==================== design 1
design_1/registers.png
Other sequential cells in the stronger grey, the rest of the logic in the fainter grey.
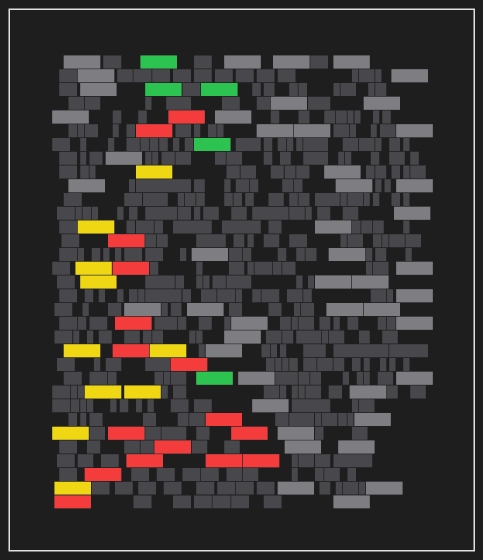
design_1/density.png
The die is cut into 9 by 11 equal tiles; black is low, pale yellow is high, 0 to 100% covered.
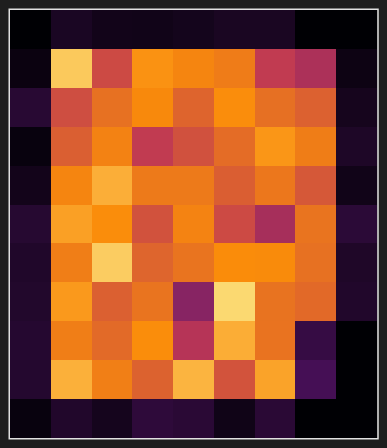
design_1/cell_classes.png
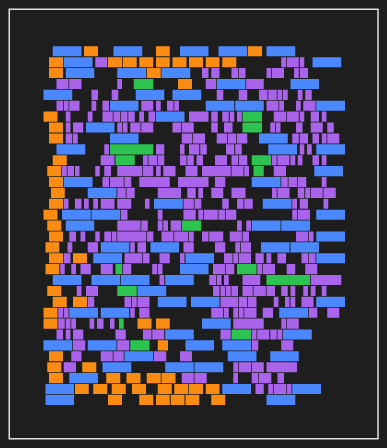
--- src/rtl/ddr3_cmd_pkg.sv ---
// Shared DDR3 command encodings ({cke,cs_n,ras_n,cas_n,we_n}) and the
// command issuer's state encoding.
package ddr3_cmd_pkg;

  localparam logic [4:0] CMD_LMR     = 5'b10000;
  localparam logic [4:0] CMD_REF     = 5'b10001;
  localparam logic [4:0] CMD_PRE     = 5'b10010;
  localparam logic [4:0] CMD_ACT     = 5'b10011;
  localparam logic [4:0] CMD_WR      = 5'b10100;
  localparam logic [4:0] CMD_RD      = 5'b10101;
  localparam logic [4:0] CMD_ZQ      = 5'b10110;
  localparam logic [4:0] CMD_NOP     = 5'b10111;
  localparam logic [4:0] CMD_CKE_LOW = 5'b01111;

  // Auto-precharge / ZQ-long flag bit on the address bus.
  localparam int ADDR_AP_BIT = 10;

  typedef enum logic [3:0] {
    ST_INIT_WAIT, ST_INIT_XPR, ST_LMR, ST_MOD_WAIT, ST_ZQCL, ST_ZQ_WAIT,
    ST_IDLE, ST_ACT, ST_RCD_WAIT, ST_RW, ST_AP_WAIT, ST_REF, ST_RFC_WAIT
  } state_e;

endpackage

--- src/rtl/ddr3_refresh_timer.sv ---
// Free-running refresh interval timer: raises ref_pending on every wrap and
// flags an overrun when a wrap finds the previous refresh still unserved.
module ddr3_refresh_timer #(
  parameter int T_REFI = 3120
) (
  input  logic ck,
  input  logic rst,
  input  logic run,
  input  logic clear,
  output logic ref_pending,
  output logic ref_overrun
);

  logic [15:0] cnt;
  logic        wrap;

  assign wrap = run && (cnt == 16'(T_REFI - 1));

  // NOTE: sequential state uses non-blocking assignments so every register
  // samples the pre-edge values of its neighbours.
  always_ff @(posedge ck) begin
    if (rst) begin
      cnt         <= '0;
      ref_pending <= 1'b0;
      ref_overrun <= 1'b0;
    end else begin
      ref_overrun <= wrap && ref_pending && !clear;
      if (run)
        cnt <= wrap ? '0 : cnt + 16'd1;
      // A wrap landing on the clear cycle re-arms the request.
      if (wrap)
        ref_pending <= 1'b1;
      else if (clear)
        ref_pending <= 1'b0;
    end
  end

endmodule

--- src/rtl/ddr3_cmd_issuer.sv ---
// DDR3 command-bus initiator: power-up sequence, closed-page single-beat
// read/write service and periodic refresh, all pins registered.
module ddr3_cmd_issuer
  import ddr3_cmd_pkg::*;
#(
  parameter int          BA_BITS   = 3,
  parameter int          ADDR_BITS = 16,
  parameter int          COL_BITS  = 10,
  parameter int          T_INIT    = 200,
  parameter int          T_XPR     = 5,
  parameter int unsigned MR0_VALUE = 'h0520,
  parameter int          T_MOD     = 12,
  parameter int          T_ZQINIT  = 512,
  parameter int          T_RCD     = 4,
  parameter int          T_AP      = 8,
  parameter int          T_REFI    = 3120,
  parameter int          T_RFC     = 44
) (
  input  logic                 ck,
  input  logic                 rst,
  input  logic                 req_valid,
  output logic                 req_ready,
  input  logic                 req_write,
  input  logic [BA_BITS-1:0]   req_bank,
  input  logic [ADDR_BITS-1:0] req_row,
  input  logic [COL_BITS-1:0]  req_col,
  output logic                 init_done,
  output logic                 ref_overrun,
  output logic                 cke,
  output logic                 cs_n,
  output logic                 ras_n,
  output logic                 cas_n,
  output logic                 we_n,
  output logic [BA_BITS-1:0]   ba,
  output logic [ADDR_BITS-1:0] addr
);

  state_e               state, state_d;
  logic [15:0]          wait_cnt, cnt_d;
  logic [4:0]           cmd, cmd_d;
  logic [BA_BITS-1:0]   ba_d, lat_bank;
  logic [ADDR_BITS-1:0] addr_d, rw_addr;
  logic [COL_BITS-1:0]  lat_col;
  logic                 lat_write, accept, ref_clear, ref_pending;

  ddr3_refresh_timer #(.T_REFI(T_REFI)) u_refresh_timer (
    .ck          (ck),
    .rst         (rst),
    .run         (init_done),
    .clear       (ref_clear),
    .ref_pending (ref_pending),
    .ref_overrun (ref_overrun)
  );

  assign req_ready = (state == ST_IDLE) && !ref_pending;
  assign {cke, cs_n, ras_n, cas_n, we_n} = cmd;

  // NOTE: every signal driven here gets a default first, so no path leaves
  // one unassigned and no latch is inferred.
  always_comb begin
    state_d   = state;
    cnt_d     = (wait_cnt == 16'd0) ? 16'd0 : wait_cnt - 16'd1;
    accept    = 1'b0;
    ref_clear = 1'b0;
    unique case (state)
      ST_INIT_WAIT: if (wait_cnt == 16'd0) begin
                      state_d = ST_INIT_XPR;
                      cnt_d   = 16'(T_XPR - 1);
                    end
      ST_INIT_XPR:  if (wait_cnt == 16'd0) state_d = ST_LMR;
      ST_LMR:       if (T_MOD > 1) begin
                      state_d = ST_MOD_WAIT;
                      cnt_d   = 16'(T_MOD - 2);
                    end else state_d = ST_ZQCL;
      ST_MOD_WAIT:  if (wait_cnt == 16'd0) state_d = ST_ZQCL;
      ST_ZQCL:      if (T_ZQINIT > 1) begin
                      state_d = ST_ZQ_WAIT;
                      cnt_d   = 16'(T_ZQINIT - 2);
                    end else state_d = ST_IDLE;
      ST_ZQ_WAIT:   if (wait_cnt == 16'd0) state_d = ST_IDLE;
      ST_IDLE:      if (ref_pending) begin
                      state_d   = ST_REF;
                      ref_clear = 1'b1;
                    end else if (req_valid) begin
                      state_d = ST_ACT;
                      accept  = 1'b1;
                    end
      ST_ACT:       if (T_RCD > 1) begin
                      state_d = ST_RCD_WAIT;
                      cnt_d   = 16'(T_RCD - 2);
                    end else state_d = ST_RW;
      ST_RCD_WAIT:  if (wait_cnt == 16'd0) state_d = ST_RW;
      ST_RW:        begin
                      state_d = ST_AP_WAIT;
                      cnt_d   = 16'(T_AP - 1);
                    end
      ST_AP_WAIT:   if (wait_cnt == 16'd0) state_d = ST_IDLE;
      ST_REF:       if (T_RFC > 1) begin
                      state_d = ST_RFC_WAIT;
                      cnt_d   = 16'(T_RFC - 2);
                    end else state_d = ST_IDLE;
      ST_RFC_WAIT:  if (wait_cnt == 16'd0) state_d = ST_IDLE;
      default:      state_d = ST_INIT_WAIT;
    endcase

    rw_addr                   = '0;
    rw_addr[COL_BITS-1:0]     = lat_col;
    rw_addr[ADDR_AP_BIT]      = 1'b1;

    // Pins are decoded from the state being entered, so they line up with it.
    cmd_d  = CMD_NOP;
    ba_d   = ba;
    addr_d = addr;
    case (state_d)
      ST_INIT_WAIT: cmd_d = CMD_CKE_LOW;
      ST_LMR:       begin
                      cmd_d  = CMD_LMR;
                      ba_d   = '0;
                      addr_d = ADDR_BITS'(MR0_VALUE);
                    end
      ST_ZQCL:      begin
                      cmd_d               = CMD_ZQ;
                      addr_d              = '0;
                      addr_d[ADDR_AP_BIT] = 1'b1;
                    end
      ST_ACT:       begin
                      cmd_d  = CMD_ACT;
                      ba_d   = req_bank;
                      addr_d = req_row;
                    end
      ST_RW:        begin
                      cmd_d  = lat_write ? CMD_WR : CMD_RD;
                      ba_d   = lat_bank;
                      addr_d = rw_addr;
                    end
      ST_REF:       cmd_d = CMD_REF;
      default:      ;
    endcase
  end

  always_ff @(posedge ck) begin
    if (rst) begin
      state     <= ST_INIT_WAIT;
      wait_cnt  <= 16'(T_INIT - 1);
      cmd       <= CMD_CKE_LOW;
      ba        <= '0;
      addr      <= '0;
      init_done <= 1'b0;
      lat_write <= 1'b0;
      lat_bank  <= '0;
      lat_col   <= '0;
    end else begin
      state    <= state_d;
      wait_cnt <= cnt_d;
      cmd      <= cmd_d;
      ba       <= ba_d;
      addr     <= addr_d;
      if (state_d == ST_IDLE)
        init_done <= 1'b1;
      if (accept) begin
        lat_write <= req_write;
        lat_bank  <= req_bank;
        lat_col   <= req_col;
      end
    end
  end

endmodule

--- config.mk ---
export PLATFORM = sky130hd
export DESIGN_NAME = ddr3_cmd_issuer
export DESIGN_NICKNAME = d
export VERILOG_FILES = /design/src/rtl/ddr3_cmd_pkg.sv /design/src/rtl/ddr3_refresh_timer.sv /design/src/rtl/ddr3_cmd_issuer.sv
export SDC_FILE = /design/constraint.sdc
export NUM_CORES = 1
export LEC_CHECK = 0
export CAP_MARGIN = 20
export CORE_ASPECT_RATIO = 1.2
export CORE_MARGIN = 8
export CORE_UTILIZATION = 53
export DETAILED_ROUTE_END_ITERATION = 10
export MAX_ROUTING_LAYER = met4
export PLACE_DENSITY_LB_ADDON = 0.05
export SYNTH_ARGS = -nofsm -noshare
export SYNTH_HDL_FRONTEND = slang
export SYNTH_SLANG_ARGS = --single-unit
--- constraint.sdc ---
create_clock -name ck -period 6.35 [get_ports ck]
set_clock_uncertainty 0.1 [all_clocks]
set_input_delay 0.635 -clock ck [delete_from_list [all_inputs] [get_ports ck]]
set_output_delay 0.635 -clock ck [all_outputs]
set_load 0.02 [all_outputs]
==> results_slide.txt <==
Physical Implementation Snapshot

Detailed routing
  – Via Count: 3059
  – Remaining number of nets flagged by the antenna check after routing: 0
  – Via-to-Cell Ratio: 5.522

Critical path
  – Worst Path Max Fanout: 12
  – Type of destination of the critical path: flop
  – Destination of the worst register-to-register timing path: addr[13]
  – Critical path start-end classification: flop to flop
  – Reg2Reg Launch Point: wait_cnt[0]

Clock tree
  – Sink count of the clock tree: 77
  – Post-CTS setup buffers: 0

Logic synthesis
  – Async set or reset register ratio after synthesis: 0%
  – Yosys cell count: 412
  – Synth Net Count: 447
  – Mapped Area: 3647 sq um
  – Post-synthesis sequential area ratio: 42.26%
  – Most frequent cells after synthesis: sky130_fd_sc_hd__dfxtp_1, sky130_fd_sc_hd__nand2_1, sky130_fd_sc_hd__nor2_1
  – Chip area estimate from yosys synthesis: 3647 sq um
  – Distinct cell type count of the synthesized netlist: 63

Floorplanning
  – Area of the core: 6771 sq um
  – Chip Width: 91.73 microns
  – Ports placed on the boundary: 60

STA
  – Number of pins with negative max-slew slack in the final report: 0
  – Hold slack final: 0.3526 ns
  – Post-route worst setup slack: 2.730 ns
  – Transition at the pin with the smallest max-transition slack: 0.9589 ns
  – Post-layout minimum cycle time: 3.620 ns
  – Number of endpoints failing setup at the final stage: 0

Final layout
  – Biggest Area Class: multi-input combinational cells
  – Count of sequential standard cells: 77
  – Combinational share of cell area: 43.96%
  – Count of multi-input combinational gates: 305

Outcome
  – Status: complete, no violations

Global routing
  – Maximum number of pins on one net before global-route repair: 42
  – GR met1 Demand/Resource: 19.77%
  – Overall track demand over capacity in global routing: 17.79%
  – GR Util met3: 3.494%

Run
  – Max Cap Viol: 0

Min path
  – Worst min-delay path endpoint: addr[5]
About design_1/registers.png:
green -> cmd  # flops 5, where north
yellow -> lat_col  # flops 10
red -> addr  # flops 16
not coloured = 46

About design_1/density.png:
densest ninth of the die = centre
nearly empty tiles = 7.1%
fullest tile = 92%
mean over tiles = 44%
tiles over 75% full = 16%
emptiest ninth of the die = south-east

About design_1/cell_classes.png:
blue -> flip-flops  # cells 77
green -> clock drivers and dummy loads  # cells 15
orange -> other buffers and delay cells  # cells 60
purple -> all other logic  # cells 315

power breakdown:
group | internal, mW | switching, mW | total [mW]
clock network | 0.229 | 0.176 | 0.405
logic | 0.0633 | 0.0634 | 0.127
registers | 0.496 | 0.0181 | 0.514
total | 0.789 | 0.257 | 1.05
cells by family after synthesis:
logic type      share of synthesized area (%)
simple gates                            25.73
compound gates                          18.53
flops                                   42.26
xor+xnor                                7.890
buf+inv                                 3.979
fa+ha+maj                              0.9605
mux                                    0.6517

==================== design 2
### src/rtl/sr_flop_bank.sv
// Bank of independent clocked SR flops with sticky illegal (S=R=1) flags.
// Optional saturating illegal-event counter: define SR_FLOP_BANK_ILLEGAL_CNT_EN.
module sr_flop_bank #(
  parameter int WIDTH = 8,
  parameter int MODE  = 0,
  parameter int CNT_W = 8
) (
  input  logic             clk,
  input  logic             reset_n,
  input  logic [WIDTH-1:0] s,
  input  logic [WIDTH-1:0] r,
  input  logic             clr,
  output logic [WIDTH-1:0] q,
  output logic [WIDTH-1:0] q_bar,
  output logic [WIDTH-1:0] illegal,
`ifdef SR_FLOP_BANK_ILLEGAL_CNT_EN
  output logic             illegal_any,
  output logic [CNT_W-1:0] illegal_cnt
`else
  output logic             illegal_any
`endif
);

  logic [WIDTH-1:0] r_q;
  logic [WIDTH-1:0] r_ill;
  logic [WIDTH-1:0] w_both;
  logic [WIDTH-1:0] w_res;
  logic [WIDTH-1:0] w_nxt;

  // Catch out-of-range parameters at elaboration.
  if (WIDTH < 1 || WIDTH > 32 || CNT_W < 1 || MODE < 0 || MODE > 3)
  begin : g_bad_param
    $error("sr_flop_bank: parameter out of range");
  end

  // S=R=1 resolution, fixed per instance.
  if (MODE == 0) begin : g_rst_dom
    assign w_res = '0;
  end else if (MODE == 1) begin : g_set_dom
    assign w_res = '1;
  end else if (MODE == 3) begin : g_toggle
    assign w_res = ~r_q;
  end else begin : g_hold
    assign w_res = r_q;
  end

  assign w_both = s & r;

  // Per-channel next state from the s/r pair.
  always_comb begin
    w_nxt = r_q;
    for (int i = 0; i < WIDTH; i++) begin
      unique case ({s[i], r[i]})
        2'b00: w_nxt[i] = r_q[i];
        2'b01: w_nxt[i] = 1'b0;
        2'b10: w_nxt[i] = 1'b1;
        2'b11: w_nxt[i] = w_res[i];
      endcase
    end
  end

  // Channel state and sticky illegal flags; clr beats s/r.
  always_ff @(posedge clk or negedge reset_n) begin
    if (!reset_n) begin
      r_q   <= '0;
      r_ill <= '0;
    end else if (clr) begin
      r_q   <= '0;
      r_ill <= '0;
    end else begin
      r_q   <= w_nxt;
      r_ill <= r_ill | w_both;
    end
  end

  assign q           = r_q;
  assign q_bar       = ~r_q;
  assign illegal     = r_ill;
  assign illegal_any = |r_ill;

`ifdef SR_FLOP_BANK_ILLEGAL_CNT_EN
  // Sum is wide enough for CNT_W-bit count plus a 32-channel popcount.
  localparam int SW = (CNT_W > 6 ? CNT_W : 6) + 1;

  logic [CNT_W-1:0] r_cnt;
  logic [5:0]       w_pop;
  logic [SW-1:0]    w_sum;
  logic [SW-1:0]    w_max;

  // Number of channels seeing s=r=1 this cycle.
  always_comb begin
    w_pop = '0;
    for (int i = 0; i < WIDTH; i++) begin
      w_pop = w_pop + 6'(w_both[i]);
    end
  end

  assign w_max = SW'({CNT_W{1'b1}});
  assign w_sum = SW'(r_cnt) + SW'(w_pop);

  // Saturating accumulate of illegal events.
  always_ff @(posedge clk or negedge reset_n) begin
    if (!reset_n) begin
      r_cnt <= '0;
    end else if (clr) begin
      r_cnt <= '0;
    end else if (w_sum > w_max) begin
      r_cnt <= {CNT_W{1'b1}};
    end else begin
      r_cnt <= w_sum[CNT_W-1:0];
    end
  end

  assign illegal_cnt = r_cnt;
`endif

endmodule

### config.mk
export PLATFORM = sky130hd
export DESIGN_NAME = sr_flop_bank
export DESIGN_NICKNAME = d
export VERILOG_FILES = /design/src/rtl/sr_flop_bank.sv
export SDC_FILE = /design/constraint.sdc
export NUM_CORES = 1
export LEC_CHECK = 0
export CAP_MARGIN = 20
export CORE_MARGIN = 3
export CORE_UTILIZATION = 33
export CTS_BUF_LIST = sky130_fd_sc_hd__clkbuf_4 sky130_fd_sc_hd__clkbuf_8 sky130_fd_sc_hd__clkbuf_16
export DETAILED_ROUTE_END_ITERATION = 8
export PLACE_DENSITY_LB_ADDON = 0.1
export SLEW_MARGIN = 10
export SYNTH_ARGS = -nofsm -noshare
export SYNTH_HDL_FRONTEND = slang
export SYNTH_SLANG_ARGS = --single-unit
### constraint.sdc
create_clock -name clk -period 1.2 [get_ports clk]
set_clock_uncertainty 0.1 [all_clocks]
set_input_delay 0.12 -clock clk [delete_from_list [all_inputs] [get_ports clk]]
set_output_delay 0.12 -clock clk [all_outputs]
set_load 0.05 [all_outputs]
design_2/cell_classes.png
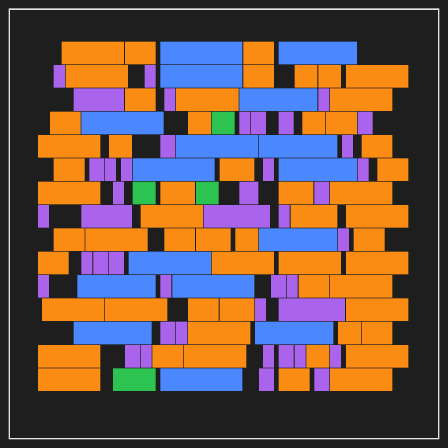
green -> clock drivers and dummy loads  # cells 4
purple -> all other logic  # cells 43
orange -> other buffers and delay cells  # cells 56
blue -> flip-flops  # cells 16

design_2/final_congestion.png
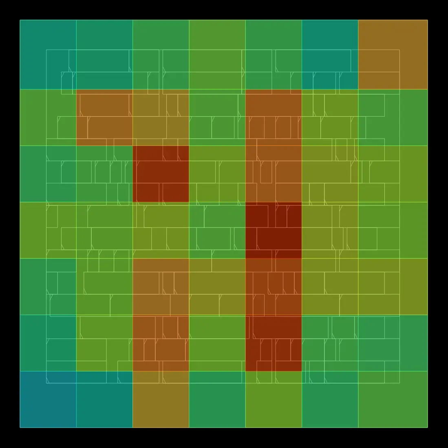
final core occ: 85.67%
GR Util met3: 4.230%
overall track demand over capacity in global routing: 16.14%

design_2/drive_strength.png
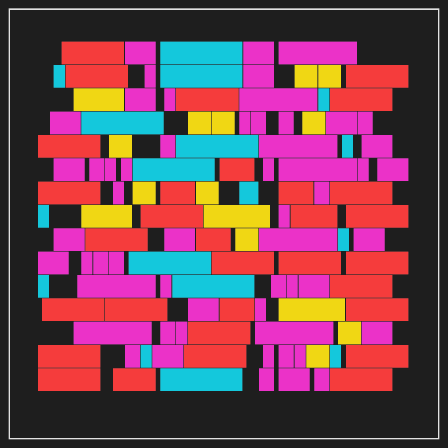
red -> drive 6 and up  # cells 31, share 26%
magenta -> drive 1 or less  # cells 56, share 47%
yellow -> drive 3 to 4  # cells 15, share 13%
cyan -> drive 2  # cells 17, share 14%

==> results_slide.txt <==
Physical Implementation Snapshot

STA
  – Post-route worst setup slack: -0.2871 ns
  – Number of endpoints failing setup at the final stage: 7

Logic synthesis
  – Dominant cell type by area after synthesis: sky130_fd_sc_hd__dfrtp_1
  – Total of warnings raised by yosys: 0
  – Flip-flop and latch count after synthesis: 16
  – Portion of netlist area occupied by mux cells: 0%

Final layout
  – Number of buffers outside the clock class in the layout: 56
  – Post-layout instance count excluding filler cells: 144
  – Antenna diode count: 0
  – Count of sequential standard cells: 16

Global routing
  – Met2 routing resource usage after global routing: 32.16%

Pwr
  – Relative contribution of the clock network to total power: 22.5%

Outcome
  – Violated checks: negative setup slack
  – Status: complete, but fails checks

Detailed routing
  – Met3 routed WL: 128 microns
  – Highest Signal Layer: met4

Critical path
  – Critical Path Source Type: flop

Run
  – Max Cap Viol: 0
  – Number of warnings in the stage logs: 29
==> power by group through the flow <==
stage | combinational [mW] | sequential, mW | clock, mW
5_1_grt | 0.606 | 0.619 | 0.377
6_report | 0.581 | 0.615 | 0.347
3_3_place_gp | 0.539 | 0.612 | 0
2_1_floorplan | 0.129 | 0.712 | 0
3_5_place_dp | 0.547 | 0.615 | 0
4_1_cts | 0.574 | 0.613 | 0.358
==> worst max-delay path, delay by kind of cell, from the launching register on <==
kind          cells  cell delay [ns]
flops             1             0.43
buf+inv           1             0.16
simple gates      2             0.39

==================== design 3
`src/rtl/dr_alu_seq_if.sv`:
```
// Dual-rail ALU bus: producer-side operands and opcode, consumer-side
// result/flags, and the two four-phase acknowledge wires.
interface dr_alu_seq_if #(
    parameter int W     = 4,
    parameter int CNT_W = 8
);
    logic [2*W-1:0]   a;
    logic [2*W-1:0]   b;
    logic [3:0]       opr;
    logic             in_ack;
    logic [2*W-1:0]   soma;
    logic [1:0]       of;
    logic [1:0]       neg;
    logic [1:0]       zero;
    logic             out_ack;
    logic             err;
    logic [CNT_W-1:0] txn_cnt;

    // Environment side: drives operands and consumer acknowledge
    modport master (
        output a, b, opr, out_ack,
        input  in_ack, soma, of, neg, zero, err, txn_cnt
    );

    // ALU side
    modport slave (
        input  a, b, opr, out_ack,
        output in_ack, soma, of, neg, zero, err, txn_cnt
    );
endinterface

```
`src/rtl/dr_alu_seq.sv`:
```
// Clocked dual-rail ALU: filters dual-rail input wavefronts, computes
// add/sub/and/xor and returns a dual-rail result with a four-phase handshake.
module dr_alu_seq #(
    parameter int W      = 4,
    parameter int STABLE = 2,
    parameter int CNT_W  = 8
) (
    input  logic         clk,
    input  logic         rst,
    dr_alu_seq_if.slave  bus
);
    localparam int          NPAIR    = 2 * W + 2;
    localparam logic [3:0]  STABLE_C = 4'(STABLE);

    typedef enum logic [1:0] {
        S_NULL = 2'd0,
        S_CALC = 2'd1,
        S_DATA = 2'd2,
        S_RTZ  = 2'd3
    } state_t;

    // Logical value of a dual-rail word: the "true" rail of each pair
    function automatic logic [W-1:0] dr_dec(input logic [2*W-1:0] x);
        logic [W-1:0] v;
        for (int i = 0; i < W; i++) begin
            v[i] = x[2*i+1];
        end
        return v;
    endfunction

    // Dual-rail encoding of a logical word (1 -> 10, 0 -> 01)
    function automatic logic [2*W-1:0] dr_enc(input logic [W-1:0] v);
        logic [2*W-1:0] x;
        for (int i = 0; i < W; i++) begin
            x[2*i +: 2] = v[i] ? 2'b10 : 2'b01;
        end
        return x;
    endfunction

    // Dual-rail encoding of a single flag bit
    function automatic logic [1:0] dr_enc1(input logic v);
        return v ? 2'b10 : 2'b01;
    endfunction

    state_t             state_q;
    logic [3:0]         stab_q;
    logic [3:0]         stab_d;
    logic [4*W+3:0]     prev_q;
    logic [W-1:0]       av_q;
    logic [W-1:0]       bv_q;
    logic [1:0]         op_q;
    logic [W-1:0]       res_q;
    logic [W-1:0]       res_d;
    logic               ovf_q;
    logic               ovf_d;
    logic [2*W-1:0]     soma_q;
    logic [1:0]         of_q;
    logic [1:0]         neg_q;
    logic [1:0]         zero_q;
    logic               in_ack_q;
    logic               err_q;
    logic [CNT_W-1:0]   txn_q;

    logic [4*W+3:0]     in_word_s;
    logic               in_complete_s;
    logic               in_null_s;
    logic               in_illegal_s;

    assign in_word_s = {bus.a, bus.b, bus.opr};

    // Classify the current input word as complete, null and/or illegal
    always_comb begin
        in_complete_s = 1'b1;
        in_null_s     = 1'b1;
        in_illegal_s  = 1'b0;
        for (int i = 0; i < NPAIR; i++) begin
            in_complete_s = in_complete_s & (^in_word_s[2*i +: 2]);
            in_null_s     = in_null_s & ~(|in_word_s[2*i +: 2]);
            in_illegal_s  = in_illegal_s | (&in_word_s[2*i +: 2]);
        end
    end

    // Stability counter next value: an illegal pair always restarts filtering
    always_comb begin
        stab_d = 4'd0;
        if (in_illegal_s) begin
            stab_d = 4'd0;
        end else if (in_complete_s && (in_word_s == prev_q)) begin
            stab_d = (stab_q == 4'd15) ? stab_q : (stab_q + 4'd1);
        end else if (in_complete_s) begin
            stab_d = 4'd1;
        end else begin
            stab_d = 4'd0;
        end
    end

    // ALU datapath on the captured logical operands; carry-out is dropped
    always_comb begin
        res_d = {W{1'b0}};
        ovf_d = 1'b0;
        case (op_q)
            2'd0: begin
                res_d = av_q + bv_q;
                ovf_d = (av_q[W-1] == bv_q[W-1]) && (res_d[W-1] != av_q[W-1]);
            end
            2'd1: begin
                res_d = av_q - bv_q;
                ovf_d = (av_q[W-1] != bv_q[W-1]) && (res_d[W-1] != av_q[W-1]);
            end
            2'd2: begin
                res_d = av_q & bv_q;
                ovf_d = 1'b0;
            end
            2'd3: begin
                res_d = av_q ^ bv_q;
                ovf_d = 1'b0;
            end
            default: begin
                res_d = {W{1'b0}};
                ovf_d = 1'b0;
            end
        endcase
    end

    // Handshake FSM with capture, result registers and registered outputs
    always_ff @(posedge clk) begin
        if (rst) begin
            state_q  <= S_NULL;
            stab_q   <= 4'd0;
            prev_q   <= {(4*W+4){1'b0}};
            av_q     <= {W{1'b0}};
            bv_q     <= {W{1'b0}};
            op_q     <= 2'd0;
            res_q    <= {W{1'b0}};
            ovf_q    <= 1'b0;
            soma_q   <= {(2*W){1'b0}};
            of_q     <= 2'b00;
            neg_q    <= 2'b00;
            zero_q   <= 2'b00;
            in_ack_q <= 1'b0;
            err_q    <= 1'b0;
            txn_q    <= {CNT_W{1'b0}};
        end else begin
            prev_q <= in_word_s;
            err_q  <= err_q | in_illegal_s;
            case (state_q)
                S_NULL: begin
                    soma_q   <= {(2*W){1'b0}};
                    of_q     <= 2'b00;
                    neg_q    <= 2'b00;
                    zero_q   <= 2'b00;
                    in_ack_q <= 1'b0;
                    if (stab_d == STABLE_C) begin
                        av_q    <= dr_dec(bus.a);
                        bv_q    <= dr_dec(bus.b);
                        op_q    <= {bus.opr[3], bus.opr[1]};
                        stab_q  <= 4'd0;
                        state_q <= S_CALC;
                    end else begin
                        stab_q  <= stab_d;
                    end
                end
                S_CALC: begin
                    res_q   <= res_d;
                    ovf_q   <= ovf_d;
                    state_q <= S_DATA;
                end
                S_DATA: begin
                    // First cycle presents DATA; out_ack only counts afterwards
                    if (!in_ack_q) begin
                        soma_q   <= dr_enc(res_q);
                        of_q     <= dr_enc1(ovf_q);
                        neg_q    <= dr_enc1(res_q[W-1]);
                        zero_q   <= dr_enc1(res_q == {W{1'b0}});
                        in_ack_q <= 1'b1;
                    end else if (bus.out_ack) begin
                        soma_q   <= {(2*W){1'b0}};
                        of_q     <= 2'b00;
                        neg_q    <= 2'b00;
                        zero_q   <= 2'b00;
                        txn_q    <= txn_q + {{(CNT_W-1){1'b0}}, 1'b1};
                        state_q  <= S_RTZ;
                    end else begin
                        state_q  <= S_DATA;
                    end
                end
                S_RTZ: begin
                    if (in_null_s && !bus.out_ack) begin
                        in_ack_q <= 1'b0;
                        stab_q   <= 4'd0;
                        state_q  <= S_NULL;
                    end else begin
                        state_q  <= S_RTZ;
                    end
                end
                default: begin
                    state_q  <= S_NULL;
                    stab_q   <= 4'd0;
                    in_ack_q <= 1'b0;
                end
            endcase
        end
    end

    assign bus.soma    = soma_q;
    assign bus.of      = of_q;
    assign bus.neg     = neg_q;
    assign bus.zero    = zero_q;
    assign bus.in_ack  = in_ack_q;
    assign bus.err     = err_q;
    assign bus.txn_cnt = txn_q;
endmodule

```
`src/flat_wrapper.sv`:
```
// flat-port wrapper written by rule: the top's interface ports become plain ports
module dr_alu_seq_flat 
#(
    parameter int W      = 4,
    parameter int STABLE = 2,
    parameter int CNT_W  = 8
)
  (clk, rst, bus_a, bus_b, bus_opr, bus_out_ack, bus_in_ack, bus_soma, bus_of, bus_neg, bus_zero, bus_err, bus_txn_cnt);
  dr_alu_seq_if #(.W(W), .CNT_W(CNT_W)) bus_i ();
  input  logic clk;
  input  logic rst;
  input wire logic [$bits(bus_i.a)-1:0] bus_a;
  input wire logic [$bits(bus_i.b)-1:0] bus_b;
  input wire logic [$bits(bus_i.opr)-1:0] bus_opr;
  input wire logic [$bits(bus_i.out_ack)-1:0] bus_out_ack;
  output wire logic [$bits(bus_i.in_ack)-1:0] bus_in_ack;
  output wire logic [$bits(bus_i.soma)-1:0] bus_soma;
  output wire logic [$bits(bus_i.of)-1:0] bus_of;
  output wire logic [$bits(bus_i.neg)-1:0] bus_neg;
  output wire logic [$bits(bus_i.zero)-1:0] bus_zero;
  output wire logic [$bits(bus_i.err)-1:0] bus_err;
  output wire logic [$bits(bus_i.txn_cnt)-1:0] bus_txn_cnt;
  assign bus_i.a = bus_a;
  assign bus_i.b = bus_b;
  assign bus_i.opr = bus_opr;
  assign bus_i.out_ack = bus_out_ack;
  assign bus_in_ack = bus_i.in_ack;
  assign bus_soma = bus_i.soma;
  assign bus_of = bus_i.of;
  assign bus_neg = bus_i.neg;
  assign bus_zero = bus_i.zero;
  assign bus_err = bus_i.err;
  assign bus_txn_cnt = bus_i.txn_cnt;
  dr_alu_seq #(.W(W), .STABLE(STABLE), .CNT_W(CNT_W)) u_core (.clk(clk), .rst(rst), .bus(bus_i));
endmodule
```
`config.mk`:
```
export PLATFORM = sky130hd
export DESIGN_NAME = dr_alu_seq_flat
export DESIGN_NICKNAME = d
export VERILOG_FILES = /design/src/rtl/dr_alu_seq_if.sv /design/src/rtl/dr_alu_seq.sv /design/src/flat_wrapper.sv
export SDC_FILE = /design/constraint.sdc
export NUM_CORES = 1
export LEC_CHECK = 0
export CORE_ASPECT_RATIO = 0.8
export CORE_UTILIZATION = 58
export CTS_CLUSTER_DIAMETER = 80
export DETAILED_ROUTE_END_ITERATION = 7
export PLACE_DENSITY = 0.95
export SLEW_MARGIN = 5
export SYNTH_ARGS = -nofsm -noshare
export SYNTH_HDL_FRONTEND = slang
export SYNTH_SLANG_ARGS = --single-unit
```
`constraint.sdc`:
```
create_clock -name clk -period 4.9 [get_ports clk]
set_input_delay 0.735 -clock clk [delete_from_list [all_inputs] [get_ports clk]]
set_output_delay 0.735 -clock clk [all_outputs]
set_load 0.005 [all_outputs]
```
design_3/final_congestion.png
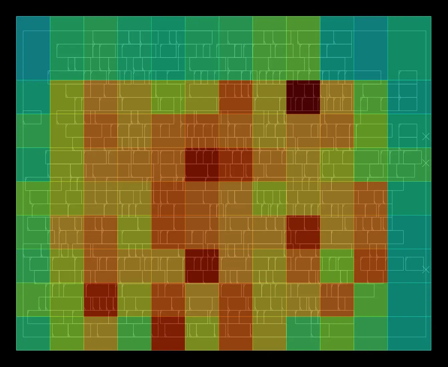
GR Util met3: 7.720%
most congested layer reported by global routing: met2
wire length per cell: 15.12 microns

design_3/cell_classes.png
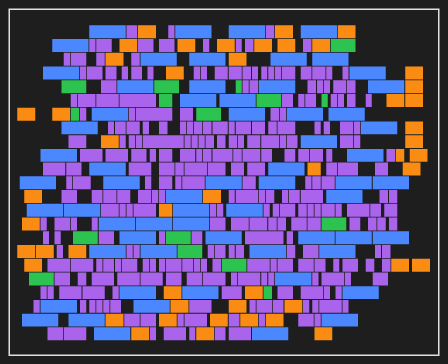
orange -> other buffers and delay cells  # cells 48
purple -> all other logic  # cells 280
green -> clock drivers and dummy loads  # cells 16
blue -> flip-flops  # cells 63

==> results_slide.txt <==
Physical Implementation Snapshot

Outcome
  – Status: complete, but fails checks
  – Violated checks: design-rule violations

Pwr
  – Total power density per cell area: 264.8 nW/um^2
  – Total clock network power: 408 uW
  – Share of power burned in combinational logic: 7.7%
  – Static Leakage: 1.594 nW
  – Highest-power group: registers
  – Combinational power: 78.2 uW

Final layout
  – Count of sequential standard cells: 63
  – Leading cell types in the layout, fill and taps excluded: sky130_fd_sc_hd__nor2_1, sky130_fd_sc_hd__dfxtp_1, sky130_fd_sc_hd__clkdlybuf4s50_1
  – Fraction of area in clock buffers and inverters: 4.615%
  – Commonest Layout Cell: sky130_fd_sc_hd__nor2_1
  – Fraction of area in registers: 33.00%
  – Area used by sequential logic in the layout: 1261 sq um
  – Logic area: 1720 sq um
  – Post-layout instance count excluding filler cells: 469
  – P&R area growth vs syn: 20.18%
  – Layout clock buffer count: 13
  – Share of final-layout standard cells stronger than drive strength 1: 5.405%
  – Number of buffers outside the clock class in the layout: 48

STA
  – Unrepaired setup endpoints after global routing: no
  – Post-layout minimum cycle time: 3.726 ns
  – Transition at the pin with the smallest max-transition slack: 1.136 ns
  – Post-route worst setup slack: 1.174 ns

Critical path
  – Critical-path top delay cell: sky130_fd_sc_hd__nor4_4
  – Req. time, crit path: 5.08 ns
  – Instance count on the critical path: 8
  – Critical Path Max Stage Delay: 0.79 ns
  – Worst Path Max Fanout: 13
  – Type of destination of the critical path: flop
  – Crit path launch: bus_opr[1]

Run
  – Max Cap Viol: 0

Logic synthesis
  – Synth Net Count: 414
  – Most frequent cells after synthesis: sky130_fd_sc_hd__nor2_1, sky130_fd_sc_hd__dfxtp_1, sky130_fd_sc_hd__inv_1
  – Flip-flop and latch count after synthesis: 63
  – Fa+ha+maj area frac: 12.67%
  – Avg Synthesized Cell Area: 8.835 sq um
  – Number of enable flip-flop cells: 0
  – Dominant cell type by area after synthesis: sky130_fd_sc_hd__dfxtp_1
  – Cells taking the most area after synthesis: sky130_fd_sc_hd__dfxtp_1, sky130_fd_sc_hd__ha_1, sky130_fd_sc_hd__nor2_1

Clock tree
  – Root buffer selected by CTS: sky130_fd_sc_hd__clkbuf_8
  – Worst-Skew Late Latency: 0.34 ns
  – Clock edge transition at the registers on the reported setup and hold paths: 0.07 ns

Placement
  – Cell count after placement: 453

Detailed routing
  – Aggregate routed wire length: 7092 microns
  – DRC violation count after routing: 3

Global routing
  – Initial antenna violation count: 0

Floorplanning
  – Ports placed on the boundary: 47

Min path
  – Hold Path Cell Cnt: 2
design_3/drive_strength.png
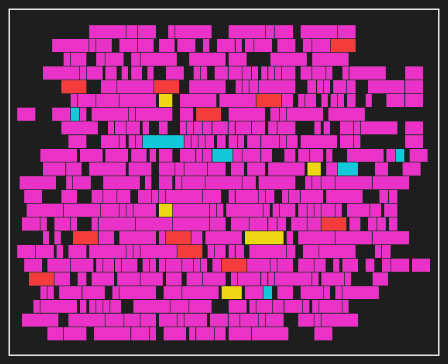
red -> drive 6 and up  # cells 11, share 2.7%
yellow -> drive 3 to 4  # cells 5, share 1.2%
cyan -> drive 2  # cells 6, share 1.5%
magenta -> drive 1 or less  # cells 385, share 95%

[per-layer routing]
layer / up-vias / wire [microns] / track usage, %
met1: 1232 / 3197 / 32.33
li1: 1288 / - / -
met3: 10 / 393 / 7.720
met2: 81 / 3384 / 45.63
met5: - / 0 / 0
met4: 0 / 116 / 10.81
[kinds of logic after synthesis]
logic type | after synthesis
xor gates and xnor gates | 30
and+or+nand+nor | 130
muxes | 13
buffers and inverters | 48
DFF | 63
AOI/OAI and AO/OA | 45
adders and majority gates | 31

==================== design 4
<file path="config.mk">
export PLATFORM = sky130hd
export DESIGN_NAME = mul_div_unit
export DESIGN_NICKNAME = d
export VERILOG_FILES = /design/src/rtl/mdu_pkg.sv /design/src/rtl/mul_div_unit_div_step.sv /design/src/rtl/mul_div_unit.sv
export SDC_FILE = /design/constraint.sdc
export NUM_CORES = 1
export LEC_CHECK = 0
export CAP_MARGIN = 20
export CORE_ASPECT_RATIO = 1.75
export CORE_MARGIN = 10
export CORE_UTILIZATION = 59
export CTS_BUF_LIST = sky130_fd_sc_hd__clkbuf_4 sky130_fd_sc_hd__clkbuf_8 sky130_fd_sc_hd__clkbuf_16
export CTS_CLUSTER_DIAMETER = 50
export DETAILED_ROUTE_END_ITERATION = 8
export GPL_ROUTABILITY_DRIVEN = 0
export GPL_TIMING_DRIVEN = 0
export PLACE_DENSITY_LB_ADDON = 0.1
export SLEW_MARGIN = 20
export SYNTH_ARGS = -nofsm -noshare
export SYNTH_HDL_FRONTEND = slang
export SYNTH_SLANG_ARGS = --single-unit
</file>
<file path="constraint.sdc">
create_clock -name clk -period 3.67 [get_ports clk]
set_input_delay 0.5505 -clock clk [delete_from_list [all_inputs] [get_ports clk]]
set_output_delay 0.5505 -clock clk [all_outputs]
set_load 0.02 [all_outputs]
</file>
<file path="src/rtl/mdu_pkg.sv">
// Shared definitions for the iterative multiply/divide unit.
package mdu_pkg;

  localparam int MDU_WIDTH  = 16;
  localparam int MDU_REG_AW = 3;
  localparam int CNT_W      = 5;

  // Counter value at which the 16th (final) iteration is performed.
  localparam logic [CNT_W-1:0] ITER_LAST = 5'd15;

  typedef enum logic [1:0] {
    MDU_MUL   = 2'b00,
    MDU_MULHU = 2'b01,
    MDU_DIVU  = 2'b10,
    MDU_REMU  = 2'b11
  } mdu_op_e;

  typedef enum logic [1:0] {
    IDLE = 2'b00,
    RUN  = 2'b01,
    DONE = 2'b10
  } mdu_state_e;

  // Bit 1 of the opcode splits the multiply and divide families.
  function automatic logic op_is_div(input mdu_op_e op);
    return op[1];
  endfunction

endpackage

</file>
<file path="src/rtl/mul_div_unit_div_step.sv">
// One restoring-division step: shift in the next dividend bit, try to
// subtract the divisor, keep the difference when it does not borrow.
module div_step
  import mdu_pkg::*;
#(
  parameter int WIDTH = MDU_WIDTH
) (
  input  logic [WIDTH:0]   rem_in,
  input  logic             dbit,
  input  logic [WIDTH-1:0] divisor,
  output logic [WIDTH:0]   rem_out,
  output logic             q_bit
);

  // The partial remainder is always below the divisor, so the shifted
  // value fits in WIDTH+1 bits and the extra top bit of trial is a clean
  // borrow flag.
  logic [WIDTH+1:0] shifted;
  logic [WIDTH+1:0] trial;

  assign shifted = {rem_in, dbit};
  assign trial   = shifted - {2'b00, divisor};
  assign q_bit   = ~trial[WIDTH+1];
  assign rem_out = q_bit ? trial[WIDTH:0] : shifted[WIDTH:0];

endmodule

</file>
<file path="src/rtl/mul_div_unit.sv">
// Iterative 16-bit multiply/divide unit feeding the register file write
// port. One iteration per clock, single-cycle write-back strobe.
// Optional: define MDU_EARLY_OUT_EN to finish trivial operations
// (zero multiply operand, zero divisor) at the accepting edge.
module mul_div_unit
  import mdu_pkg::*;
#(
  parameter int WIDTH  = MDU_WIDTH,
  parameter int REG_AW = MDU_REG_AW
) (
  input  logic              clk,
  input  logic              rst,
  input  logic              start,
  input  logic [1:0]        op,
  input  logic [WIDTH-1:0]  opa,
  input  logic [WIDTH-1:0]  opb,
  input  logic [REG_AW-1:0] dst,
  output logic              busy,
  output logic              wb_en,
  output logic [REG_AW-1:0] wb_reg,
  output logic [WIDTH-1:0]  wb_data
);

  mdu_state_e        state_q, state_d;
  mdu_op_e           op_in, op_q;
  logic [REG_AW-1:0] dst_q;
  logic [WIDTH-1:0]  opnd_q;     // multiplicand (MUL*) or divisor (DIV*)
  logic [2*WIDTH-1:0] prod_q;    // product; low half doubles as dividend/quotient
  logic [WIDTH:0]    rem_q;
  logic [CNT_W-1:0]  cnt_q;

  logic              ld, step, fin;
  logic [WIDTH:0]    mul_sum;
  logic [2*WIDTH-1:0] mul_nxt;
  logic [WIDTH:0]    rem_nxt;
  logic              q_bit;
  logic [WIDTH-1:0]  quo_nxt;
  logic [2*WIDTH-1:0] prod_nxt;
  logic [WIDTH-1:0]  res_nxt;
  logic              eo;
  logic [WIDTH-1:0]  eo_res;

  assign op_in = mdu_op_e'(op);
  assign ld    = (state_q == IDLE) && start;
  assign step  = (state_q == RUN);
  assign fin   = step && (cnt_q == ITER_LAST);

`ifdef MDU_EARLY_OUT_EN
  // Zero-detect at acceptance: results known without iterating.
  always_comb begin
    eo     = 1'b0;
    eo_res = '0;
    if (!op_is_div(op_in)) begin
      eo = (opa == '0) || (opb == '0);
    end else begin
      eo     = (opb == '0);
      eo_res = (op_in == MDU_REMU) ? opa : '1;
    end
  end
`else
  assign eo     = 1'b0;
  assign eo_res = '0;
`endif

  // Shift-add multiply: conditionally add the multiplicand into the high
  // half, then shift the whole product right, retiring one multiplier bit.
  assign mul_sum = {1'b0, prod_q[2*WIDTH-1:WIDTH]} +
                   (prod_q[0] ? {1'b0, opnd_q} : '0);
  assign mul_nxt = {mul_sum, prod_q[WIDTH-1:1]};

  // Dividend bits leave from the top of the low half while quotient bits
  // enter at the bottom. A zero divisor naturally yields all-ones/opa.
  div_step #(.WIDTH(WIDTH)) u_div_step (
    .rem_in  (rem_q),
    .dbit    (prod_q[WIDTH-1]),
    .divisor (opnd_q),
    .rem_out (rem_nxt),
    .q_bit   (q_bit)
  );
  assign quo_nxt = {prod_q[WIDTH-2:0], q_bit};

  assign prod_nxt = op_is_div(op_q) ? {prod_q[2*WIDTH-1:WIDTH], quo_nxt} : mul_nxt;

  // Final-iteration result selection.
  always_comb begin
    res_nxt = '0;
    case (op_q)
      MDU_MUL:   res_nxt = mul_nxt[WIDTH-1:0];
      MDU_MULHU: res_nxt = mul_nxt[2*WIDTH-1:WIDTH];
      MDU_DIVU:  res_nxt = quo_nxt;
      MDU_REMU:  res_nxt = rem_nxt[WIDTH-1:0];
      default:   res_nxt = '0;
    endcase
  end

  // State register.
  always_ff @(posedge clk or posedge rst) begin
    if (rst) state_q <= IDLE;
    else     state_q <= state_d;
  end

  // Next-state logic: accept in IDLE, iterate in RUN, one DONE cycle.
  always_comb begin
    state_d = state_q;
    case (state_q)
      IDLE:    if (start) state_d = eo ? DONE : RUN;
      RUN:     if (cnt_q == ITER_LAST) state_d = DONE;
      DONE:    state_d = IDLE;
      default: state_d = IDLE;
    endcase
  end

  // Datapath, counter and registered outputs.
  always_ff @(posedge clk or posedge rst) begin
    if (rst) begin
      busy    <= 1'b0;
      wb_en   <= 1'b0;
      wb_reg  <= '0;
      wb_data <= '0;
      op_q    <= MDU_MUL;
      dst_q   <= '0;
      opnd_q  <= '0;
      prod_q  <= '0;
      rem_q   <= '0;
      cnt_q   <= '0;
    end else begin
      busy  <= (state_d != IDLE);
      wb_en <= fin || (ld && eo);
      if (ld) begin
        op_q   <= op_in;
        dst_q  <= dst;
        cnt_q  <= '0;
        rem_q  <= '0;
        opnd_q <= op_is_div(op_in) ? opb : opa;
        prod_q <= {{WIDTH{1'b0}}, (op_is_div(op_in) ? opa : opb)};
        if (eo) begin
          wb_reg  <= dst;
          wb_data <= eo_res;
        end
      end else if (step) begin
        cnt_q  <= cnt_q + 5'd1;
        prod_q <= prod_nxt;
        rem_q  <= rem_nxt;
        if (fin) begin
          wb_reg  <= dst_q;
          wb_data <= res_nxt;
        end
      end
    end
  end

endmodule

</file>
design_4/density.png
The die is cut into 10 by 16 equal tiles; black is low, pale yellow is high, 0 to 100% covered.
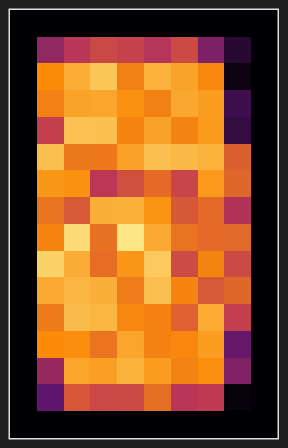
densest ninth of the die = centre
emptiest ninth of the die = north-east
nearly empty tiles = 31%
mean over tiles = 47%
fullest tile = 95%
tiles over 75% full = 29%

cell families after synthesis:
logic type	after synthesis	share of synthesized area, %
AOI/OAI and AO/OA	231	22.32
xor gates and xnor gates	28	3.742
adders and majority gates	36	7.102
buffers and inverters	79	4.944
DFF	98	37.42
muxes	50	7.904
and+or+nand+nor	233	16.57
==> results_slide.txt <==
Physical Implementation Snapshot

Final layout
  – Fraction of area in clock buffers and inverters: 3.835%
  – Count of sequential standard cells: 98
  – Flip-flop count of the largest register after layout: 32
  – Area used by sequential logic in the layout: 2452 sq um
  – Number of non-clock inverters in the layout: 37
  – Biggest Area Class: multi-input combinational cells
  – Share of final-layout standard cells stronger than drive strength 1: 6.393%
  – Final core occ: 70.95%
  – Fraction of area in registers: 32.12%
  – Commonest Layout Cell: sky130_fd_sc_hd__nand2_1
  – Antenna diode count: 1
  – Final Cell Area: 7635 sq um

Pwr
  – Combinational power: 5.38 mW
  – Highest-power group: combinational logic
  – Static Leakage: 3.432 nW
  – Internal Pwr Total: 4.316 mW
  – Seq pwr share: 24.3%
  – Relative contribution of the clock network to total power: 11.5%

STA
  – Sum of negative setup slack: 0 ns
  – Post-layout minimum cycle time: 3.547 ns
  – Number of endpoints failing setup at the final stage: 0
  – Transition at the pin with the smallest max-transition slack: 0.8835 ns
  – Fmax achieved: 281.9 MHz
  – Share of the clock period used by the worst path after layout: 96.65%
  – Post-route worst setup slack: 0.1228 ns

Logic synthesis
  – Async set or reset register ratio after synthesis: 100.0%
  – Leading cell type by number of instances after synthesis: sky130_fd_sc_hd__nand2_1
  – Chip area estimate from yosys synthesis: 6554 sq um
  – Avg Synthesized Cell Area: 8.681 sq um
  – Most frequent cells after synthesis: sky130_fd_sc_hd__nand2_1, sky130_fd_sc_hd__dfrtp_1, sky130_fd_sc_hd__o21ai_0
  – Total of warnings raised by yosys: 0
  – Number of enable flip-flop cells: 0
  – Mapped Area: 6554 sq um
  – Yosys top cell area share: 37.42%

Critical path
  – Critical path start-end classification: flop to flop
  – Critical-path top delay cell: sky130_fd_sc_hd__dfrtp_1
  – Setup slack of the worst register-to-register path: 0.12 ns
  – Worst Path Max Fanout: 18
  – Reg2Reg Launch Point: prod_q[0]
  – Critical Path Max Stage Delay: 0.62 ns

Floorplanning
  – FP Util: 60.91%
  – Number of tap cells inserted: 130

Run
  – Number of warnings in the stage logs: 26

Clock tree
  – Clock edge transition at the registers on the reported setup and hold paths: 0.06 ns
  – Deepest clock path buffer count: 2

Placement
  – Count of buffers from port buffering: 59

Global routing
  – First-pass GRT wire length: 33630 microns
  – Gr ovfl total: 0
  – Overall track demand over capacity in global routing: 26.53%
  – Maximum number of pins on one net before global-route repair: 52

Detailed routing
  – Highest Signal Layer: met4
  – DRT met1 WL: 7390 microns

Outcome
  – Status: complete, no violations

Min path
  – Hold Path Cell Cnt: 2

==================== design 5
design_5/final_congestion.png
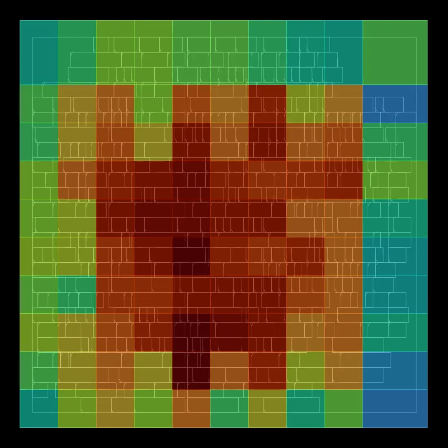
## config.mk

```make
export PLATFORM = sky130hd
export DESIGN_NAME = pc_unit_flat
export DESIGN_NICKNAME = d
export VERILOG_FILES = /design/src/rtl/pc_unit_if.sv /design/src/rtl/pc_unit.sv /design/src/flat_wrapper.sv
export SDC_FILE = /design/constraint.sdc
export NUM_CORES = 1
export LEC_CHECK = 0
export ABC_AREA = 1
export CORE_MARGIN = 2
export CORE_UTILIZATION = 39
export CTS_CLUSTER_SIZE = 12
export DETAILED_ROUTE_END_ITERATION = 8
export PLACE_DENSITY = 0.83
export SLEW_MARGIN = 5
export SYNTH_ARGS = -nofsm -noshare
export SYNTH_HDL_FRONTEND = slang
export SYNTH_SLANG_ARGS = --single-unit
```

## constraint.sdc

```tcl
create_clock -name clk -period 1.4 [get_ports clk]
set_input_delay 0.28 -clock clk [delete_from_list [all_inputs] [get_ports clk]]
set_output_delay 0.28 -clock clk [all_outputs]
set_load 0.01 [all_outputs]
```

## src/rtl/pc_unit_if.sv

```systemverilog
// pc_unit_if: groups the fetch-stage control and the PC outputs exchanged
// between the next-PC logic (master) and the program-counter unit (slave).
interface pc_unit_if #(
  parameter int PC_W = 13
);
  logic            stall;
  logic            branch_taken;
  logic [PC_W-1:0] branch_target;
  logic            jump;
  logic [PC_W-1:0] jump_target;
  logic            call;
  logic            ret;
  logic            exc;
  logic            eret;
  logic            halt;
  logic            resume;
  logic [PC_W-1:0] pc;
  logic [PC_W-1:0] pc_plus;
  logic [PC_W-1:0] epc;
  logic            fetch_valid;
  logic [1:0]      state;

  modport master (
    output stall, branch_taken, branch_target, jump, jump_target,
           call, ret, exc, eret, halt, resume,
    input  pc, pc_plus, epc, fetch_valid, state
  );

  modport slave (
    input  stall, branch_taken, branch_target, jump, jump_target,
           call, ret, exc, eret, halt, resume,
    output pc, pc_plus, epc, fetch_valid, state
  );
endinterface

```

## src/rtl/pc_unit.sv

```systemverilog
// pc_unit: fetch-stage program counter with sequential increment, stall hold,
// jump/branch redirect, exception vectoring with EPC/ERET and a
// BOOT/RUN/HALT state machine.
// Optional feature: define PC_RAS_EN to compile in a RAS_DEPTH-entry
// return-address stack (call pushes pc_plus, ret pops). Without it, call
// behaves as jump and ret always uses jump_target.
module pc_unit #(
  parameter int PC_W      = 13,
  parameter int STEP      = 1,
  parameter int RESET_VEC = 0,
  parameter int EXC_VEC   = 'h0100,
  parameter int RAS_DEPTH = 4
) (
  input logic        clk,
  input logic        reset,
  pc_unit_if.slave   bus
);

  typedef enum logic [1:0] {
    ST_BOOT = 2'b00,
    ST_RUN  = 2'b01,
    ST_HALT = 2'b10
  } state_t;

  localparam logic [PC_W-1:0] STEP_V  = PC_W'(STEP);
  localparam logic [PC_W-1:0] RESET_V = PC_W'(RESET_VEC);
  localparam logic [PC_W-1:0] EXC_V   = PC_W'(EXC_VEC);

  state_t          r_state;
  state_t          w_state_nxt;
  logic [PC_W-1:0] r_pc;
  logic [PC_W-1:0] w_pc_nxt;
  logic [PC_W-1:0] r_epc;
  logic [PC_W-1:0] w_epc_nxt;
  logic [PC_W-1:0] w_pc_plus;

  assign w_pc_plus       = r_pc + STEP_V;
  assign bus.pc          = r_pc;
  assign bus.pc_plus     = w_pc_plus;
  assign bus.epc         = r_epc;
  assign bus.state       = r_state;
  // Fetch is valid only while running and not held by stall or halt.
  assign bus.fetch_valid = (r_state == ST_RUN) && !bus.stall && !bus.halt;

`ifdef PC_RAS_EN
  localparam int CNT_W = $clog2(RAS_DEPTH + 1);
  localparam logic [CNT_W-1:0] CNT_MAX = CNT_W'(RAS_DEPTH);

  // Entry 0 is the top of stack; pushing shifts older entries toward the
  // bottom so a push into a full stack drops the oldest address.
  logic [PC_W-1:0]  r_ras [RAS_DEPTH];
  logic [CNT_W-1:0] r_ras_cnt;
  logic             w_push;
  logic             w_pop;
  logic             w_ras_empty;

  assign w_ras_empty = (r_ras_cnt == {CNT_W{1'b0}});

  // Return-address stack storage and saturating occupancy count.
  always_ff @(posedge clk or posedge reset) begin
    if (reset) begin
      r_ras_cnt <= {CNT_W{1'b0}};
      for (int i = 0; i < RAS_DEPTH; i++) r_ras[i] <= {PC_W{1'b0}};
    end else if (w_pop) begin
      for (int i = 0; i < RAS_DEPTH - 1; i++) r_ras[i] <= r_ras[i+1];
      r_ras[RAS_DEPTH-1] <= {PC_W{1'b0}};
      r_ras_cnt <= r_ras_cnt - CNT_W'(1);
    end else if (w_push) begin
      for (int i = 1; i < RAS_DEPTH; i++) r_ras[i] <= r_ras[i-1];
      r_ras[0] <= w_pc_plus;
      if (r_ras_cnt != CNT_MAX) r_ras_cnt <= r_ras_cnt + CNT_W'(1);
      else                      r_ras_cnt <= r_ras_cnt;
    end else begin
      r_ras_cnt <= r_ras_cnt;
    end
  end
`endif

  // State, PC and EPC registers.
  always_ff @(posedge clk or posedge reset) begin
    if (reset) begin
      r_state <= ST_BOOT;
      r_pc    <= RESET_V;
      r_epc   <= {PC_W{1'b0}};
    end else begin
      r_state <= w_state_nxt;
      r_pc    <= w_pc_nxt;
      r_epc   <= w_epc_nxt;
    end
  end

  // Next-state and next-PC selection; exc overrides everything in any state.
  always_comb begin
    w_state_nxt = r_state;
    w_pc_nxt    = r_pc;
    w_epc_nxt   = r_epc;
`ifdef PC_RAS_EN
    w_push      = 1'b0;
    w_pop       = 1'b0;
`endif
    if (bus.exc) begin
      w_state_nxt = ST_RUN;
      w_pc_nxt    = EXC_V;
      w_epc_nxt   = r_pc;
    end else begin
      case (r_state)
        ST_BOOT: begin
          w_state_nxt = ST_RUN;
        end
        ST_RUN: begin
          if (bus.halt) w_state_nxt = ST_HALT;
          else          w_state_nxt = ST_RUN;
          if (bus.eret) begin
            w_pc_nxt = r_epc;
          end else if (bus.stall || bus.halt) begin
            w_pc_nxt = r_pc;
          end else if (bus.ret) begin
`ifdef PC_RAS_EN
            if (!w_ras_empty) begin
              w_pc_nxt = r_ras[0];
              w_pop    = 1'b1;
            end else begin
              w_pc_nxt = bus.jump_target;
            end
`else
            w_pc_nxt = bus.jump_target;
`endif
          end else if (bus.jump || bus.call) begin
            w_pc_nxt = bus.jump_target;
`ifdef PC_RAS_EN
            w_push   = bus.call;
`endif
          end else if (bus.branch_taken) begin
            w_pc_nxt = bus.branch_target;
          end else begin
            w_pc_nxt = w_pc_plus;
          end
        end
        ST_HALT: begin
          if (bus.resume) w_state_nxt = ST_RUN;
          else            w_state_nxt = ST_HALT;
        end
        default: begin
          w_state_nxt = ST_BOOT;
        end
      endcase
    end
  end

endmodule

```

## src/flat_wrapper.sv

```systemverilog
// flat-port wrapper written by rule: the top's interface ports become plain ports
module pc_unit_flat 
#(
  parameter int PC_W      = 13,
  parameter int STEP      = 1,
  parameter int RESET_VEC = 0,
  parameter int EXC_VEC   = 'h0100,
  parameter int RAS_DEPTH = 4
)
  (clk, reset, bus_stall, bus_branch_taken, bus_branch_target, bus_jump, bus_jump_target, bus_call, bus_ret, bus_exc, bus_eret, bus_halt, bus_resume, bus_pc, bus_pc_plus, bus_epc, bus_fetch_valid, bus_state);
  pc_unit_if #(.PC_W(PC_W)) bus_i ();
  input logic clk;
  input logic reset;
  input wire logic [$bits(bus_i.stall)-1:0] bus_stall;
  input wire logic [$bits(bus_i.branch_taken)-1:0] bus_branch_taken;
  input wire logic [$bits(bus_i.branch_target)-1:0] bus_branch_target;
  input wire logic [$bits(bus_i.jump)-1:0] bus_jump;
  input wire logic [$bits(bus_i.jump_target)-1:0] bus_jump_target;
  input wire logic [$bits(bus_i.call)-1:0] bus_call;
  input wire logic [$bits(bus_i.ret)-1:0] bus_ret;
  input wire logic [$bits(bus_i.exc)-1:0] bus_exc;
  input wire logic [$bits(bus_i.eret)-1:0] bus_eret;
  input wire logic [$bits(bus_i.halt)-1:0] bus_halt;
  input wire logic [$bits(bus_i.resume)-1:0] bus_resume;
  output wire logic [$bits(bus_i.pc)-1:0] bus_pc;
  output wire logic [$bits(bus_i.pc_plus)-1:0] bus_pc_plus;
  output wire logic [$bits(bus_i.epc)-1:0] bus_epc;
  output wire logic [$bits(bus_i.fetch_valid)-1:0] bus_fetch_valid;
  output wire logic [$bits(bus_i.state)-1:0] bus_state;
  assign bus_i.stall = bus_stall;
  assign bus_i.branch_taken = bus_branch_taken;
  assign bus_i.branch_target = bus_branch_target;
  assign bus_i.jump = bus_jump;
  assign bus_i.jump_target = bus_jump_target;
  assign bus_i.call = bus_call;
  assign bus_i.ret = bus_ret;
  assign bus_i.exc = bus_exc;
  assign bus_i.eret = bus_eret;
  assign bus_i.halt = bus_halt;
  assign bus_i.resume = bus_resume;
  assign bus_pc = bus_i.pc;
  assign bus_pc_plus = bus_i.pc_plus;
  assign bus_epc = bus_i.epc;
  assign bus_fetch_valid = bus_i.fetch_valid;
  assign bus_state = bus_i.state;
  pc_unit #(.PC_W(PC_W), .STEP(STEP), .RESET_VEC(RESET_VEC), .EXC_VEC(EXC_VEC), .RAS_DEPTH(RAS_DEPTH)) u_core (.clk(clk), .reset(reset), .bus(bus_i));
endmodule
```

==> results_slide.txt <==
Physical Implementation Snapshot

Pwr
  – Switching fraction of total power: 38.14%

Critical path
  – Reg2Reg Launch Point: u_core.bus.pc[0]

STA
  – Transition at the pin with the smallest max-transition slack: 0.2872 ns
  – Number of endpoints failing setup at the final stage: 27
  – Relative max-transition margin: 80.65%
  – Final worst clock skew: 0.01277 ns
  – Post-route worst setup slack: -0.5184 ns

Final layout
  – Count of sequential standard cells: 28
  – Count of multi-input combinational gates: 212
  – Layout clock buffer count: 4
  – Fill cell instance count of the final layout: 265
  – Final Cell Area: 3786 sq um
  – Combinational share of cell area: 35.06%

Logic synthesis
  – Number of enable flip-flop cells: 0
  – Yosys cell count: 286
  – Post-synthesis sequential area ratio: 36.91%
  – Ao+oa area frac: 15.29%
  – Portion of netlist area occupied by mux cells: 0%

Floorplanning
  – Ports placed on the boundary: 79

Global routing
  – Maximum number of pins on one net before global-route repair: 29

Detailed routing
  – Via-to-Cell Ratio: 5.426
  – First-pass detailed-route iteration total: 5

Outcome
  – Violated checks: negative setup slack
  – Status: complete, but fails checks

Clock tree
  – Clock tree from TritonCTS: built

Placement
  – Pre-CTS WS: -0.4640 ns
Notes on design_5/final_congestion.png above:
most congested layer reported by global routing: met2
wire length per cell: 18.04 microns
final core occ: 80.16%

-- metal layers --
| layer | up-vias | global-route usage [%] |
|---|---|---|
| li1 | 1199 | - |
| met1 | 1239 | 32.00 |
| met2 | 216 | 49.31 |
| met3 | 70 | 4.664 |
| met4 | 0 | 16.77 |
| met5 | - | 0 |
-- repair_timing --
| action | 4_1_cts | 5_1_grt |
|---|---|---|
| resized | 154 | 89 |
| hold endpoints to repair | 0 | 0 |
| setup buffers | 22 | 13 |
| setup endpoints to repair | 50 | 40 |
| gates cloned | 0 | 3 |
| pin swaps | 19 | 34 |

==================== design 6
design_6/drive_strength.png
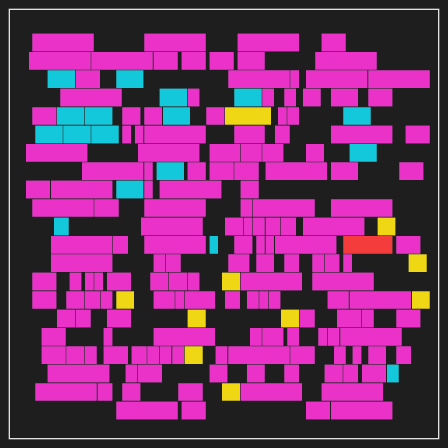
design_6/cell_classes.png
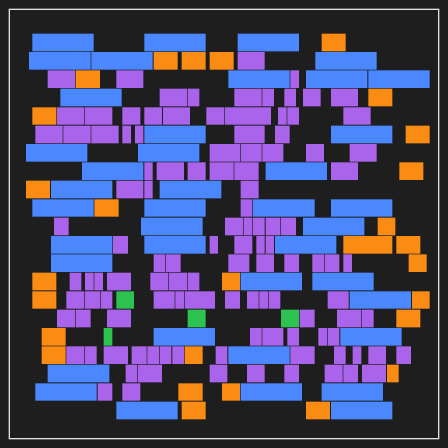
$ cat src/rtl/rz_uart_pkg.sv
// rz_uart_pkg: shared constants, RX state encoding and sizing helpers for the
// RZ UART. Build option RZ_UART_PARITY_EN adds an even-parity bit to each frame.
`timescale 1ns/1ps
package rz_uart_pkg;

  localparam int DEFAULT_DATA_WIDTH = 8;

  // Number of bit slots in one frame: start + data (+ parity) + stop.
  function automatic int frame_bits(input int data_width);
`ifdef RZ_UART_PARITY_EN
    return data_width + 3;
`else
    return data_width + 2;
`endif
  endfunction

  // Width of a counter that must hold the values 0 .. n-1.
  function automatic int count_width(input int n);
    return (n <= 2) ? 1 : $clog2(n);
  endfunction

  localparam int FRAME_BITS = frame_bits(DEFAULT_DATA_WIDTH);

  typedef enum logic [1:0] {
    IDLE,
    DATA,
`ifdef RZ_UART_PARITY_EN
    PARITY,
`endif
    STOP
  } rx_state_t;

endpackage

$ cat src/rtl/rz_uart_if.sv
// rz_uart_if: word-level transmit request and receive result of the RZ UART.
// The core is the slave; the user logic is the master. Frame layout depends
// on RZ_UART_PARITY_EN but the word-level signals do not.
`timescale 1ns/1ps
interface rz_uart_if #(
  parameter int DATA_WIDTH = 8
);
  logic                  tx_valid;
  logic [DATA_WIDTH-1:0] tx_data;
  logic                  rx_valid;
  logic [DATA_WIDTH-1:0] rx_data;

  modport master (
    output tx_valid,
    output tx_data,
    input  rx_valid,
    input  rx_data
  );

  modport slave (
    input  tx_valid,
    input  tx_data,
    output rx_valid,
    output rx_data
  );
endinterface

$ cat src/rtl/rz_uart_rx.sv
// rz_uart_rx: self-timed RZ receiver. Every rising edge of (rx_p | rx_n) is a
// bit strobe and rx_p at that moment is the bit value, so no receive clock is
// needed. With RZ_UART_PARITY_EN defined an even-parity slot is checked
// before the stop bit and a mismatch discards the frame.
`timescale 1ns/1ps
module rz_uart_rx
  import rz_uart_pkg::*;
#(
  parameter int DATA_WIDTH = 8
) (
  input  logic                  reset_n,
  input  logic                  rx_p,
  input  logic                  rx_n,
  output logic                  rx_valid,
  output logic [DATA_WIDTH-1:0] rx_data
);

  localparam int CNT_W = count_width(DATA_WIDTH);

  logic                  strobe;
  logic                  bit_val;
  rx_state_t             state;
  logic [CNT_W-1:0]      bit_cnt;
  logic [DATA_WIDTH-1:0] shift_reg;
`ifdef RZ_UART_PARITY_EN
  logic                  parity_ok;
`endif

  assign strobe  = rx_p | rx_n;
  assign bit_val = rx_p;

  // Frame FSM clocked by the incoming pulses themselves.
  always_ff @(posedge strobe or negedge reset_n) begin
    if (!reset_n) begin
      state     <= IDLE;
      bit_cnt   <= '0;
      shift_reg <= '0;
      rx_valid  <= 1'b0;
      rx_data   <= '0;
`ifdef RZ_UART_PARITY_EN
      parity_ok <= 1'b1;
`endif
    end else begin
      case (state)
        IDLE: begin
          if (!bit_val) begin
            rx_valid <= 1'b0;
            bit_cnt  <= '0;
            state    <= DATA;
          end
        end
        DATA: begin
          shift_reg[bit_cnt] <= bit_val;
          if (bit_cnt == CNT_W'(DATA_WIDTH - 1)) begin
`ifdef RZ_UART_PARITY_EN
            state <= PARITY;
`else
            state <= STOP;
`endif
          end else begin
            bit_cnt <= bit_cnt + CNT_W'(1);
          end
        end
`ifdef RZ_UART_PARITY_EN
        PARITY: begin
          parity_ok <= (bit_val == (^shift_reg));
          state     <= STOP;
        end
`endif
        STOP: begin
`ifdef RZ_UART_PARITY_EN
          if (bit_val && parity_ok) begin
`else
          if (bit_val) begin
`endif
            rx_data  <= shift_reg;
            rx_valid <= 1'b1;
          end
          state <= IDLE;
        end
        default: state <= IDLE;
      endcase
    end
  end

endmodule

$ cat src/rtl/rz_uart_core.sv
// rz_uart_core: full-duplex UART over differential return-to-zero pairs.
// TX runs on tx_clk, two cycles per bit (pulse, then both-low); a request is
// accepted with zero latency whenever TX is idle. RX is self-timed in
// rz_uart_rx. Build option RZ_UART_PARITY_EN inserts an even-parity bit.
`timescale 1ns/1ps
module rz_uart_core
  import rz_uart_pkg::*;
#(
  parameter int DATA_WIDTH = 8
) (
  input  logic      tx_clk,
  input  logic      reset_n,
  input  logic      rx_p,
  input  logic      rx_n,
  output logic      tx_p,
  output logic      tx_n,
  rz_uart_if.slave  bus
);

  localparam int F     = frame_bits(DATA_WIDTH);
  localparam int CNT_W = count_width(2 * F);

  logic             busy;
  logic [CNT_W-1:0] cyc;
  logic [F-1:0]     frame_sr;
  logic [F-1:0]     next_frame;

  // Frame assembled from the request word, transmitted LSB (start bit) first.
  always_comb begin
`ifdef RZ_UART_PARITY_EN
    next_frame = {1'b1, ^bus.tx_data, bus.tx_data, 1'b0};
`else
    next_frame = {1'b1, bus.tx_data, 1'b0};
`endif
  end

  // TX sequencer: odd cycle counts are the both-low half of each bit.
  always_ff @(posedge tx_clk or negedge reset_n) begin
    if (!reset_n) begin
      busy     <= 1'b0;
      cyc      <= '0;
      frame_sr <= '0;
      tx_p     <= 1'b0;
      tx_n     <= 1'b0;
    end else if (!busy) begin
      if (bus.tx_valid) begin
        busy     <= 1'b1;
        cyc      <= CNT_W'(1);
        frame_sr <= next_frame;
        tx_p     <= next_frame[0];
        tx_n     <= ~next_frame[0];
      end else begin
        tx_p <= 1'b0;
        tx_n <= 1'b0;
      end
    end else if (cyc[0]) begin
      tx_p     <= 1'b0;
      tx_n     <= 1'b0;
      frame_sr <= frame_sr >> 1;
      if (cyc == CNT_W'(2 * F - 1)) begin
        busy <= 1'b0;
        cyc  <= '0;
      end else begin
        cyc <= cyc + CNT_W'(1);
      end
    end else begin
      tx_p <= frame_sr[0];
      tx_n <= ~frame_sr[0];
      cyc  <= cyc + CNT_W'(1);
    end
  end

  rz_uart_rx #(
    .DATA_WIDTH (DATA_WIDTH)
  ) u_rx (
    .reset_n  (reset_n),
    .rx_p     (rx_p),
    .rx_n     (rx_n),
    .rx_valid (bus.rx_valid),
    .rx_data  (bus.rx_data)
  );

endmodule

$ cat src/flat_wrapper.sv
// flat-port wrapper written by rule: the top's interface ports become plain ports
module rz_uart_core_flat import rz_uart_pkg::*;
#(
  parameter int DATA_WIDTH = 8
)
  (tx_clk, reset_n, rx_p, rx_n, tx_p, tx_n, bus_tx_valid, bus_tx_data, bus_rx_valid, bus_rx_data);
  rz_uart_if #(.DATA_WIDTH(DATA_WIDTH)) bus_i ();
  input  logic tx_clk;
  input  logic reset_n;
  input  logic rx_p;
  input  logic rx_n;
  output logic tx_p;
  output logic tx_n;
  input wire logic [$bits(bus_i.tx_valid)-1:0] bus_tx_valid;
  input wire logic [$bits(bus_i.tx_data)-1:0] bus_tx_data;
  output wire logic [$bits(bus_i.rx_valid)-1:0] bus_rx_valid;
  output wire logic [$bits(bus_i.rx_data)-1:0] bus_rx_data;
  assign bus_i.tx_valid = bus_tx_valid;
  assign bus_i.tx_data = bus_tx_data;
  assign bus_rx_valid = bus_i.rx_valid;
  assign bus_rx_data = bus_i.rx_data;
  rz_uart_core #(.DATA_WIDTH(DATA_WIDTH)) u_core (.tx_clk(tx_clk), .reset_n(reset_n), .rx_p(rx_p), .rx_n(rx_n), .tx_p(tx_p), .tx_n(tx_n), .bus(bus_i));
endmodule
$ cat config.mk
export PLATFORM = sky130hd
export DESIGN_NAME = rz_uart_core_flat
export DESIGN_NICKNAME = d
export VERILOG_FILES = /design/src/rtl/rz_uart_pkg.sv /design/src/rtl/rz_uart_if.sv /design/src/rtl/rz_uart_rx.sv /design/src/rtl/rz_uart_core.sv /design/src/flat_wrapper.sv
export SDC_FILE = /design/constraint.sdc
export NUM_CORES = 1
export LEC_CHECK = 0
export CAP_MARGIN = 15
export CORE_UTILIZATION = 50
export CTS_BUF_LIST = sky130_fd_sc_hd__clkbuf_4
export CTS_CLUSTER_SIZE = 12
export DETAILED_ROUTE_END_ITERATION = 16
export PLACE_DENSITY = 0.73
export SYNTH_ARGS = -nofsm -noshare
export SYNTH_HDL_FRONTEND = slang
export SYNTH_SLANG_ARGS = --single-unit
$ cat constraint.sdc
create_clock -name tx_clk -period 1.7 [get_ports tx_clk]
set_input_delay 0.425 -clock tx_clk [delete_from_list [all_inputs] [get_ports tx_clk]]
set_output_delay 0.425 -clock tx_clk [all_outputs]
set_load 0.05 [all_outputs]
==> results_slide.txt <==
Physical Implementation Snapshot

STA
  – Count of unclocked register or latch pins: 22
  – Unrepaired setup endpoints after global routing: no
  – Number of unconstrained endpoints: 31
  – Share of the clock period used by the worst path after layout: 82.28%

Floorplanning
  – Placement Rows: 21
  – FP Util: 54.11%
  – Number of tap cells inserted: 46
  – Area of the core: 3468 sq um
  – Die Size: 4002 sq um

Global routing
  – Maximum number of pins on one net before global-route repair: 23
  – Most congested layer reported by global routing: met2

Pwr
  – Power Sequential: 791 uW
  – Static Leakage: 0.9912 nW
  – Post-layout total power: 1.693 mW
  – Max IR drop VDD: 0.0005350 V
  – Total power density per cell area: 774.5 nW/um^2
  – Internal Pwr Total: 1.034 mW

Final layout
  – Antenna diode count: 0
  – Fraction of area in registers: 45.79%
  – Logic area: 815.8 sq um
  – Leading cell types in the layout, fill and taps excluded: sky130_fd_sc_hd__dfrtp_1, sky130_fd_sc_hd__clkdlybuf4s50_1, sky130_fd_sc_hd__mux2_2
  – Post-layout instance count excluding filler cells: 232
  – Number of non-clock inverters in the layout: 4

Critical path
  – Worst Path Max Fanout: 12
  – Reg2Reg Launch Point: u_core.cyc[0]
  – Req. time, crit path: 1.90 ns
  – Critical Path Max Stage Delay: 0.62 ns

Detailed routing
  – Via Count: 1282
  – Met3 routed WL: 113 microns
  – Highest Signal Layer: met4
  – Via-to-Cell Ratio: 5.526

Placement
  – Cell area reported after detailed placement: 2160 sq um
  – Pre-CTS WS: 0.09394 ns
  – Routability congestion estimate: 0.7751
  – Count of buffers from port buffering: 23

Logic synthesis
  – Most used flip-flop cell: sky130_fd_sc_hd__dfrtp_1
  – Leading cell type by number of instances after synthesis: sky130_fd_sc_hd__dfrtp_1
  – Fa+ha+maj area frac: 2.000%
  – Flip-flop and latch count after synthesis: 40
  – Chip area estimate from yosys synthesis: 1877 sq um
  – Total of warnings raised by yosys: 0
  – Async set or reset register ratio after synthesis: 100.0%
  – Synth Net Count: 180
  – Post-synthesis sequential area ratio: 53.33%
  – Xor-xnor portion of the synthesized cell area: 0.4667%
  – Yosys top cell area share: 53.33%
  – Ao+oa area frac: 10.60%
  – Cells taking the most area after synthesis: sky130_fd_sc_hd__dfrtp_1, sky130_fd_sc_hd__mux2_2, sky130_fd_sc_hd__mux2i_1
  – Most frequent cells after synthesis: sky130_fd_sc_hd__dfrtp_1, sky130_fd_sc_hd__mux2_2, sky130_fd_sc_hd__a21oi_1

Clock tree
  – Worst-Skew Late Latency: 0.29 ns
  – Root buffer selected by CTS: sky130_fd_sc_hd__clkbuf_4
  – Cells resized by post-CTS repair: 0
  – Clock edge transition at the registers on the reported setup and hold paths: 0.10 ns

Outcome
  – Status: complete, no violations

Run
  – Max Cap Viol: 0
About design_6/drive_strength.png:
red -> drive 6 and up  # cells 1, share 0.54%
yellow -> drive 3 to 4  # cells 10, share 5.4%
magenta -> drive 1 or less  # cells 158, share 85%
cyan -> drive 2  # cells 17, share 9.1%

About design_6/cell_classes.png:
green -> clock drivers and dummy loads  # cells 4
blue -> flip-flops  # cells 40
orange -> other buffers and delay cells  # cells 28
purple -> all other logic  # cells 114

==> worst max path at each step <==
stage | startpoint | end | slack, ns | cells after the start
2_1_floorplan | bus_tx_valid | u_core.frame_sr[2] | 0.56 | 4
3_3_place_gp | bus_tx_valid | u_core.frame_sr[4] | 0.13 | 5
3_5_place_dp | bus_tx_valid | u_core.frame_sr[4] | 0.09 | 5
4_1_cts | u_core.cyc[0] | u_core.cyc[4] | 0.31 | 4
5_1_grt | u_core.cyc[0] | u_core.cyc[4] | 0.16 | 4
6_report | u_core.cyc[0] | u_core.cyc[4] | 0.30 | 3

==================== design 7
design_7/cell_classes.png
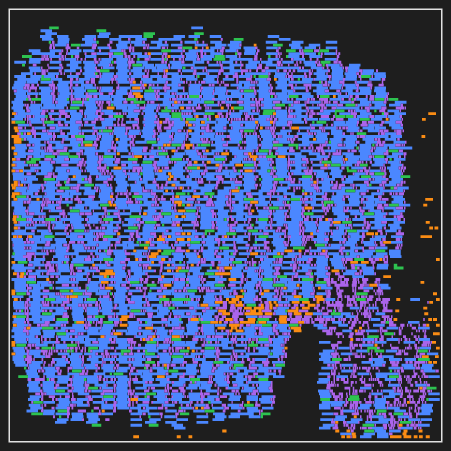
--- config.mk ---
export PLATFORM = sky130hd
export DESIGN_NAME = cache_set_nway
export DESIGN_NICKNAME = d
export VERILOG_FILES = /design/src/rtl/cache_set_nway.sv
export SDC_FILE = /design/constraint.sdc
export NUM_CORES = 2
export LEC_CHECK = 0
export ABC_AREA = 1
export CORE_UTILIZATION = 55
export DETAILED_ROUTE_END_ITERATION = 8
export PLACE_DENSITY = 0.76
export SLEW_MARGIN = 5
export SYNTH_ARGS = -nofsm -noshare
export SYNTH_HDL_FRONTEND = slang
export SYNTH_SLANG_ARGS = --single-unit
--- constraint.sdc ---
create_clock -name clk_i -period 9.3 [get_ports clk_i]
set_clock_uncertainty 0.1 [all_clocks]
set_input_delay 1.86 -clock clk_i [delete_from_list [all_inputs] [get_ports clk_i]]
set_output_delay 1.86 -clock clk_i [all_outputs]
set_load 0.02 [all_outputs]
--- src/rtl/cache_set_nway.sv ---
// One set of an N-way set-associative cache: tag lookup with word read-out,
// beat-wise line refill FSM and LRU-age or round-robin victim selection.
module cache_set_nway #(
    parameter int BLOCK_BYTES = 64,
    parameter int WAYS        = 4,
    parameter int TAG_BITS    = 26,
    parameter int REFILL_W    = 64,
    parameter int REPL_MODE   = 0
) (
    input  logic                           clk_i,
    input  logic                           reset_i,
    input  logic                           active_set_i,
    input  logic                           repl_grant_i,
    input  logic                           invalidate_i,
    input  logic [$clog2(BLOCK_BYTES)-1:0] block_i,
    input  logic [TAG_BITS-1:0]            tag_i,
    input  logic [REFILL_W-1:0]            rep_word_i,
    output logic [31:0]                    data_o,
    output logic                           cache_set_miss_o,
    output logic [$clog2(WAYS)-1:0]        hit_way_o,
    output logic                           refill_busy_o,
    output logic                           refill_done_o
);
    localparam int OFF_W  = $clog2(BLOCK_BYTES);
    localparam int WAY_W  = $clog2(WAYS);
    localparam int LINE_W = BLOCK_BYTES * 8;
    localparam int BEATS  = LINE_W / REFILL_W;
    localparam int CNT_W  = $clog2(BEATS) + 1;

    typedef enum logic {IDLE, FILL} state_t;

    state_t                           state_q, state_d;
    logic [CNT_W-1:0]                 cnt_q, cnt_d;
    logic [WAY_W-1:0]                 victim_q, victim_d;
    logic                             rr_used_q, rr_used_d;
    logic [WAYS-1:0]                  valid_q, valid_d;
    logic [WAYS-1:0][WAY_W-1:0]       age_q, age_d;
    logic [WAY_W-1:0]                 rr_q, rr_d;
    logic                             done_q, done_d;
    logic [WAYS-1:0][TAG_BITS-1:0]    tag_q, tag_d;
    logic [WAYS-1:0][LINE_W-1:0]      line_q, line_d;

    logic                             hit_c;
    logic [WAY_W-1:0]                 hit_way_c;
    logic [WAY_W-1:0]                 victim_c;
    logic                             have_inv_c;
    logic                             use_rr_c;
    logic                             wr_en;
    logic [WAY_W-1:0]                 wr_way;
    logic [CNT_W-1:0]                 wr_beat;
    logic                             complete;
    logic [OFF_W-1:0]                 word_idx;

    function automatic logic [WAYS-1:0][WAY_W-1:0] age_init();
        logic [WAYS-1:0][WAY_W-1:0] r;
        for (int i = 0; i < WAYS; i++) r[i] = WAY_W'(i);
        return r;
    endfunction

    // Most-recent way goes to age 0; only younger ways age by one.
    function automatic logic [WAYS-1:0][WAY_W-1:0] touch(
        input logic [WAYS-1:0][WAY_W-1:0] a,
        input logic [WAY_W-1:0]           w
    );
        logic [WAYS-1:0][WAY_W-1:0] r;
        r = a;
        for (int i = 0; i < WAYS; i++) begin
            if (WAY_W'(i) == w) r[i] = '0;
            else if (a[i] < a[w]) r[i] = a[i] + WAY_W'(1);
        end
        return r;
    endfunction

    always_comb begin
        hit_c     = 1'b0;
        hit_way_c = '0;
        for (int w = WAYS - 1; w >= 0; w--) begin
            if (active_set_i && valid_q[w] && tag_q[w] == tag_i) begin
                hit_c     = 1'b1;
                hit_way_c = WAY_W'(w);
            end
        end
    end

    always_comb begin
        victim_c   = '0;
        have_inv_c = 1'b0;
        use_rr_c   = 1'b0;
        for (int w = WAYS - 1; w >= 0; w--) begin
            if (!valid_q[w]) begin
                victim_c   = WAY_W'(w);
                have_inv_c = 1'b1;
            end
        end
        if (!have_inv_c) begin
            if (REPL_MODE == 1) begin
                victim_c = rr_q;
                use_rr_c = 1'b1;
            end else begin
                for (int w = 0; w < WAYS; w++) begin
                    if (age_q[w] == WAY_W'(WAYS - 1)) victim_c = WAY_W'(w);
                end
            end
        end
    end

    always_comb begin
        state_d   = state_q;
        cnt_d     = cnt_q;
        victim_d  = victim_q;
        rr_used_d = rr_used_q;
        valid_d   = valid_q;
        age_d     = age_q;
        rr_d      = rr_q;
        done_d    = 1'b0;
        tag_d     = tag_q;
        line_d    = line_q;
        wr_en     = 1'b0;
        wr_way    = victim_q;
        wr_beat   = cnt_q;
        complete  = 1'b0;

        case (state_q)
            IDLE: begin
                if (active_set_i && !hit_c && repl_grant_i) begin
                    // The victim stays invalid until its last beat lands.
                    wr_en            = 1'b1;
                    wr_way           = victim_c;
                    wr_beat          = '0;
                    victim_d         = victim_c;
                    rr_used_d        = use_rr_c;
                    tag_d[victim_c]  = tag_i;
                    valid_d[victim_c] = 1'b0;
                    if (BEATS == 1) begin
                        complete = 1'b1;
                    end else begin
                        state_d = FILL;
                        cnt_d   = CNT_W'(1);
                    end
                end else if (active_set_i && hit_c) begin
                    age_d = touch(age_q, hit_way_c);
                end
            end
            FILL: begin
                if (active_set_i && repl_grant_i) begin
                    wr_en = 1'b1;
                    if (cnt_q == CNT_W'(BEATS - 1)) complete = 1'b1;
                    else cnt_d = cnt_q + CNT_W'(1);
                end
            end
            default: state_d = IDLE;
        endcase

        if (wr_en) line_d[wr_way][int'(wr_beat) * REFILL_W +: REFILL_W] = rep_word_i;

        if (complete) begin
            valid_d[wr_way] = 1'b1;
            age_d           = touch(age_q, wr_way);
            if (rr_used_d) rr_d = rr_q + WAY_W'(1);
            state_d = IDLE;
            cnt_d   = '0;
            done_d  = 1'b1;
        end

        if (invalidate_i) begin
            valid_d = '0;
            state_d = IDLE;
            cnt_d   = '0;
            age_d   = age_init();
            rr_d    = '0;
            done_d  = 1'b0;
        end
    end

    always_ff @(posedge clk_i or posedge reset_i) begin
        if (reset_i) begin
            state_q   <= IDLE;
            cnt_q     <= '0;
            victim_q  <= '0;
            rr_used_q <= 1'b0;
            valid_q   <= '0;
            age_q     <= age_init();
            rr_q      <= '0;
            done_q    <= 1'b0;
        end else begin
            state_q   <= state_d;
            cnt_q     <= cnt_d;
            victim_q  <= victim_d;
            rr_used_q <= rr_used_d;
            valid_q   <= valid_d;
            age_q     <= age_d;
            rr_q      <= rr_d;
            done_q    <= done_d;
        end
    end

    // Tag and line storage is qualified by valid_q, so it needs no reset.
    always_ff @(posedge clk_i) begin
        tag_q  <= tag_d;
        line_q <= line_d;
    end

    assign word_idx         = block_i >> 2;
    assign data_o           = hit_c ? line_q[hit_way_c][int'(word_idx) * 32 +: 32] : 32'd0;
    assign cache_set_miss_o = !hit_c;
    assign hit_way_o        = hit_way_c;
    assign refill_busy_o    = (state_q == FILL);
    assign refill_done_o    = done_q;
endmodule

==> results_slide.txt <==
Physical Implementation Snapshot

Placement
  – Hpwl dp: 159600 microns
  – Cell count after placement: 9707
  – Routability congestion estimate: 0.8954

Floorplanning
  – Chip Width: 410.1 microns
  – FP Util: 55.45%
  – Area of the core: 165200 sq um
  – Placement Rows: 149

Detailed routing
  – Highest Signal Layer: met5
  – Via Count: 64.06k
  – DRC violation count after routing: 18
  – DRT met1 WL: 98260 microns
  – Met3 routed WL: 41080 microns

Logic synthesis
  – Cell count after synthesis: 7624
  – Mapped Area: 91600 sq um
  – Yosys cell count: 7624
  – Chip area estimate from yosys synthesis: 91600 sq um
  – Post-synthesis sequential area ratio: 71.10%
  – Avg Synthesized Cell Area: 12.01 sq um
  – Number of enable flip-flop cells: 2152

Clock tree
  – Sink count of the clock tree: 2172
  – Clock edge transition at the registers on the reported setup and hold paths: 0.06 ns
  – Worst-Skew Late Latency: 0.85 ns
  – Post-CTS setup buffers: 0

Critical path
  – FF-to-FF path depth: 21
  – Crit path buf inv count: 4
  – Crit path launch: tag_i[15]

Run
  – Max Cap Viol: 0

STA
  – Post-route worst setup slack: 0.3134 ns
  – Post-layout minimum cycle time: 8.987 ns

Pwr
  – Power Sequential: 10.7 mW
  – Relative contribution of the clock network to total power: 41.2%
  – Seq pwr share: 54.0%
  – Static Leakage: 39.20 nW
  – Total clock network power: 8.18 mW
  – Net Switching: 4.406 mW

Final layout
  – Number of buffers outside the clock class in the layout: 351
  – Share of final-layout standard cells stronger than drive strength 1: 14.28%
  – Fraction of area in clock buffers and inverters: 6.283%
  – Final Cell Area: 103300 sq um
  – Biggest Area Class: sequential cells
  – Layout clock buffer count: 271
  – Area used by sequential logic in the layout: 65130 sq um
  – Count of sequential standard cells: 2172

Outcome
  – Violated checks: design-rule violations
  – Status: complete, but fails checks

Min path
  – Hold Path Cell Cnt: 2
About design_7/cell_classes.png:
purple -> all other logic  # cells 4995
blue -> flip-flops  # cells 2172
orange -> other buffers and delay cells  # cells 351
green -> clock drivers and dummy loads  # cells 375

-- cell families after synthesis --
family | Yosys count | share of synthesized area, %
xor gates and xnor gates | 35 | 0.3347
and+or+nand+nor | 3720 | 18.96
buffers and inverters | 906 | 4.072
adders and majority gates | 15 | 0.2049
DFF | 2172 | 71.10
AOI/OAI and AO/OA | 776 | 5.329
-- sequential cells by signal, indices dropped and copies added, names as in the netlist --
register / flops
age_q: 8
tag_q: 104
valid_q: 4
refill_done_o: 1
refill_busy_o: 1
victim_q: 2
cnt_q: 4
line_q: 2048

==================== design 8
==> src/rtl/pipe_skid_latch.sv <==
// pipe_skid_latch: valid/ready pipeline stage latch with a 2-entry skid buffer.
// The main register drives data_o. The skid register catches one payload
// accepted while downstream stalls. valid_o, ready_o and count_o are flops,
// so ready_i has no combinational path to ready_o. flush empties the latch.
// Optional stall/flush performance counters are built only when the macro
// PIPE_PERF_CNT_EN is defined. Otherwise both counter ports read zero.
module pipe_skid_latch #(
    parameter int                 DATA_W    = 32,
    parameter logic [DATA_W-1:0]  RESET_VAL = '0,
    parameter int                 CNT_W     = 16
) (
    input  logic              CLK,
    input  logic              nRST,
    input  logic              flush,
    input  logic              valid_i,
    output logic              ready_o,
    input  logic [DATA_W-1:0] data_i,
    output logic              valid_o,
    input  logic              ready_i,
    output logic [DATA_W-1:0] data_o,
    output logic [1:0]        count_o,
    output logic [CNT_W-1:0]  stall_cnt_o,
    output logic [CNT_W-1:0]  flush_cnt_o
);

    typedef enum logic [1:0] {
        ST_EMPTY = 2'd0,
        ST_ONE   = 2'd1,
        ST_FULL  = 2'd2
    } state_e;

    state_e              state_q, state_d;
    logic [DATA_W-1:0]   main_q, main_d;
    logic [DATA_W-1:0]   skid_q, skid_d;
    logic                valid_q, valid_d;
    logic                ready_q, ready_d;
    logic [1:0]          count_q, count_d;
    logic                in_fire;
    logic                out_fire;

    assign in_fire  = valid_i & ready_q;
    assign out_fire = valid_q & ready_i;

    // Next-state, payload movement and registered-output decode
    always_comb begin
        state_d = state_q;
        main_d  = main_q;
        skid_d  = skid_q;
        if (flush) begin
            state_d = ST_EMPTY;
            main_d  = RESET_VAL;
            skid_d  = RESET_VAL;
        end else begin
            case (state_q)
                ST_EMPTY: begin
                    if (in_fire) begin
                        state_d = ST_ONE;
                        main_d  = data_i;
                    end else begin
                        state_d = ST_EMPTY;
                    end
                end
                ST_ONE: begin
                    if (in_fire && out_fire) begin
                        main_d = data_i;
                    end else if (in_fire) begin
                        state_d = ST_FULL;
                        skid_d  = data_i;
                    end else if (out_fire) begin
                        state_d = ST_EMPTY;
                        main_d  = RESET_VAL;
                    end else begin
                        state_d = ST_ONE;
                    end
                end
                ST_FULL: begin
                    // ready_o is low here, so only the drain side can fire
                    if (out_fire) begin
                        state_d = ST_ONE;
                        main_d  = skid_q;
                        skid_d  = RESET_VAL;
                    end else begin
                        state_d = ST_FULL;
                    end
                end
                default: begin
                    state_d = ST_EMPTY;
                    main_d  = RESET_VAL;
                    skid_d  = RESET_VAL;
                end
            endcase
        end
        valid_d = (state_d != ST_EMPTY);
        ready_d = (state_d != ST_FULL);
        case (state_d)
            ST_EMPTY: count_d = 2'd0;
            ST_ONE:   count_d = 2'd1;
            ST_FULL:  count_d = 2'd2;
            default:  count_d = 2'd0;
        endcase
    end

    // State, payload registers and registered handshake/occupancy outputs
    always_ff @(posedge CLK or negedge nRST) begin
        if (!nRST) begin
            state_q <= ST_EMPTY;
            main_q  <= RESET_VAL;
            skid_q  <= RESET_VAL;
            valid_q <= 1'b0;
            ready_q <= 1'b1;
            count_q <= 2'd0;
        end else begin
            state_q <= state_d;
            main_q  <= main_d;
            skid_q  <= skid_d;
            valid_q <= valid_d;
            ready_q <= ready_d;
            count_q <= count_d;
        end
    end

    assign valid_o = valid_q;
    assign ready_o = ready_q;
    assign data_o  = main_q;
    assign count_o = count_q;

`ifdef PIPE_PERF_CNT_EN
    localparam logic [CNT_W-1:0] CNT_MAX = '1;
    localparam logic [CNT_W-1:0] CNT_ONE = {{(CNT_W-1){1'b0}}, 1'b1};

    logic [CNT_W-1:0] stall_cnt_q, stall_cnt_d;
    logic [CNT_W-1:0] flush_cnt_q, flush_cnt_d;

    // Saturating increment of the stall and flush event counters
    always_comb begin
        if (valid_q && !ready_i && (stall_cnt_q != CNT_MAX)) begin
            stall_cnt_d = stall_cnt_q + CNT_ONE;
        end else begin
            stall_cnt_d = stall_cnt_q;
        end
        if (flush && (flush_cnt_q != CNT_MAX)) begin
            flush_cnt_d = flush_cnt_q + CNT_ONE;
        end else begin
            flush_cnt_d = flush_cnt_q;
        end
    end

    // Counter registers, cleared only by reset
    always_ff @(posedge CLK or negedge nRST) begin
        if (!nRST) begin
            stall_cnt_q <= '0;
            flush_cnt_q <= '0;
        end else begin
            stall_cnt_q <= stall_cnt_d;
            flush_cnt_q <= flush_cnt_d;
        end
    end

    assign stall_cnt_o = stall_cnt_q;
    assign flush_cnt_o = flush_cnt_q;
`else
    assign stall_cnt_o = '0;
    assign flush_cnt_o = '0;
`endif

endmodule

==> config.mk <==
export PLATFORM = sky130hd
export DESIGN_NAME = pipe_skid_latch
export DESIGN_NICKNAME = d
export VERILOG_FILES = /design/src/rtl/pipe_skid_latch.sv
export SDC_FILE = /design/constraint.sdc
export NUM_CORES = 1
export LEC_CHECK = 0
export CAP_MARGIN = 20
export CORE_UTILIZATION = 35
export CTS_CLUSTER_DIAMETER = 30
export CTS_CLUSTER_SIZE = 16
export DETAILED_ROUTE_END_ITERATION = 8
export PLACE_DENSITY_LB_ADDON = 0.2
export SYNTH_ARGS = -nofsm -noshare
export SYNTH_HDL_FRONTEND = slang
export SYNTH_SLANG_ARGS = --single-unit
==> constraint.sdc <==
create_clock -name CLK -period 1.9 [get_ports CLK]
set_clock_uncertainty 0.15 [all_clocks]
set_input_delay 0.57 -clock CLK [delete_from_list [all_inputs] [get_ports CLK]]
set_output_delay 0.57 -clock CLK [all_outputs]
set_load 0.005 [all_outputs]
design_8/drive_strength.png
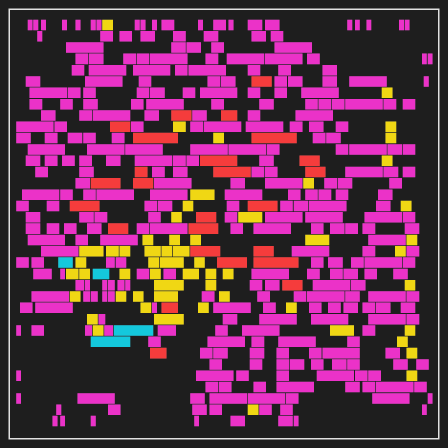
yellow -> drive 3 to 4  # cells 56, share 14%
magenta -> drive 1 or less  # cells 318, share 79%
red -> drive 6 and up  # cells 25, share 6.2%
cyan -> drive 2  # cells 4, share 0.99%

design_8/cell_classes.png
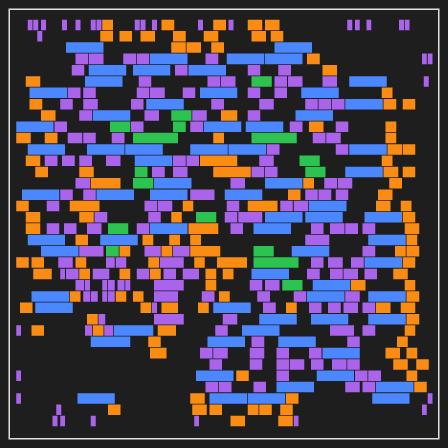
blue -> flip-flops  # cells 70
green -> clock drivers and dummy loads  # cells 16
orange -> other buffers and delay cells  # cells 123
purple -> all other logic  # cells 194

==> results_slide.txt <==
Physical Implementation Snapshot

Critical path
  – Crit path launch: ready_o
  – Critical Path Source Type: flop
  – Capture point of the worst path: ready_o
  – Setup slack of the worst register-to-register path: 0.07 ns
  – Arrival time of the worst setup path: 1.13 ns
  – Critical-path top delay cell: sky130_fd_sc_hd__dfstp_2
  – Instance count on the critical path: 1

Outcome
  – Status: complete, no violations

Placement
  – Count of buffers from port buffering: 72

Logic synthesis
  – Dominant comb cell: AND-OR/OR-AND gates
  – Cells taking the most area after synthesis: sky130_fd_sc_hd__dfrtp_1, sky130_fd_sc_hd__a22o_1, sky130_fd_sc_hd__mux2i_1
  – Post-synthesis sequential area ratio: 49.23%
  – Ao+oa area frac: 26.42%
  – Flip-flop and latch count after synthesis: 70
  – Portion of netlist area occupied by mux cells: 8.995%
  – Share of synthesized cell area in and, or, nand and nor gates: 3.127%
  – Avg Synthesized Cell Area: 12.45 sq um
  – Most frequent cells after synthesis: sky130_fd_sc_hd__dfrtp_1, sky130_fd_sc_hd__a22o_1, sky130_fd_sc_hd__buf_4
  – Total of warnings raised by yosys: 0

Floorplanning
  – Area of the core: 9819 sq um
  – Number of tap cells inserted: 133

Clock tree
  – Cells resized by post-CTS repair: 43
  – Number of buffers created by CTS: 9
  – Clock edge transition at the registers on the reported setup and hold paths: 0.08 ns
  – Root buffer selected by CTS: sky130_fd_sc_hd__clkbuf_8
  – Number of hold buffers added after CTS: 0
  – Deepest clock path buffer count: 2

Final layout
  – Antenna diode count: 0
  – P&R area growth vs syn: 39.18%
  – Post-layout instance count excluding filler cells: 536
  – Count of multi-input combinational gates: 194

Global routing
  – GR met1 Demand/Resource: 26.01%
  – Most congested layer reported by global routing: met2
  – Overall track demand over capacity in global routing: 18.36%

Pwr
  – Share of power burned in combinational logic: 21.9%
  – Total clock network power: 1.52 mW
  – Power Sequential: 1.64 mW
  – Max IR drop VDD: 0.0004048 V
  – Seq pwr share: 40.5%

STA
  – Sum of negative setup slack: 0 ns
  – Unrepaired setup endpoints after global routing: no
design_8/registers.png
Other sequential cells in the stronger grey, the rest of the logic in the fainter grey.
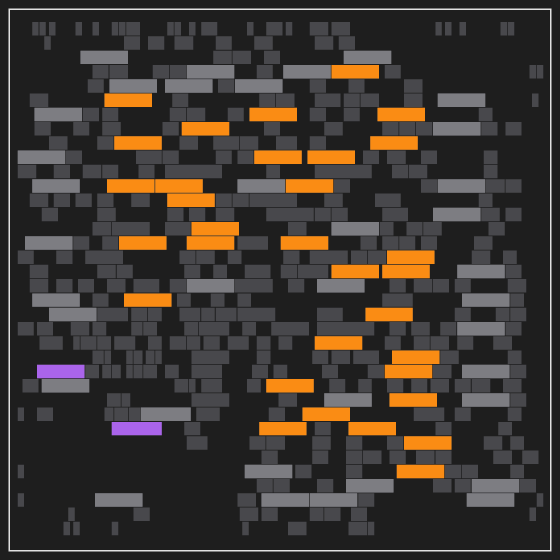
purple -> state_q  # flops 2
orange -> skid_q  # flops 32

## per-layer routing
layer | share of wire (%) | up-vias | wire length, microns
met5 | 0 | - | 0
met4 | 1.0 | 0 | 95
met3 | 5.1 | 13 | 480
met2 | 46 | 80 | 4298
met1 | 48 | 1354 | 4524
li1 | - | 1260 | -
## per-stage QoR
stage               power [mW]  hold WS, ns  setup WS [ns]
finish                   4.041     0.005354        0.05134
floorplan                2.106       0.1244         0.2128
detailed placement       2.436       0.3409        -0.6394
CTS                      4.038      0.01747      -0.002525
global placement         2.434       0.3374        -0.6563
global route             4.229      0.04500      0.0007201

==================== design 9
==> src/rtl/cache_ctrl.sv <==
// Direct-mapped write-back/write-allocate cache, one word per line; CACHE_WRITE_THROUGH_EN selects write-through/no-allocate.
// Latency: read hit responds 1 cycle after accept; misses are bounded by memory ready/response timing.
// Backpressure: rx_req_ready drops in every non-IDLE state; tx_req_* held stable while tx_req_valid && !tx_req_ready.
module cache_ctrl #(
    parameter int ADDR_WIDTH  = 6,
    parameter int DATA_WIDTH  = 8,
    parameter int INDEX_WIDTH = 3
) (
    input  logic                  clk,
    input  logic                  rst,
    input  logic                  rx_req_valid,
    output logic                  rx_req_ready,
    input  logic                  rx_req_write,
    input  logic [ADDR_WIDTH-1:0] rx_req_addr,
    input  logic [DATA_WIDTH-1:0] rx_req_data,
    output logic                  rx_rsp_valid,
    output logic [DATA_WIDTH-1:0] rx_rsp_data,
    output logic                  tx_req_valid,
    input  logic                  tx_req_ready,
    output logic                  tx_req_write,
    output logic [ADDR_WIDTH-1:0] tx_req_addr,
    output logic [DATA_WIDTH-1:0] tx_req_data,
    input  logic                  tx_rsp_valid,
    input  logic [DATA_WIDTH-1:0] tx_rsp_data
);

    localparam int LINES     = 1 << INDEX_WIDTH;
    localparam int TAG_WIDTH = ADDR_WIDTH - INDEX_WIDTH;

    typedef enum logic [2:0] {
        IDLE      = 3'd0,
        WRITEBACK = 3'd1,
        FILL_REQ  = 3'd2,
        FILL_WAIT = 3'd3,
        WRITE_FWD = 3'd4
    } state_t;

    state_t                  state, state_nxt;
    logic                    ready_q;
    logic                    lat_write;
    logic [ADDR_WIDTH-1:0]   lat_addr;
    logic [DATA_WIDTH-1:0]   lat_data;

    logic [DATA_WIDTH-1:0]   line_dat [LINES];
    logic [TAG_WIDTH-1:0]    line_tag [LINES];
    logic [LINES-1:0]        line_vld;
    logic [LINES-1:0]        line_dirty;

    logic [ADDR_WIDTH-1:0]   cur_addr;
    logic [DATA_WIDTH-1:0]   cur_data;
    logic [INDEX_WIDTH-1:0]  cur_idx;
    logic [TAG_WIDTH-1:0]    cur_tag;
    logic [INDEX_WIDTH-1:0]  lat_idx;
    logic                    accept;
    logic                    hit;
    logic                    fill_done;

    // Ready only after reset has been released for a cycle, and only when idle.
    assign rx_req_ready = ready_q && (state == IDLE);
    assign accept       = rx_req_valid && rx_req_ready;
    assign fill_done    = (state == FILL_WAIT) && tx_rsp_valid;
    assign lat_idx      = lat_addr[INDEX_WIDTH-1:0];

    // The working request is the incoming one while idle, the latched one otherwise.
    always_comb begin
        cur_addr = (state == IDLE) ? rx_req_addr : lat_addr;
        cur_data = (state == IDLE) ? rx_req_data : lat_data;
        cur_idx  = cur_addr[INDEX_WIDTH-1:0];
        cur_tag  = cur_addr[ADDR_WIDTH-1:INDEX_WIDTH];
        hit      = line_vld[cur_idx] && (line_tag[cur_idx] == cur_tag);
    end

    // Next-state logic for the miss / forward sequencer.
    always_comb begin
        state_nxt = state;
        case (state)
            IDLE: begin
                if (accept) begin
`ifdef CACHE_WRITE_THROUGH_EN
                    if (rx_req_write)
                        state_nxt = WRITE_FWD;
                    else if (!hit)
                        state_nxt = FILL_REQ;
`else
                    if (!hit)
                        state_nxt = (line_vld[cur_idx] && line_dirty[cur_idx]) ? WRITEBACK : FILL_REQ;
`endif
                end
            end
            WRITEBACK: if (tx_req_ready) state_nxt = FILL_REQ;
            FILL_REQ:  if (tx_req_ready) state_nxt = FILL_WAIT;
            FILL_WAIT: if (tx_rsp_valid) state_nxt = IDLE;
            WRITE_FWD: if (tx_req_ready) state_nxt = IDLE;
            default:   state_nxt = IDLE;
        endcase
    end

    // State, line status bits, latched request, responses and the registered memory request.
    always_ff @(posedge clk) begin
        if (!rst) begin
            state        <= IDLE;
            ready_q      <= 1'b0;
            line_vld     <= '0;
            line_dirty   <= '0;
            lat_write    <= 1'b0;
            lat_addr     <= '0;
            lat_data     <= '0;
            rx_rsp_valid <= 1'b0;
            rx_rsp_data  <= '0;
            tx_req_valid <= 1'b0;
            tx_req_write <= 1'b0;
            tx_req_addr  <= '0;
            tx_req_data  <= '0;
        end else begin
            state        <= state_nxt;
            ready_q      <= 1'b1;
            rx_rsp_valid <= 1'b0;
            if (accept) begin
                lat_write <= rx_req_write;
                lat_addr  <= rx_req_addr;
                lat_data  <= rx_req_data;
            end
            if (accept && hit && !rx_req_write) begin
                rx_rsp_valid <= 1'b1;
                rx_rsp_data  <= line_dat[cur_idx];
            end
`ifndef CACHE_WRITE_THROUGH_EN
            if (accept && hit && rx_req_write)
                line_dirty[cur_idx] <= 1'b1;
`endif
            if (fill_done) begin
                line_vld[lat_idx] <= 1'b1;
`ifdef CACHE_WRITE_THROUGH_EN
                line_dirty[lat_idx] <= 1'b0;
`else
                line_dirty[lat_idx] <= lat_write;
`endif
                if (!lat_write) begin
                    rx_rsp_valid <= 1'b1;
                    rx_rsp_data  <= tx_rsp_data;
                end
            end
            // Request fields are recomputed from stable sources every cycle, so they hold while stalled.
            tx_req_valid <= (state_nxt == WRITEBACK) || (state_nxt == FILL_REQ) || (state_nxt == WRITE_FWD);
            case (state_nxt)
                WRITEBACK: begin
                    tx_req_write <= 1'b1;
                    tx_req_addr  <= {line_tag[cur_idx], cur_idx};
                    tx_req_data  <= line_dat[cur_idx];
                end
                FILL_REQ: begin
                    tx_req_write <= 1'b0;
                    tx_req_addr  <= cur_addr;
                end
                WRITE_FWD: begin
                    tx_req_write <= 1'b1;
                    tx_req_addr  <= cur_addr;
                    tx_req_data  <= cur_data;
                end
                default: ;
            endcase
        end
    end

    // Line data and tags: updated by write hits and by line installs.
    always_ff @(posedge clk) begin
        if (rst) begin
            if (accept && hit && rx_req_write)
                line_dat[cur_idx] <= rx_req_data;
            if (fill_done) begin
                line_tag[lat_idx] <= lat_addr[ADDR_WIDTH-1:INDEX_WIDTH];
                line_dat[lat_idx] <= lat_write ? lat_data : tx_rsp_data;
            end
        end
    end

endmodule

==> config.mk <==
export PLATFORM = sky130hd
export DESIGN_NAME = cache_ctrl
export DESIGN_NICKNAME = d
export VERILOG_FILES = /design/src/rtl/cache_ctrl.sv
export SDC_FILE = /design/constraint.sdc
export NUM_CORES = 1
export LEC_CHECK = 0
export CAP_MARGIN = 5
export CORE_MARGIN = 10
export CORE_UTILIZATION = 54
export CTS_CLUSTER_SIZE = 30
export DETAILED_ROUTE_END_ITERATION = 12
export PLACE_DENSITY = 0.86
export SYNTH_ARGS = -nofsm -noshare
export SYNTH_HDL_FRONTEND = slang
export SYNTH_SLANG_ARGS = --single-unit
==> constraint.sdc <==
create_clock -name clk -period 6.08 [get_ports clk]
set_clock_uncertainty 0.15 [all_clocks]
set_input_delay 1.216 -clock clk [delete_from_list [all_inputs] [get_ports clk]]
set_output_delay 1.216 -clock clk [all_outputs]
set_load 0.05 [all_outputs]
design_9/registers.png
Other sequential cells in the stronger grey, the rest of the logic in the fainter grey.
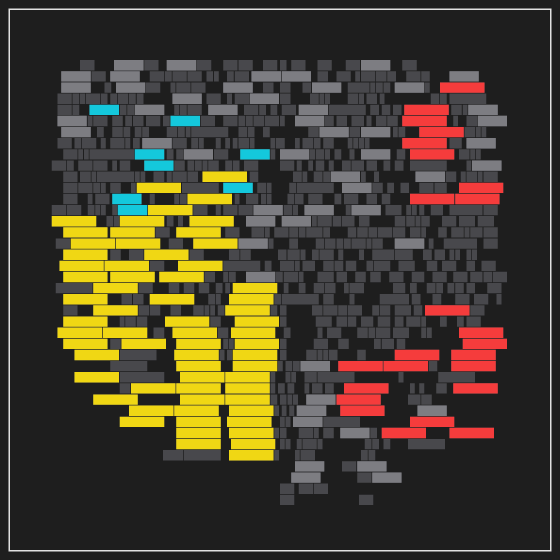
yellow -> line_dat  # flops 64
cyan -> lat_data  # flops 8, where north-west
red -> line_tag  # flops 24
not coloured = 52

==> results_slide.txt <==
Physical Implementation Snapshot

Min path
  – Worst min-delay path endpoint: line_vld[2]
  – Hold Path Cell Cnt: 1

Clock tree
  – Clock tree from TritonCTS: built
  – Clock edge transition at the registers on the reported setup and hold paths: 0.06 ns
  – Level count of the clock H-tree: 4
  – Post-CTS setup buffers: 0
  – Sink count of the clock tree: 148
  – Deepest clock path buffer count: 2

Placement
  – Pre-CTS WS: 0.6532 ns
  – Routability congestion estimate: 0.9701
  – Cell area reported after detailed placement: 7403 sq um
  – Hpwl dp: 13110 microns
  – Cell count after placement: 817

Logic synthesis
  – Share of synthesized cell area in and, or, nand and nor gates: 15.96%
  – Cells taking the most area after synthesis: sky130_fd_sc_hd__edfxtp_1, sky130_fd_sc_hd__dfxtp_1, sky130_fd_sc_hd__nand2_1
  – Avg Synthesized Cell Area: 10.75 sq um
  – Chip area estimate from yosys synthesis: 6751 sq um
  – Portion of netlist area occupied by mux cells: 7.357%
  – Leading cell type by number of instances after synthesis: sky130_fd_sc_hd__nand2_1
  – Post-synthesis sequential area ratio: 56.93%
  – Flip-flop and latch count after synthesis: 148
  – Number of enable flip-flop cells: 88
  – Yosys top cell area share: 39.14%
  – Yosys cell count: 628
  – Most frequent cells after synthesis: sky130_fd_sc_hd__nand2_1, sky130_fd_sc_hd__edfxtp_1, sky130_fd_sc_hd__dfxtp_1

Outcome
  – Status: complete, no violations

Final layout
  – Final core occ: 65.89%

Critical path
  – Type of destination of the critical path: flop
  – Cell family with the largest share of critical-path delay: buffers and inverters
  – Arrival time of the worst setup path: 4.99 ns
  – Critical Path Source Type: input port
  – Most frequent cell on the critical path: sky130_fd_sc_hd__buf_4
  – Setup slack of the worst register-to-register path: 1.73 ns
  – Crit path buf inv count: 3
  – Critical path start-end classification: input port to flop
  – Req. time, crit path: 5.99 ns
  – Capture point of the worst path: line_dat[7][4]
  – Destination of the worst register-to-register timing path: line_dat[7][4]

STA
  – Fmax achieved: 197.0 MHz
  – Share of the clock period used by the worst path after layout: 83.50%
  – Post-route worst setup slack: 1.003 ns
  – Number of endpoints failing setup at the final stage: 0
  – Post-layout minimum cycle time: 5.077 ns
  – Hold slack final: 0.3156 ns

Detailed routing
  – Met3 routed WL: 1319 microns
  – Via-to-Cell Ratio: 6.307
  – Initial DRC Count: 611
  – WL met2: 9035 microns
  – DRC violation count after routing: 0

Floorplanning
  – Chip Width: 131.8 microns
  – Ports placed on the boundary: 54
  – Placement Rows: 40

Global routing
  – Gr ovfl total: 0
  – Maximum number of pins on one net before global-route repair: 76
  – Met2 routing resource usage after global routing: 35.01%
  – GR Util met3: 4.954%
  – Most congested layer reported by global routing: met2
  – Initial antenna violation count: 0
  – Number of global-route vias before repair: 5356

Pwr
  – Post-layout total power: 2.556 mW
  – Power Sequential: 1.12 mW
  – Highest-power group: registers
  – Internal Pwr Total: 1.849 mW
  – Combinational power: 415 uW
  – Share of power burned in combinational logic: 16.2%
==> final cells by class <==
cell class / count / area (sq um)
clock buffer: 21 / 450.4
clock inverter: 11 / 126.4
fill: 937 / 4131
inverter: 12 / 45.04
multi-input combinational: 425 / 2696
sequential: 148 / 3844
tap: 168 / 210.2
timing repair buffer: 64 / 608.1
==> sequential cells by signal (all words and copies together), names as in the netlist <==
name and cells:
lat_data 8, rx_rsp_valid 1, line_dat 64, tx_req_valid 1, lat_write 1, line_vld 8, line_tag 24, line_dirty 8
tx_req_addr 6, rx_rsp_data 8, state 3, tx_req_write 1, ready_q 1, lat_addr 6, tx_req_data 8

==================== design 10
$ cat config.mk
export PLATFORM = sky130hd
export DESIGN_NAME = gf_mul_arb
export DESIGN_NICKNAME = d
export VERILOG_FILES = /design/src/rtl/gf_mul_arb_pkg.sv /design/src/rtl/gf_mul_arb_mul.sv /design/src/rtl/gf_mul_arb.sv
export SDC_FILE = /design/constraint.sdc
export NUM_CORES = 1
export LEC_CHECK = 0
export CORE_UTILIZATION = 40
export DETAILED_ROUTE_END_ITERATION = 10
export PLACE_DENSITY = 0.72
export RECOVER_POWER = 100
export SYNTH_ARGS = -nofsm -noshare
export SYNTH_HDL_FRONTEND = slang
export SYNTH_SLANG_ARGS = --single-unit
$ cat constraint.sdc
create_clock -name clk -period 2.4 [get_ports clk]
set_input_delay 0.48 -clock clk [delete_from_list [all_inputs] [get_ports clk]]
set_output_delay 0.48 -clock clk [all_outputs]
set_load 0.01 [all_outputs]
$ cat src/rtl/gf_mul_arb_pkg.sv
// Shared GF(2^8) definitions for the multiplier arbiter: field width, reduction polynomial,
// requester-index width and a combinational field multiply.
package gf_mul_arb_pkg;

   localparam int GF_W = 8;
   localparam logic [GF_W-1:0] GF_POLY = 8'h1D;  // x^8 + x^4 + x^3 + x^2 + 1, x^8 term implied

   function automatic int idx_w(input int n);
      return (n > 1) ? $clog2(n) : 1;
   endfunction

   // Shift-and-add multiply; each doubling of the multiplicand reduces immediately.
   function automatic logic [GF_W-1:0] gf_mult(input logic [GF_W-1:0] a, input logic [GF_W-1:0] b);
      logic [GF_W-1:0] acc;
      logic [GF_W-1:0] x;
      acc = '0;
      x   = a;
      for (int i = 0; i < GF_W; i++) begin
         if (b[i]) acc = acc ^ x;
         x = x[GF_W-1] ? ((x << 1) ^ GF_POLY) : (x << 1);
      end
      return acc;
   endfunction

endpackage

$ cat src/rtl/gf_mul_arb_mul.sv
// gf_mul: GF(2^8) multiplier with optional input and output register stages (latency REG_IN+REG_OUT),
// no backpressure; accepts a new operand pair every cycle.
module gf_mul
   import gf_mul_arb_pkg::*;
#(
   parameter int REG_IN  = 1,
   parameter int REG_OUT = 1
) (
   input  logic            clk,
   input  logic            rst_n,
   input  logic            in_vld,
   input  logic [GF_W-1:0] a,
   input  logic [GF_W-1:0] b,
   output logic [GF_W-1:0] p,
   output logic            done
);

   logic [GF_W-1:0] a_s;
   logic [GF_W-1:0] b_s;
   logic            vld_s;
   logic [GF_W-1:0] prod_d;

   generate
      if (REG_IN != 0) begin : g_reg_in
         logic [GF_W-1:0] a_q;
         logic [GF_W-1:0] b_q;
         logic            vld_q;
         always_ff @(posedge clk or negedge rst_n) begin
            if (!rst_n) begin
               a_q   <= '0;
               b_q   <= '0;
               vld_q <= 1'b0;
            end else begin
               a_q   <= a;
               b_q   <= b;
               vld_q <= in_vld;
            end
         end
         assign a_s   = a_q;
         assign b_s   = b_q;
         assign vld_s = vld_q;
      end else begin : g_comb_in
         assign a_s   = a;
         assign b_s   = b;
         assign vld_s = in_vld;
      end
   endgenerate

   always_comb begin
      prod_d = gf_mult(a_s, b_s);
   end

   generate
      if (REG_OUT != 0) begin : g_reg_out
         logic [GF_W-1:0] prod_q;
         logic            done_q;
         always_ff @(posedge clk or negedge rst_n) begin
            if (!rst_n) begin
               prod_q <= '0;
               done_q <= 1'b0;
            end else begin
               prod_q <= prod_d;
               done_q <= vld_s;
            end
         end
         assign p    = prod_q;
         assign done = done_q;
      end else begin : g_comb_out
         assign p    = prod_d;
         assign done = vld_s;
      end
   endgenerate

endmodule

$ cat src/rtl/gf_mul_arb.sv
// Round-robin arbiter sharing one 2-cycle GF(2^8) multiplier; one issue per cycle, results MUL_LAT cycles after grant.
// Requests wait (held) until granted; GF_MUL_ARB_PRIO0_EN gives requester 0 absolute priority.
module gf_mul_arb
   import gf_mul_arb_pkg::*;
#(
   parameter  int NUM_REQ = 4,
   parameter  int MUL_LAT = 2,
   localparam int IDX_W   = idx_w(NUM_REQ)
) (
   input  logic                    clk,
   input  logic                    rst_n,
   input  logic [NUM_REQ-1:0]      req,
   input  logic [GF_W*NUM_REQ-1:0] op_a,
   input  logic [GF_W*NUM_REQ-1:0] op_b,
   output logic [NUM_REQ-1:0]      gnt,
   output logic [GF_W-1:0]         res,
   output logic                    res_valid,
   output logic [IDX_W-1:0]        res_id,
   output logic                    busy
);

   logic [IDX_W-1:0]   ptr_d, ptr_q;
   logic [IDX_W-1:0]   gnt_idx;
   logic               gnt_vld;
   logic               prio_hit;
   logic [IDX_W:0]     scan;
   logic [GF_W-1:0]    iss_a, iss_b;
   logic [MUL_LAT-1:0] vld_d, vld_q;
   logic [IDX_W-1:0]   id_d [MUL_LAT];
   logic [IDX_W-1:0]   id_q [MUL_LAT];
   logic               unused_mul_done;

   always_comb begin
      gnt_vld  = 1'b0;
      gnt_idx  = '0;
      prio_hit = 1'b0;
      scan     = '0;
      gnt      = '0;
      // Scan from ptr with wrap; the extra scan bit keeps ptr+k from overflowing before the wrap.
      for (int k = 0; k < NUM_REQ; k++) begin
         scan = {1'b0, ptr_q} + (IDX_W+1)'(k);
         if (scan >= (IDX_W+1)'(NUM_REQ)) scan = scan - (IDX_W+1)'(NUM_REQ);
         if (!gnt_vld && req[scan[IDX_W-1:0]]) begin
            gnt_vld = 1'b1;
            gnt_idx = scan[IDX_W-1:0];
         end
      end
`ifdef GF_MUL_ARB_PRIO0_EN
      if (req[0]) begin
         gnt_vld  = 1'b1;
         gnt_idx  = '0;
         prio_hit = 1'b1;
      end
`endif
      gnt_vld = gnt_vld & rst_n;
      if (gnt_vld) gnt[gnt_idx] = 1'b1;

      ptr_d = ptr_q;
      if (gnt_vld && !prio_hit)
         ptr_d = (gnt_idx == IDX_W'(NUM_REQ-1)) ? '0 : gnt_idx + IDX_W'(1);

      iss_a = op_a[int'(gnt_idx)*GF_W +: GF_W];
      iss_b = op_b[int'(gnt_idx)*GF_W +: GF_W];
   end

   // Owner tracking lives here rather than in the multiplier so reset flushes it with the arbiter.
   always_comb begin
      vld_d    = '0;
      vld_d[0] = gnt_vld;
      id_d[0]  = gnt_idx;
      for (int i = 1; i < MUL_LAT; i++) begin
         vld_d[i] = vld_q[i-1];
         id_d[i]  = id_q[i-1];
      end
   end

   always_ff @(posedge clk or negedge rst_n) begin
      if (!rst_n) begin
         ptr_q <= '0;
         vld_q <= '0;
         for (int i = 0; i < MUL_LAT; i++) id_q[i] <= '0;
      end else begin
         ptr_q <= ptr_d;
         vld_q <= vld_d;
         for (int i = 0; i < MUL_LAT; i++) id_q[i] <= id_d[i];
      end
   end

   assign res_valid = vld_q[MUL_LAT-1];
   assign res_id    = id_q[MUL_LAT-1];
   assign busy      = |vld_q;

   // Two register stages: MUL_LAT must stay 2 to line up with this instance.
   gf_mul #(
      .REG_IN  (1),
      .REG_OUT (1)
   ) u_mul (
      .clk    (clk),
      .rst_n  (rst_n),
      .in_vld (gnt_vld),
      .a      (iss_a),
      .b      (iss_b),
      .p      (res),
      .done   (unused_mul_done)
   );

endmodule

==> results_slide.txt <==
Physical Implementation Snapshot

Outcome
  – Status: complete, but fails checks
  – Violated checks: design-rule violations

Final layout
  – Leading cell types in the layout, fill and taps excluded: sky130_fd_sc_hd__nand2_1, sky130_fd_sc_hd__clkdlybuf4s50_1, sky130_fd_sc_hd__xnor2_1
  – Count of multi-input combinational gates: 256
  – Combinational share of cell area: 47.43%
  – Count of sequential standard cells: 32
  – Proportion of final cell area spent on non-clock buffers: 25.15%
  – Final Cell Area: 3851 sq um

Critical path
  – Reg2Reg Launch Point: ptr_q[1]
  – Arrival time of the worst setup path: 1.92 ns
  – Capture point of the worst path: gnt[3]
  – Cell breakdown of the critical path: buf_6 -> nor3b_4 -> a211oi_4 -> buf_6 -> buf_4 -> ha_1 -> and2_1 -> clkbuf_2
  – Critical-path top delay cell: sky130_fd_sc_hd__dfrtp_2

Placement
  – Routability congestion estimate: 0.8508
  – Count of buffers from port buffering: 85
  – Hpwl dp: 5151 microns
  – Cell area reported after detailed placement: 3630 sq um

Logic synthesis
  – Chip area estimate from yosys synthesis: 2739 sq um
  – Dominant cell type by area after synthesis: sky130_fd_sc_hd__dfrtp_1
  – Xor-xnor portion of the synthesized cell area: 28.05%
  – Total of warnings raised by yosys: 0
  – Dominant comb cell: XOR/XNOR gates
  – Flip-flop and latch count after synthesis: 32
  – Cell count after synthesis: 320
  – Cells taking the most area after synthesis: sky130_fd_sc_hd__dfrtp_1, sky130_fd_sc_hd__xnor2_1, sky130_fd_sc_hd__nand2_1

Pwr
  – Total power density per cell area: 1926 nW/um^2
  – Combinational power: 5.41 mW
  – Total clock network power: 575 uW
  – Net Switching: 3.286 mW
  – Share of power burned in combinational logic: 72.9%

Clock tree
  – Sink count of the clock tree: 32
  – Clock tree from TritonCTS: built
  – Cells resized by post-CTS repair: 19
  – Number of hold buffers added after CTS: 0

Min path
  – Worst min-delay path endpoint: res_id[0]
  – Hold Path Cell Cnt: 0

Global routing
  – Maximum number of pins on one net before global-route repair: 35
  – Initial antenna violation count: 0
  – Overall track demand over capacity in global routing: 20.10%
  – First-pass GRT wire length: 11490 microns
  – Gr ovfl total: 0

STA
  – Fmax achieved: 417.5 MHz
  – Post-layout minimum cycle time: 2.395 ns
  – Post-route worst setup slack: 0.004835 ns

Floorplanning
  – Die H: 84.75 microns

Detailed routing
  – Remaining number of nets flagged by the antenna check after routing: 0
  – Wire length per cell: 14.28 microns
  – DRC violation count after routing: 2
  – Aggregate routed wire length: 6913 microns
  – First-pass detailed-route iteration total: 7
  – DRT met1 WL: 2911 microns
  – WL met2: 3256 microns
[state kept, by name (all words and copies together) (netlist names)]
register / count
ptr_q: 2
vld_q: 2
u_mul.a_s: 8
u_mul.b_s: 8
u_mul.p: 8
id_d: 2
res_id: 2
[through the flow]
stage                     hold slack, ns  power, mW  setup TNS, ns  cells  utilization [%]
final                             0.3490      7.418              0    484            59.29
after global placement            0.3329      6.579         -1.858    467            55.89
after CTS                         0.3502      7.391       -0.07561    481            58.79
after detailed placement          0.3347      6.724         -2.527    467            55.89
after floorplan                   0.1844      5.763              0    320                -
after global routing              0.3595      8.039       -0.07078    484            59.29
design_10/final_congestion.png
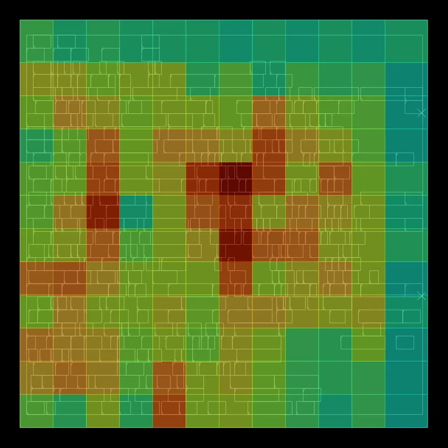
GR met1 Demand/Resource: 23.41%
final core occ: 59.29%
most congested layer reported by global routing: met2
GR Util met3: 7.866%

design_10/registers.png
Other sequential cells in the stronger grey, the rest of the logic in the fainter grey.
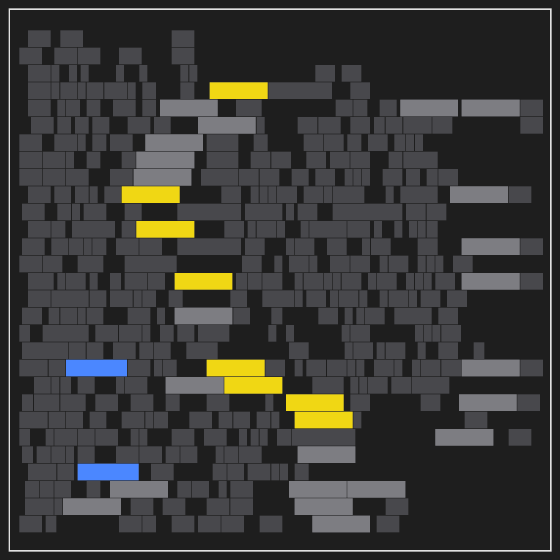
yellow -> u_mul.b_s  # flops 8
blue -> ptr_q  # flops 2



## Gallery

Sizing map.
shot_01.png
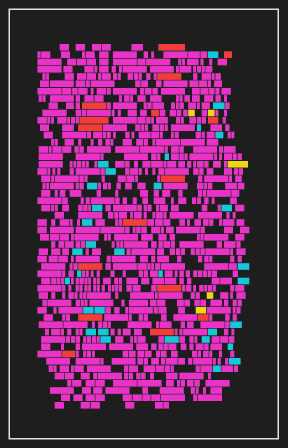
shot_02.png
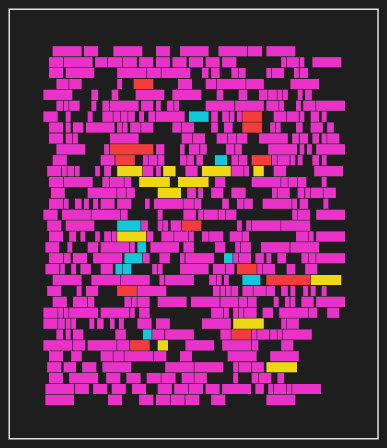
shot_03.png
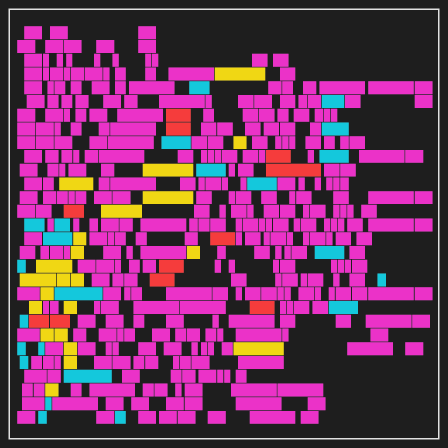
shot_04.png
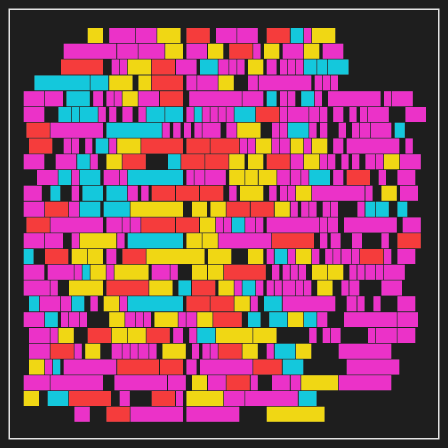
shot_05.png
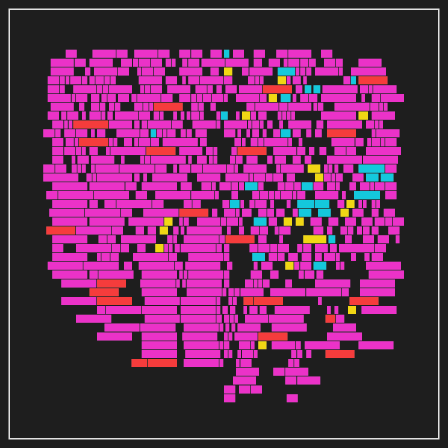
Design 1 is shot_02.png.
Design 4 is shot_01.png.
Design 9 is shot_05.png.
Design 10 is shot_03.png.
Design 5 is shot_04.png.


==> screenshots <==
Placement by cell class.
(a)
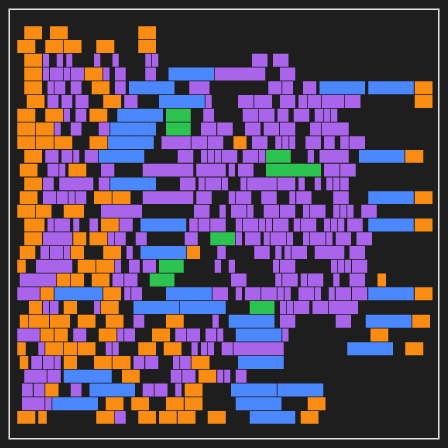
(b)
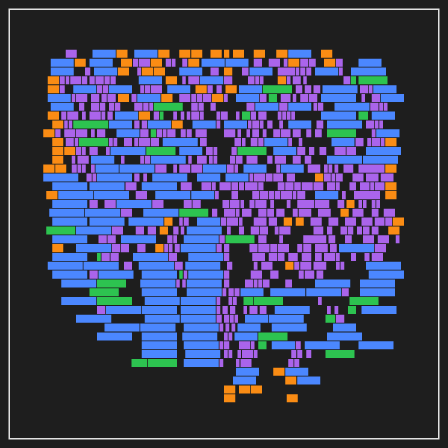
(c)
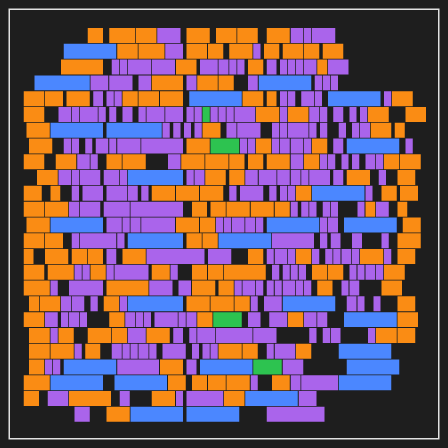
(d)
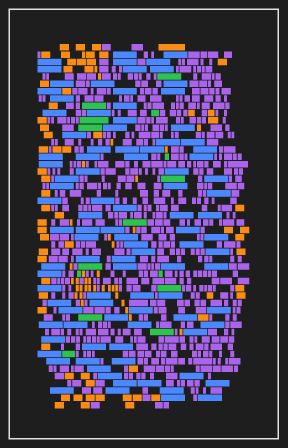
- most sequential cells: (b)
For design 5, see (c).
For design 10, see (a).
For design 9, see (b).
For design 4, see (d).

Key to (a):
green -> clock drivers and dummy loads  # cells 8
blue -> flip-flops  # cells 32
orange -> other buffers and delay cells  # cells 103
purple -> all other logic  # cells 264

Power and IR drop assume default switching activity.
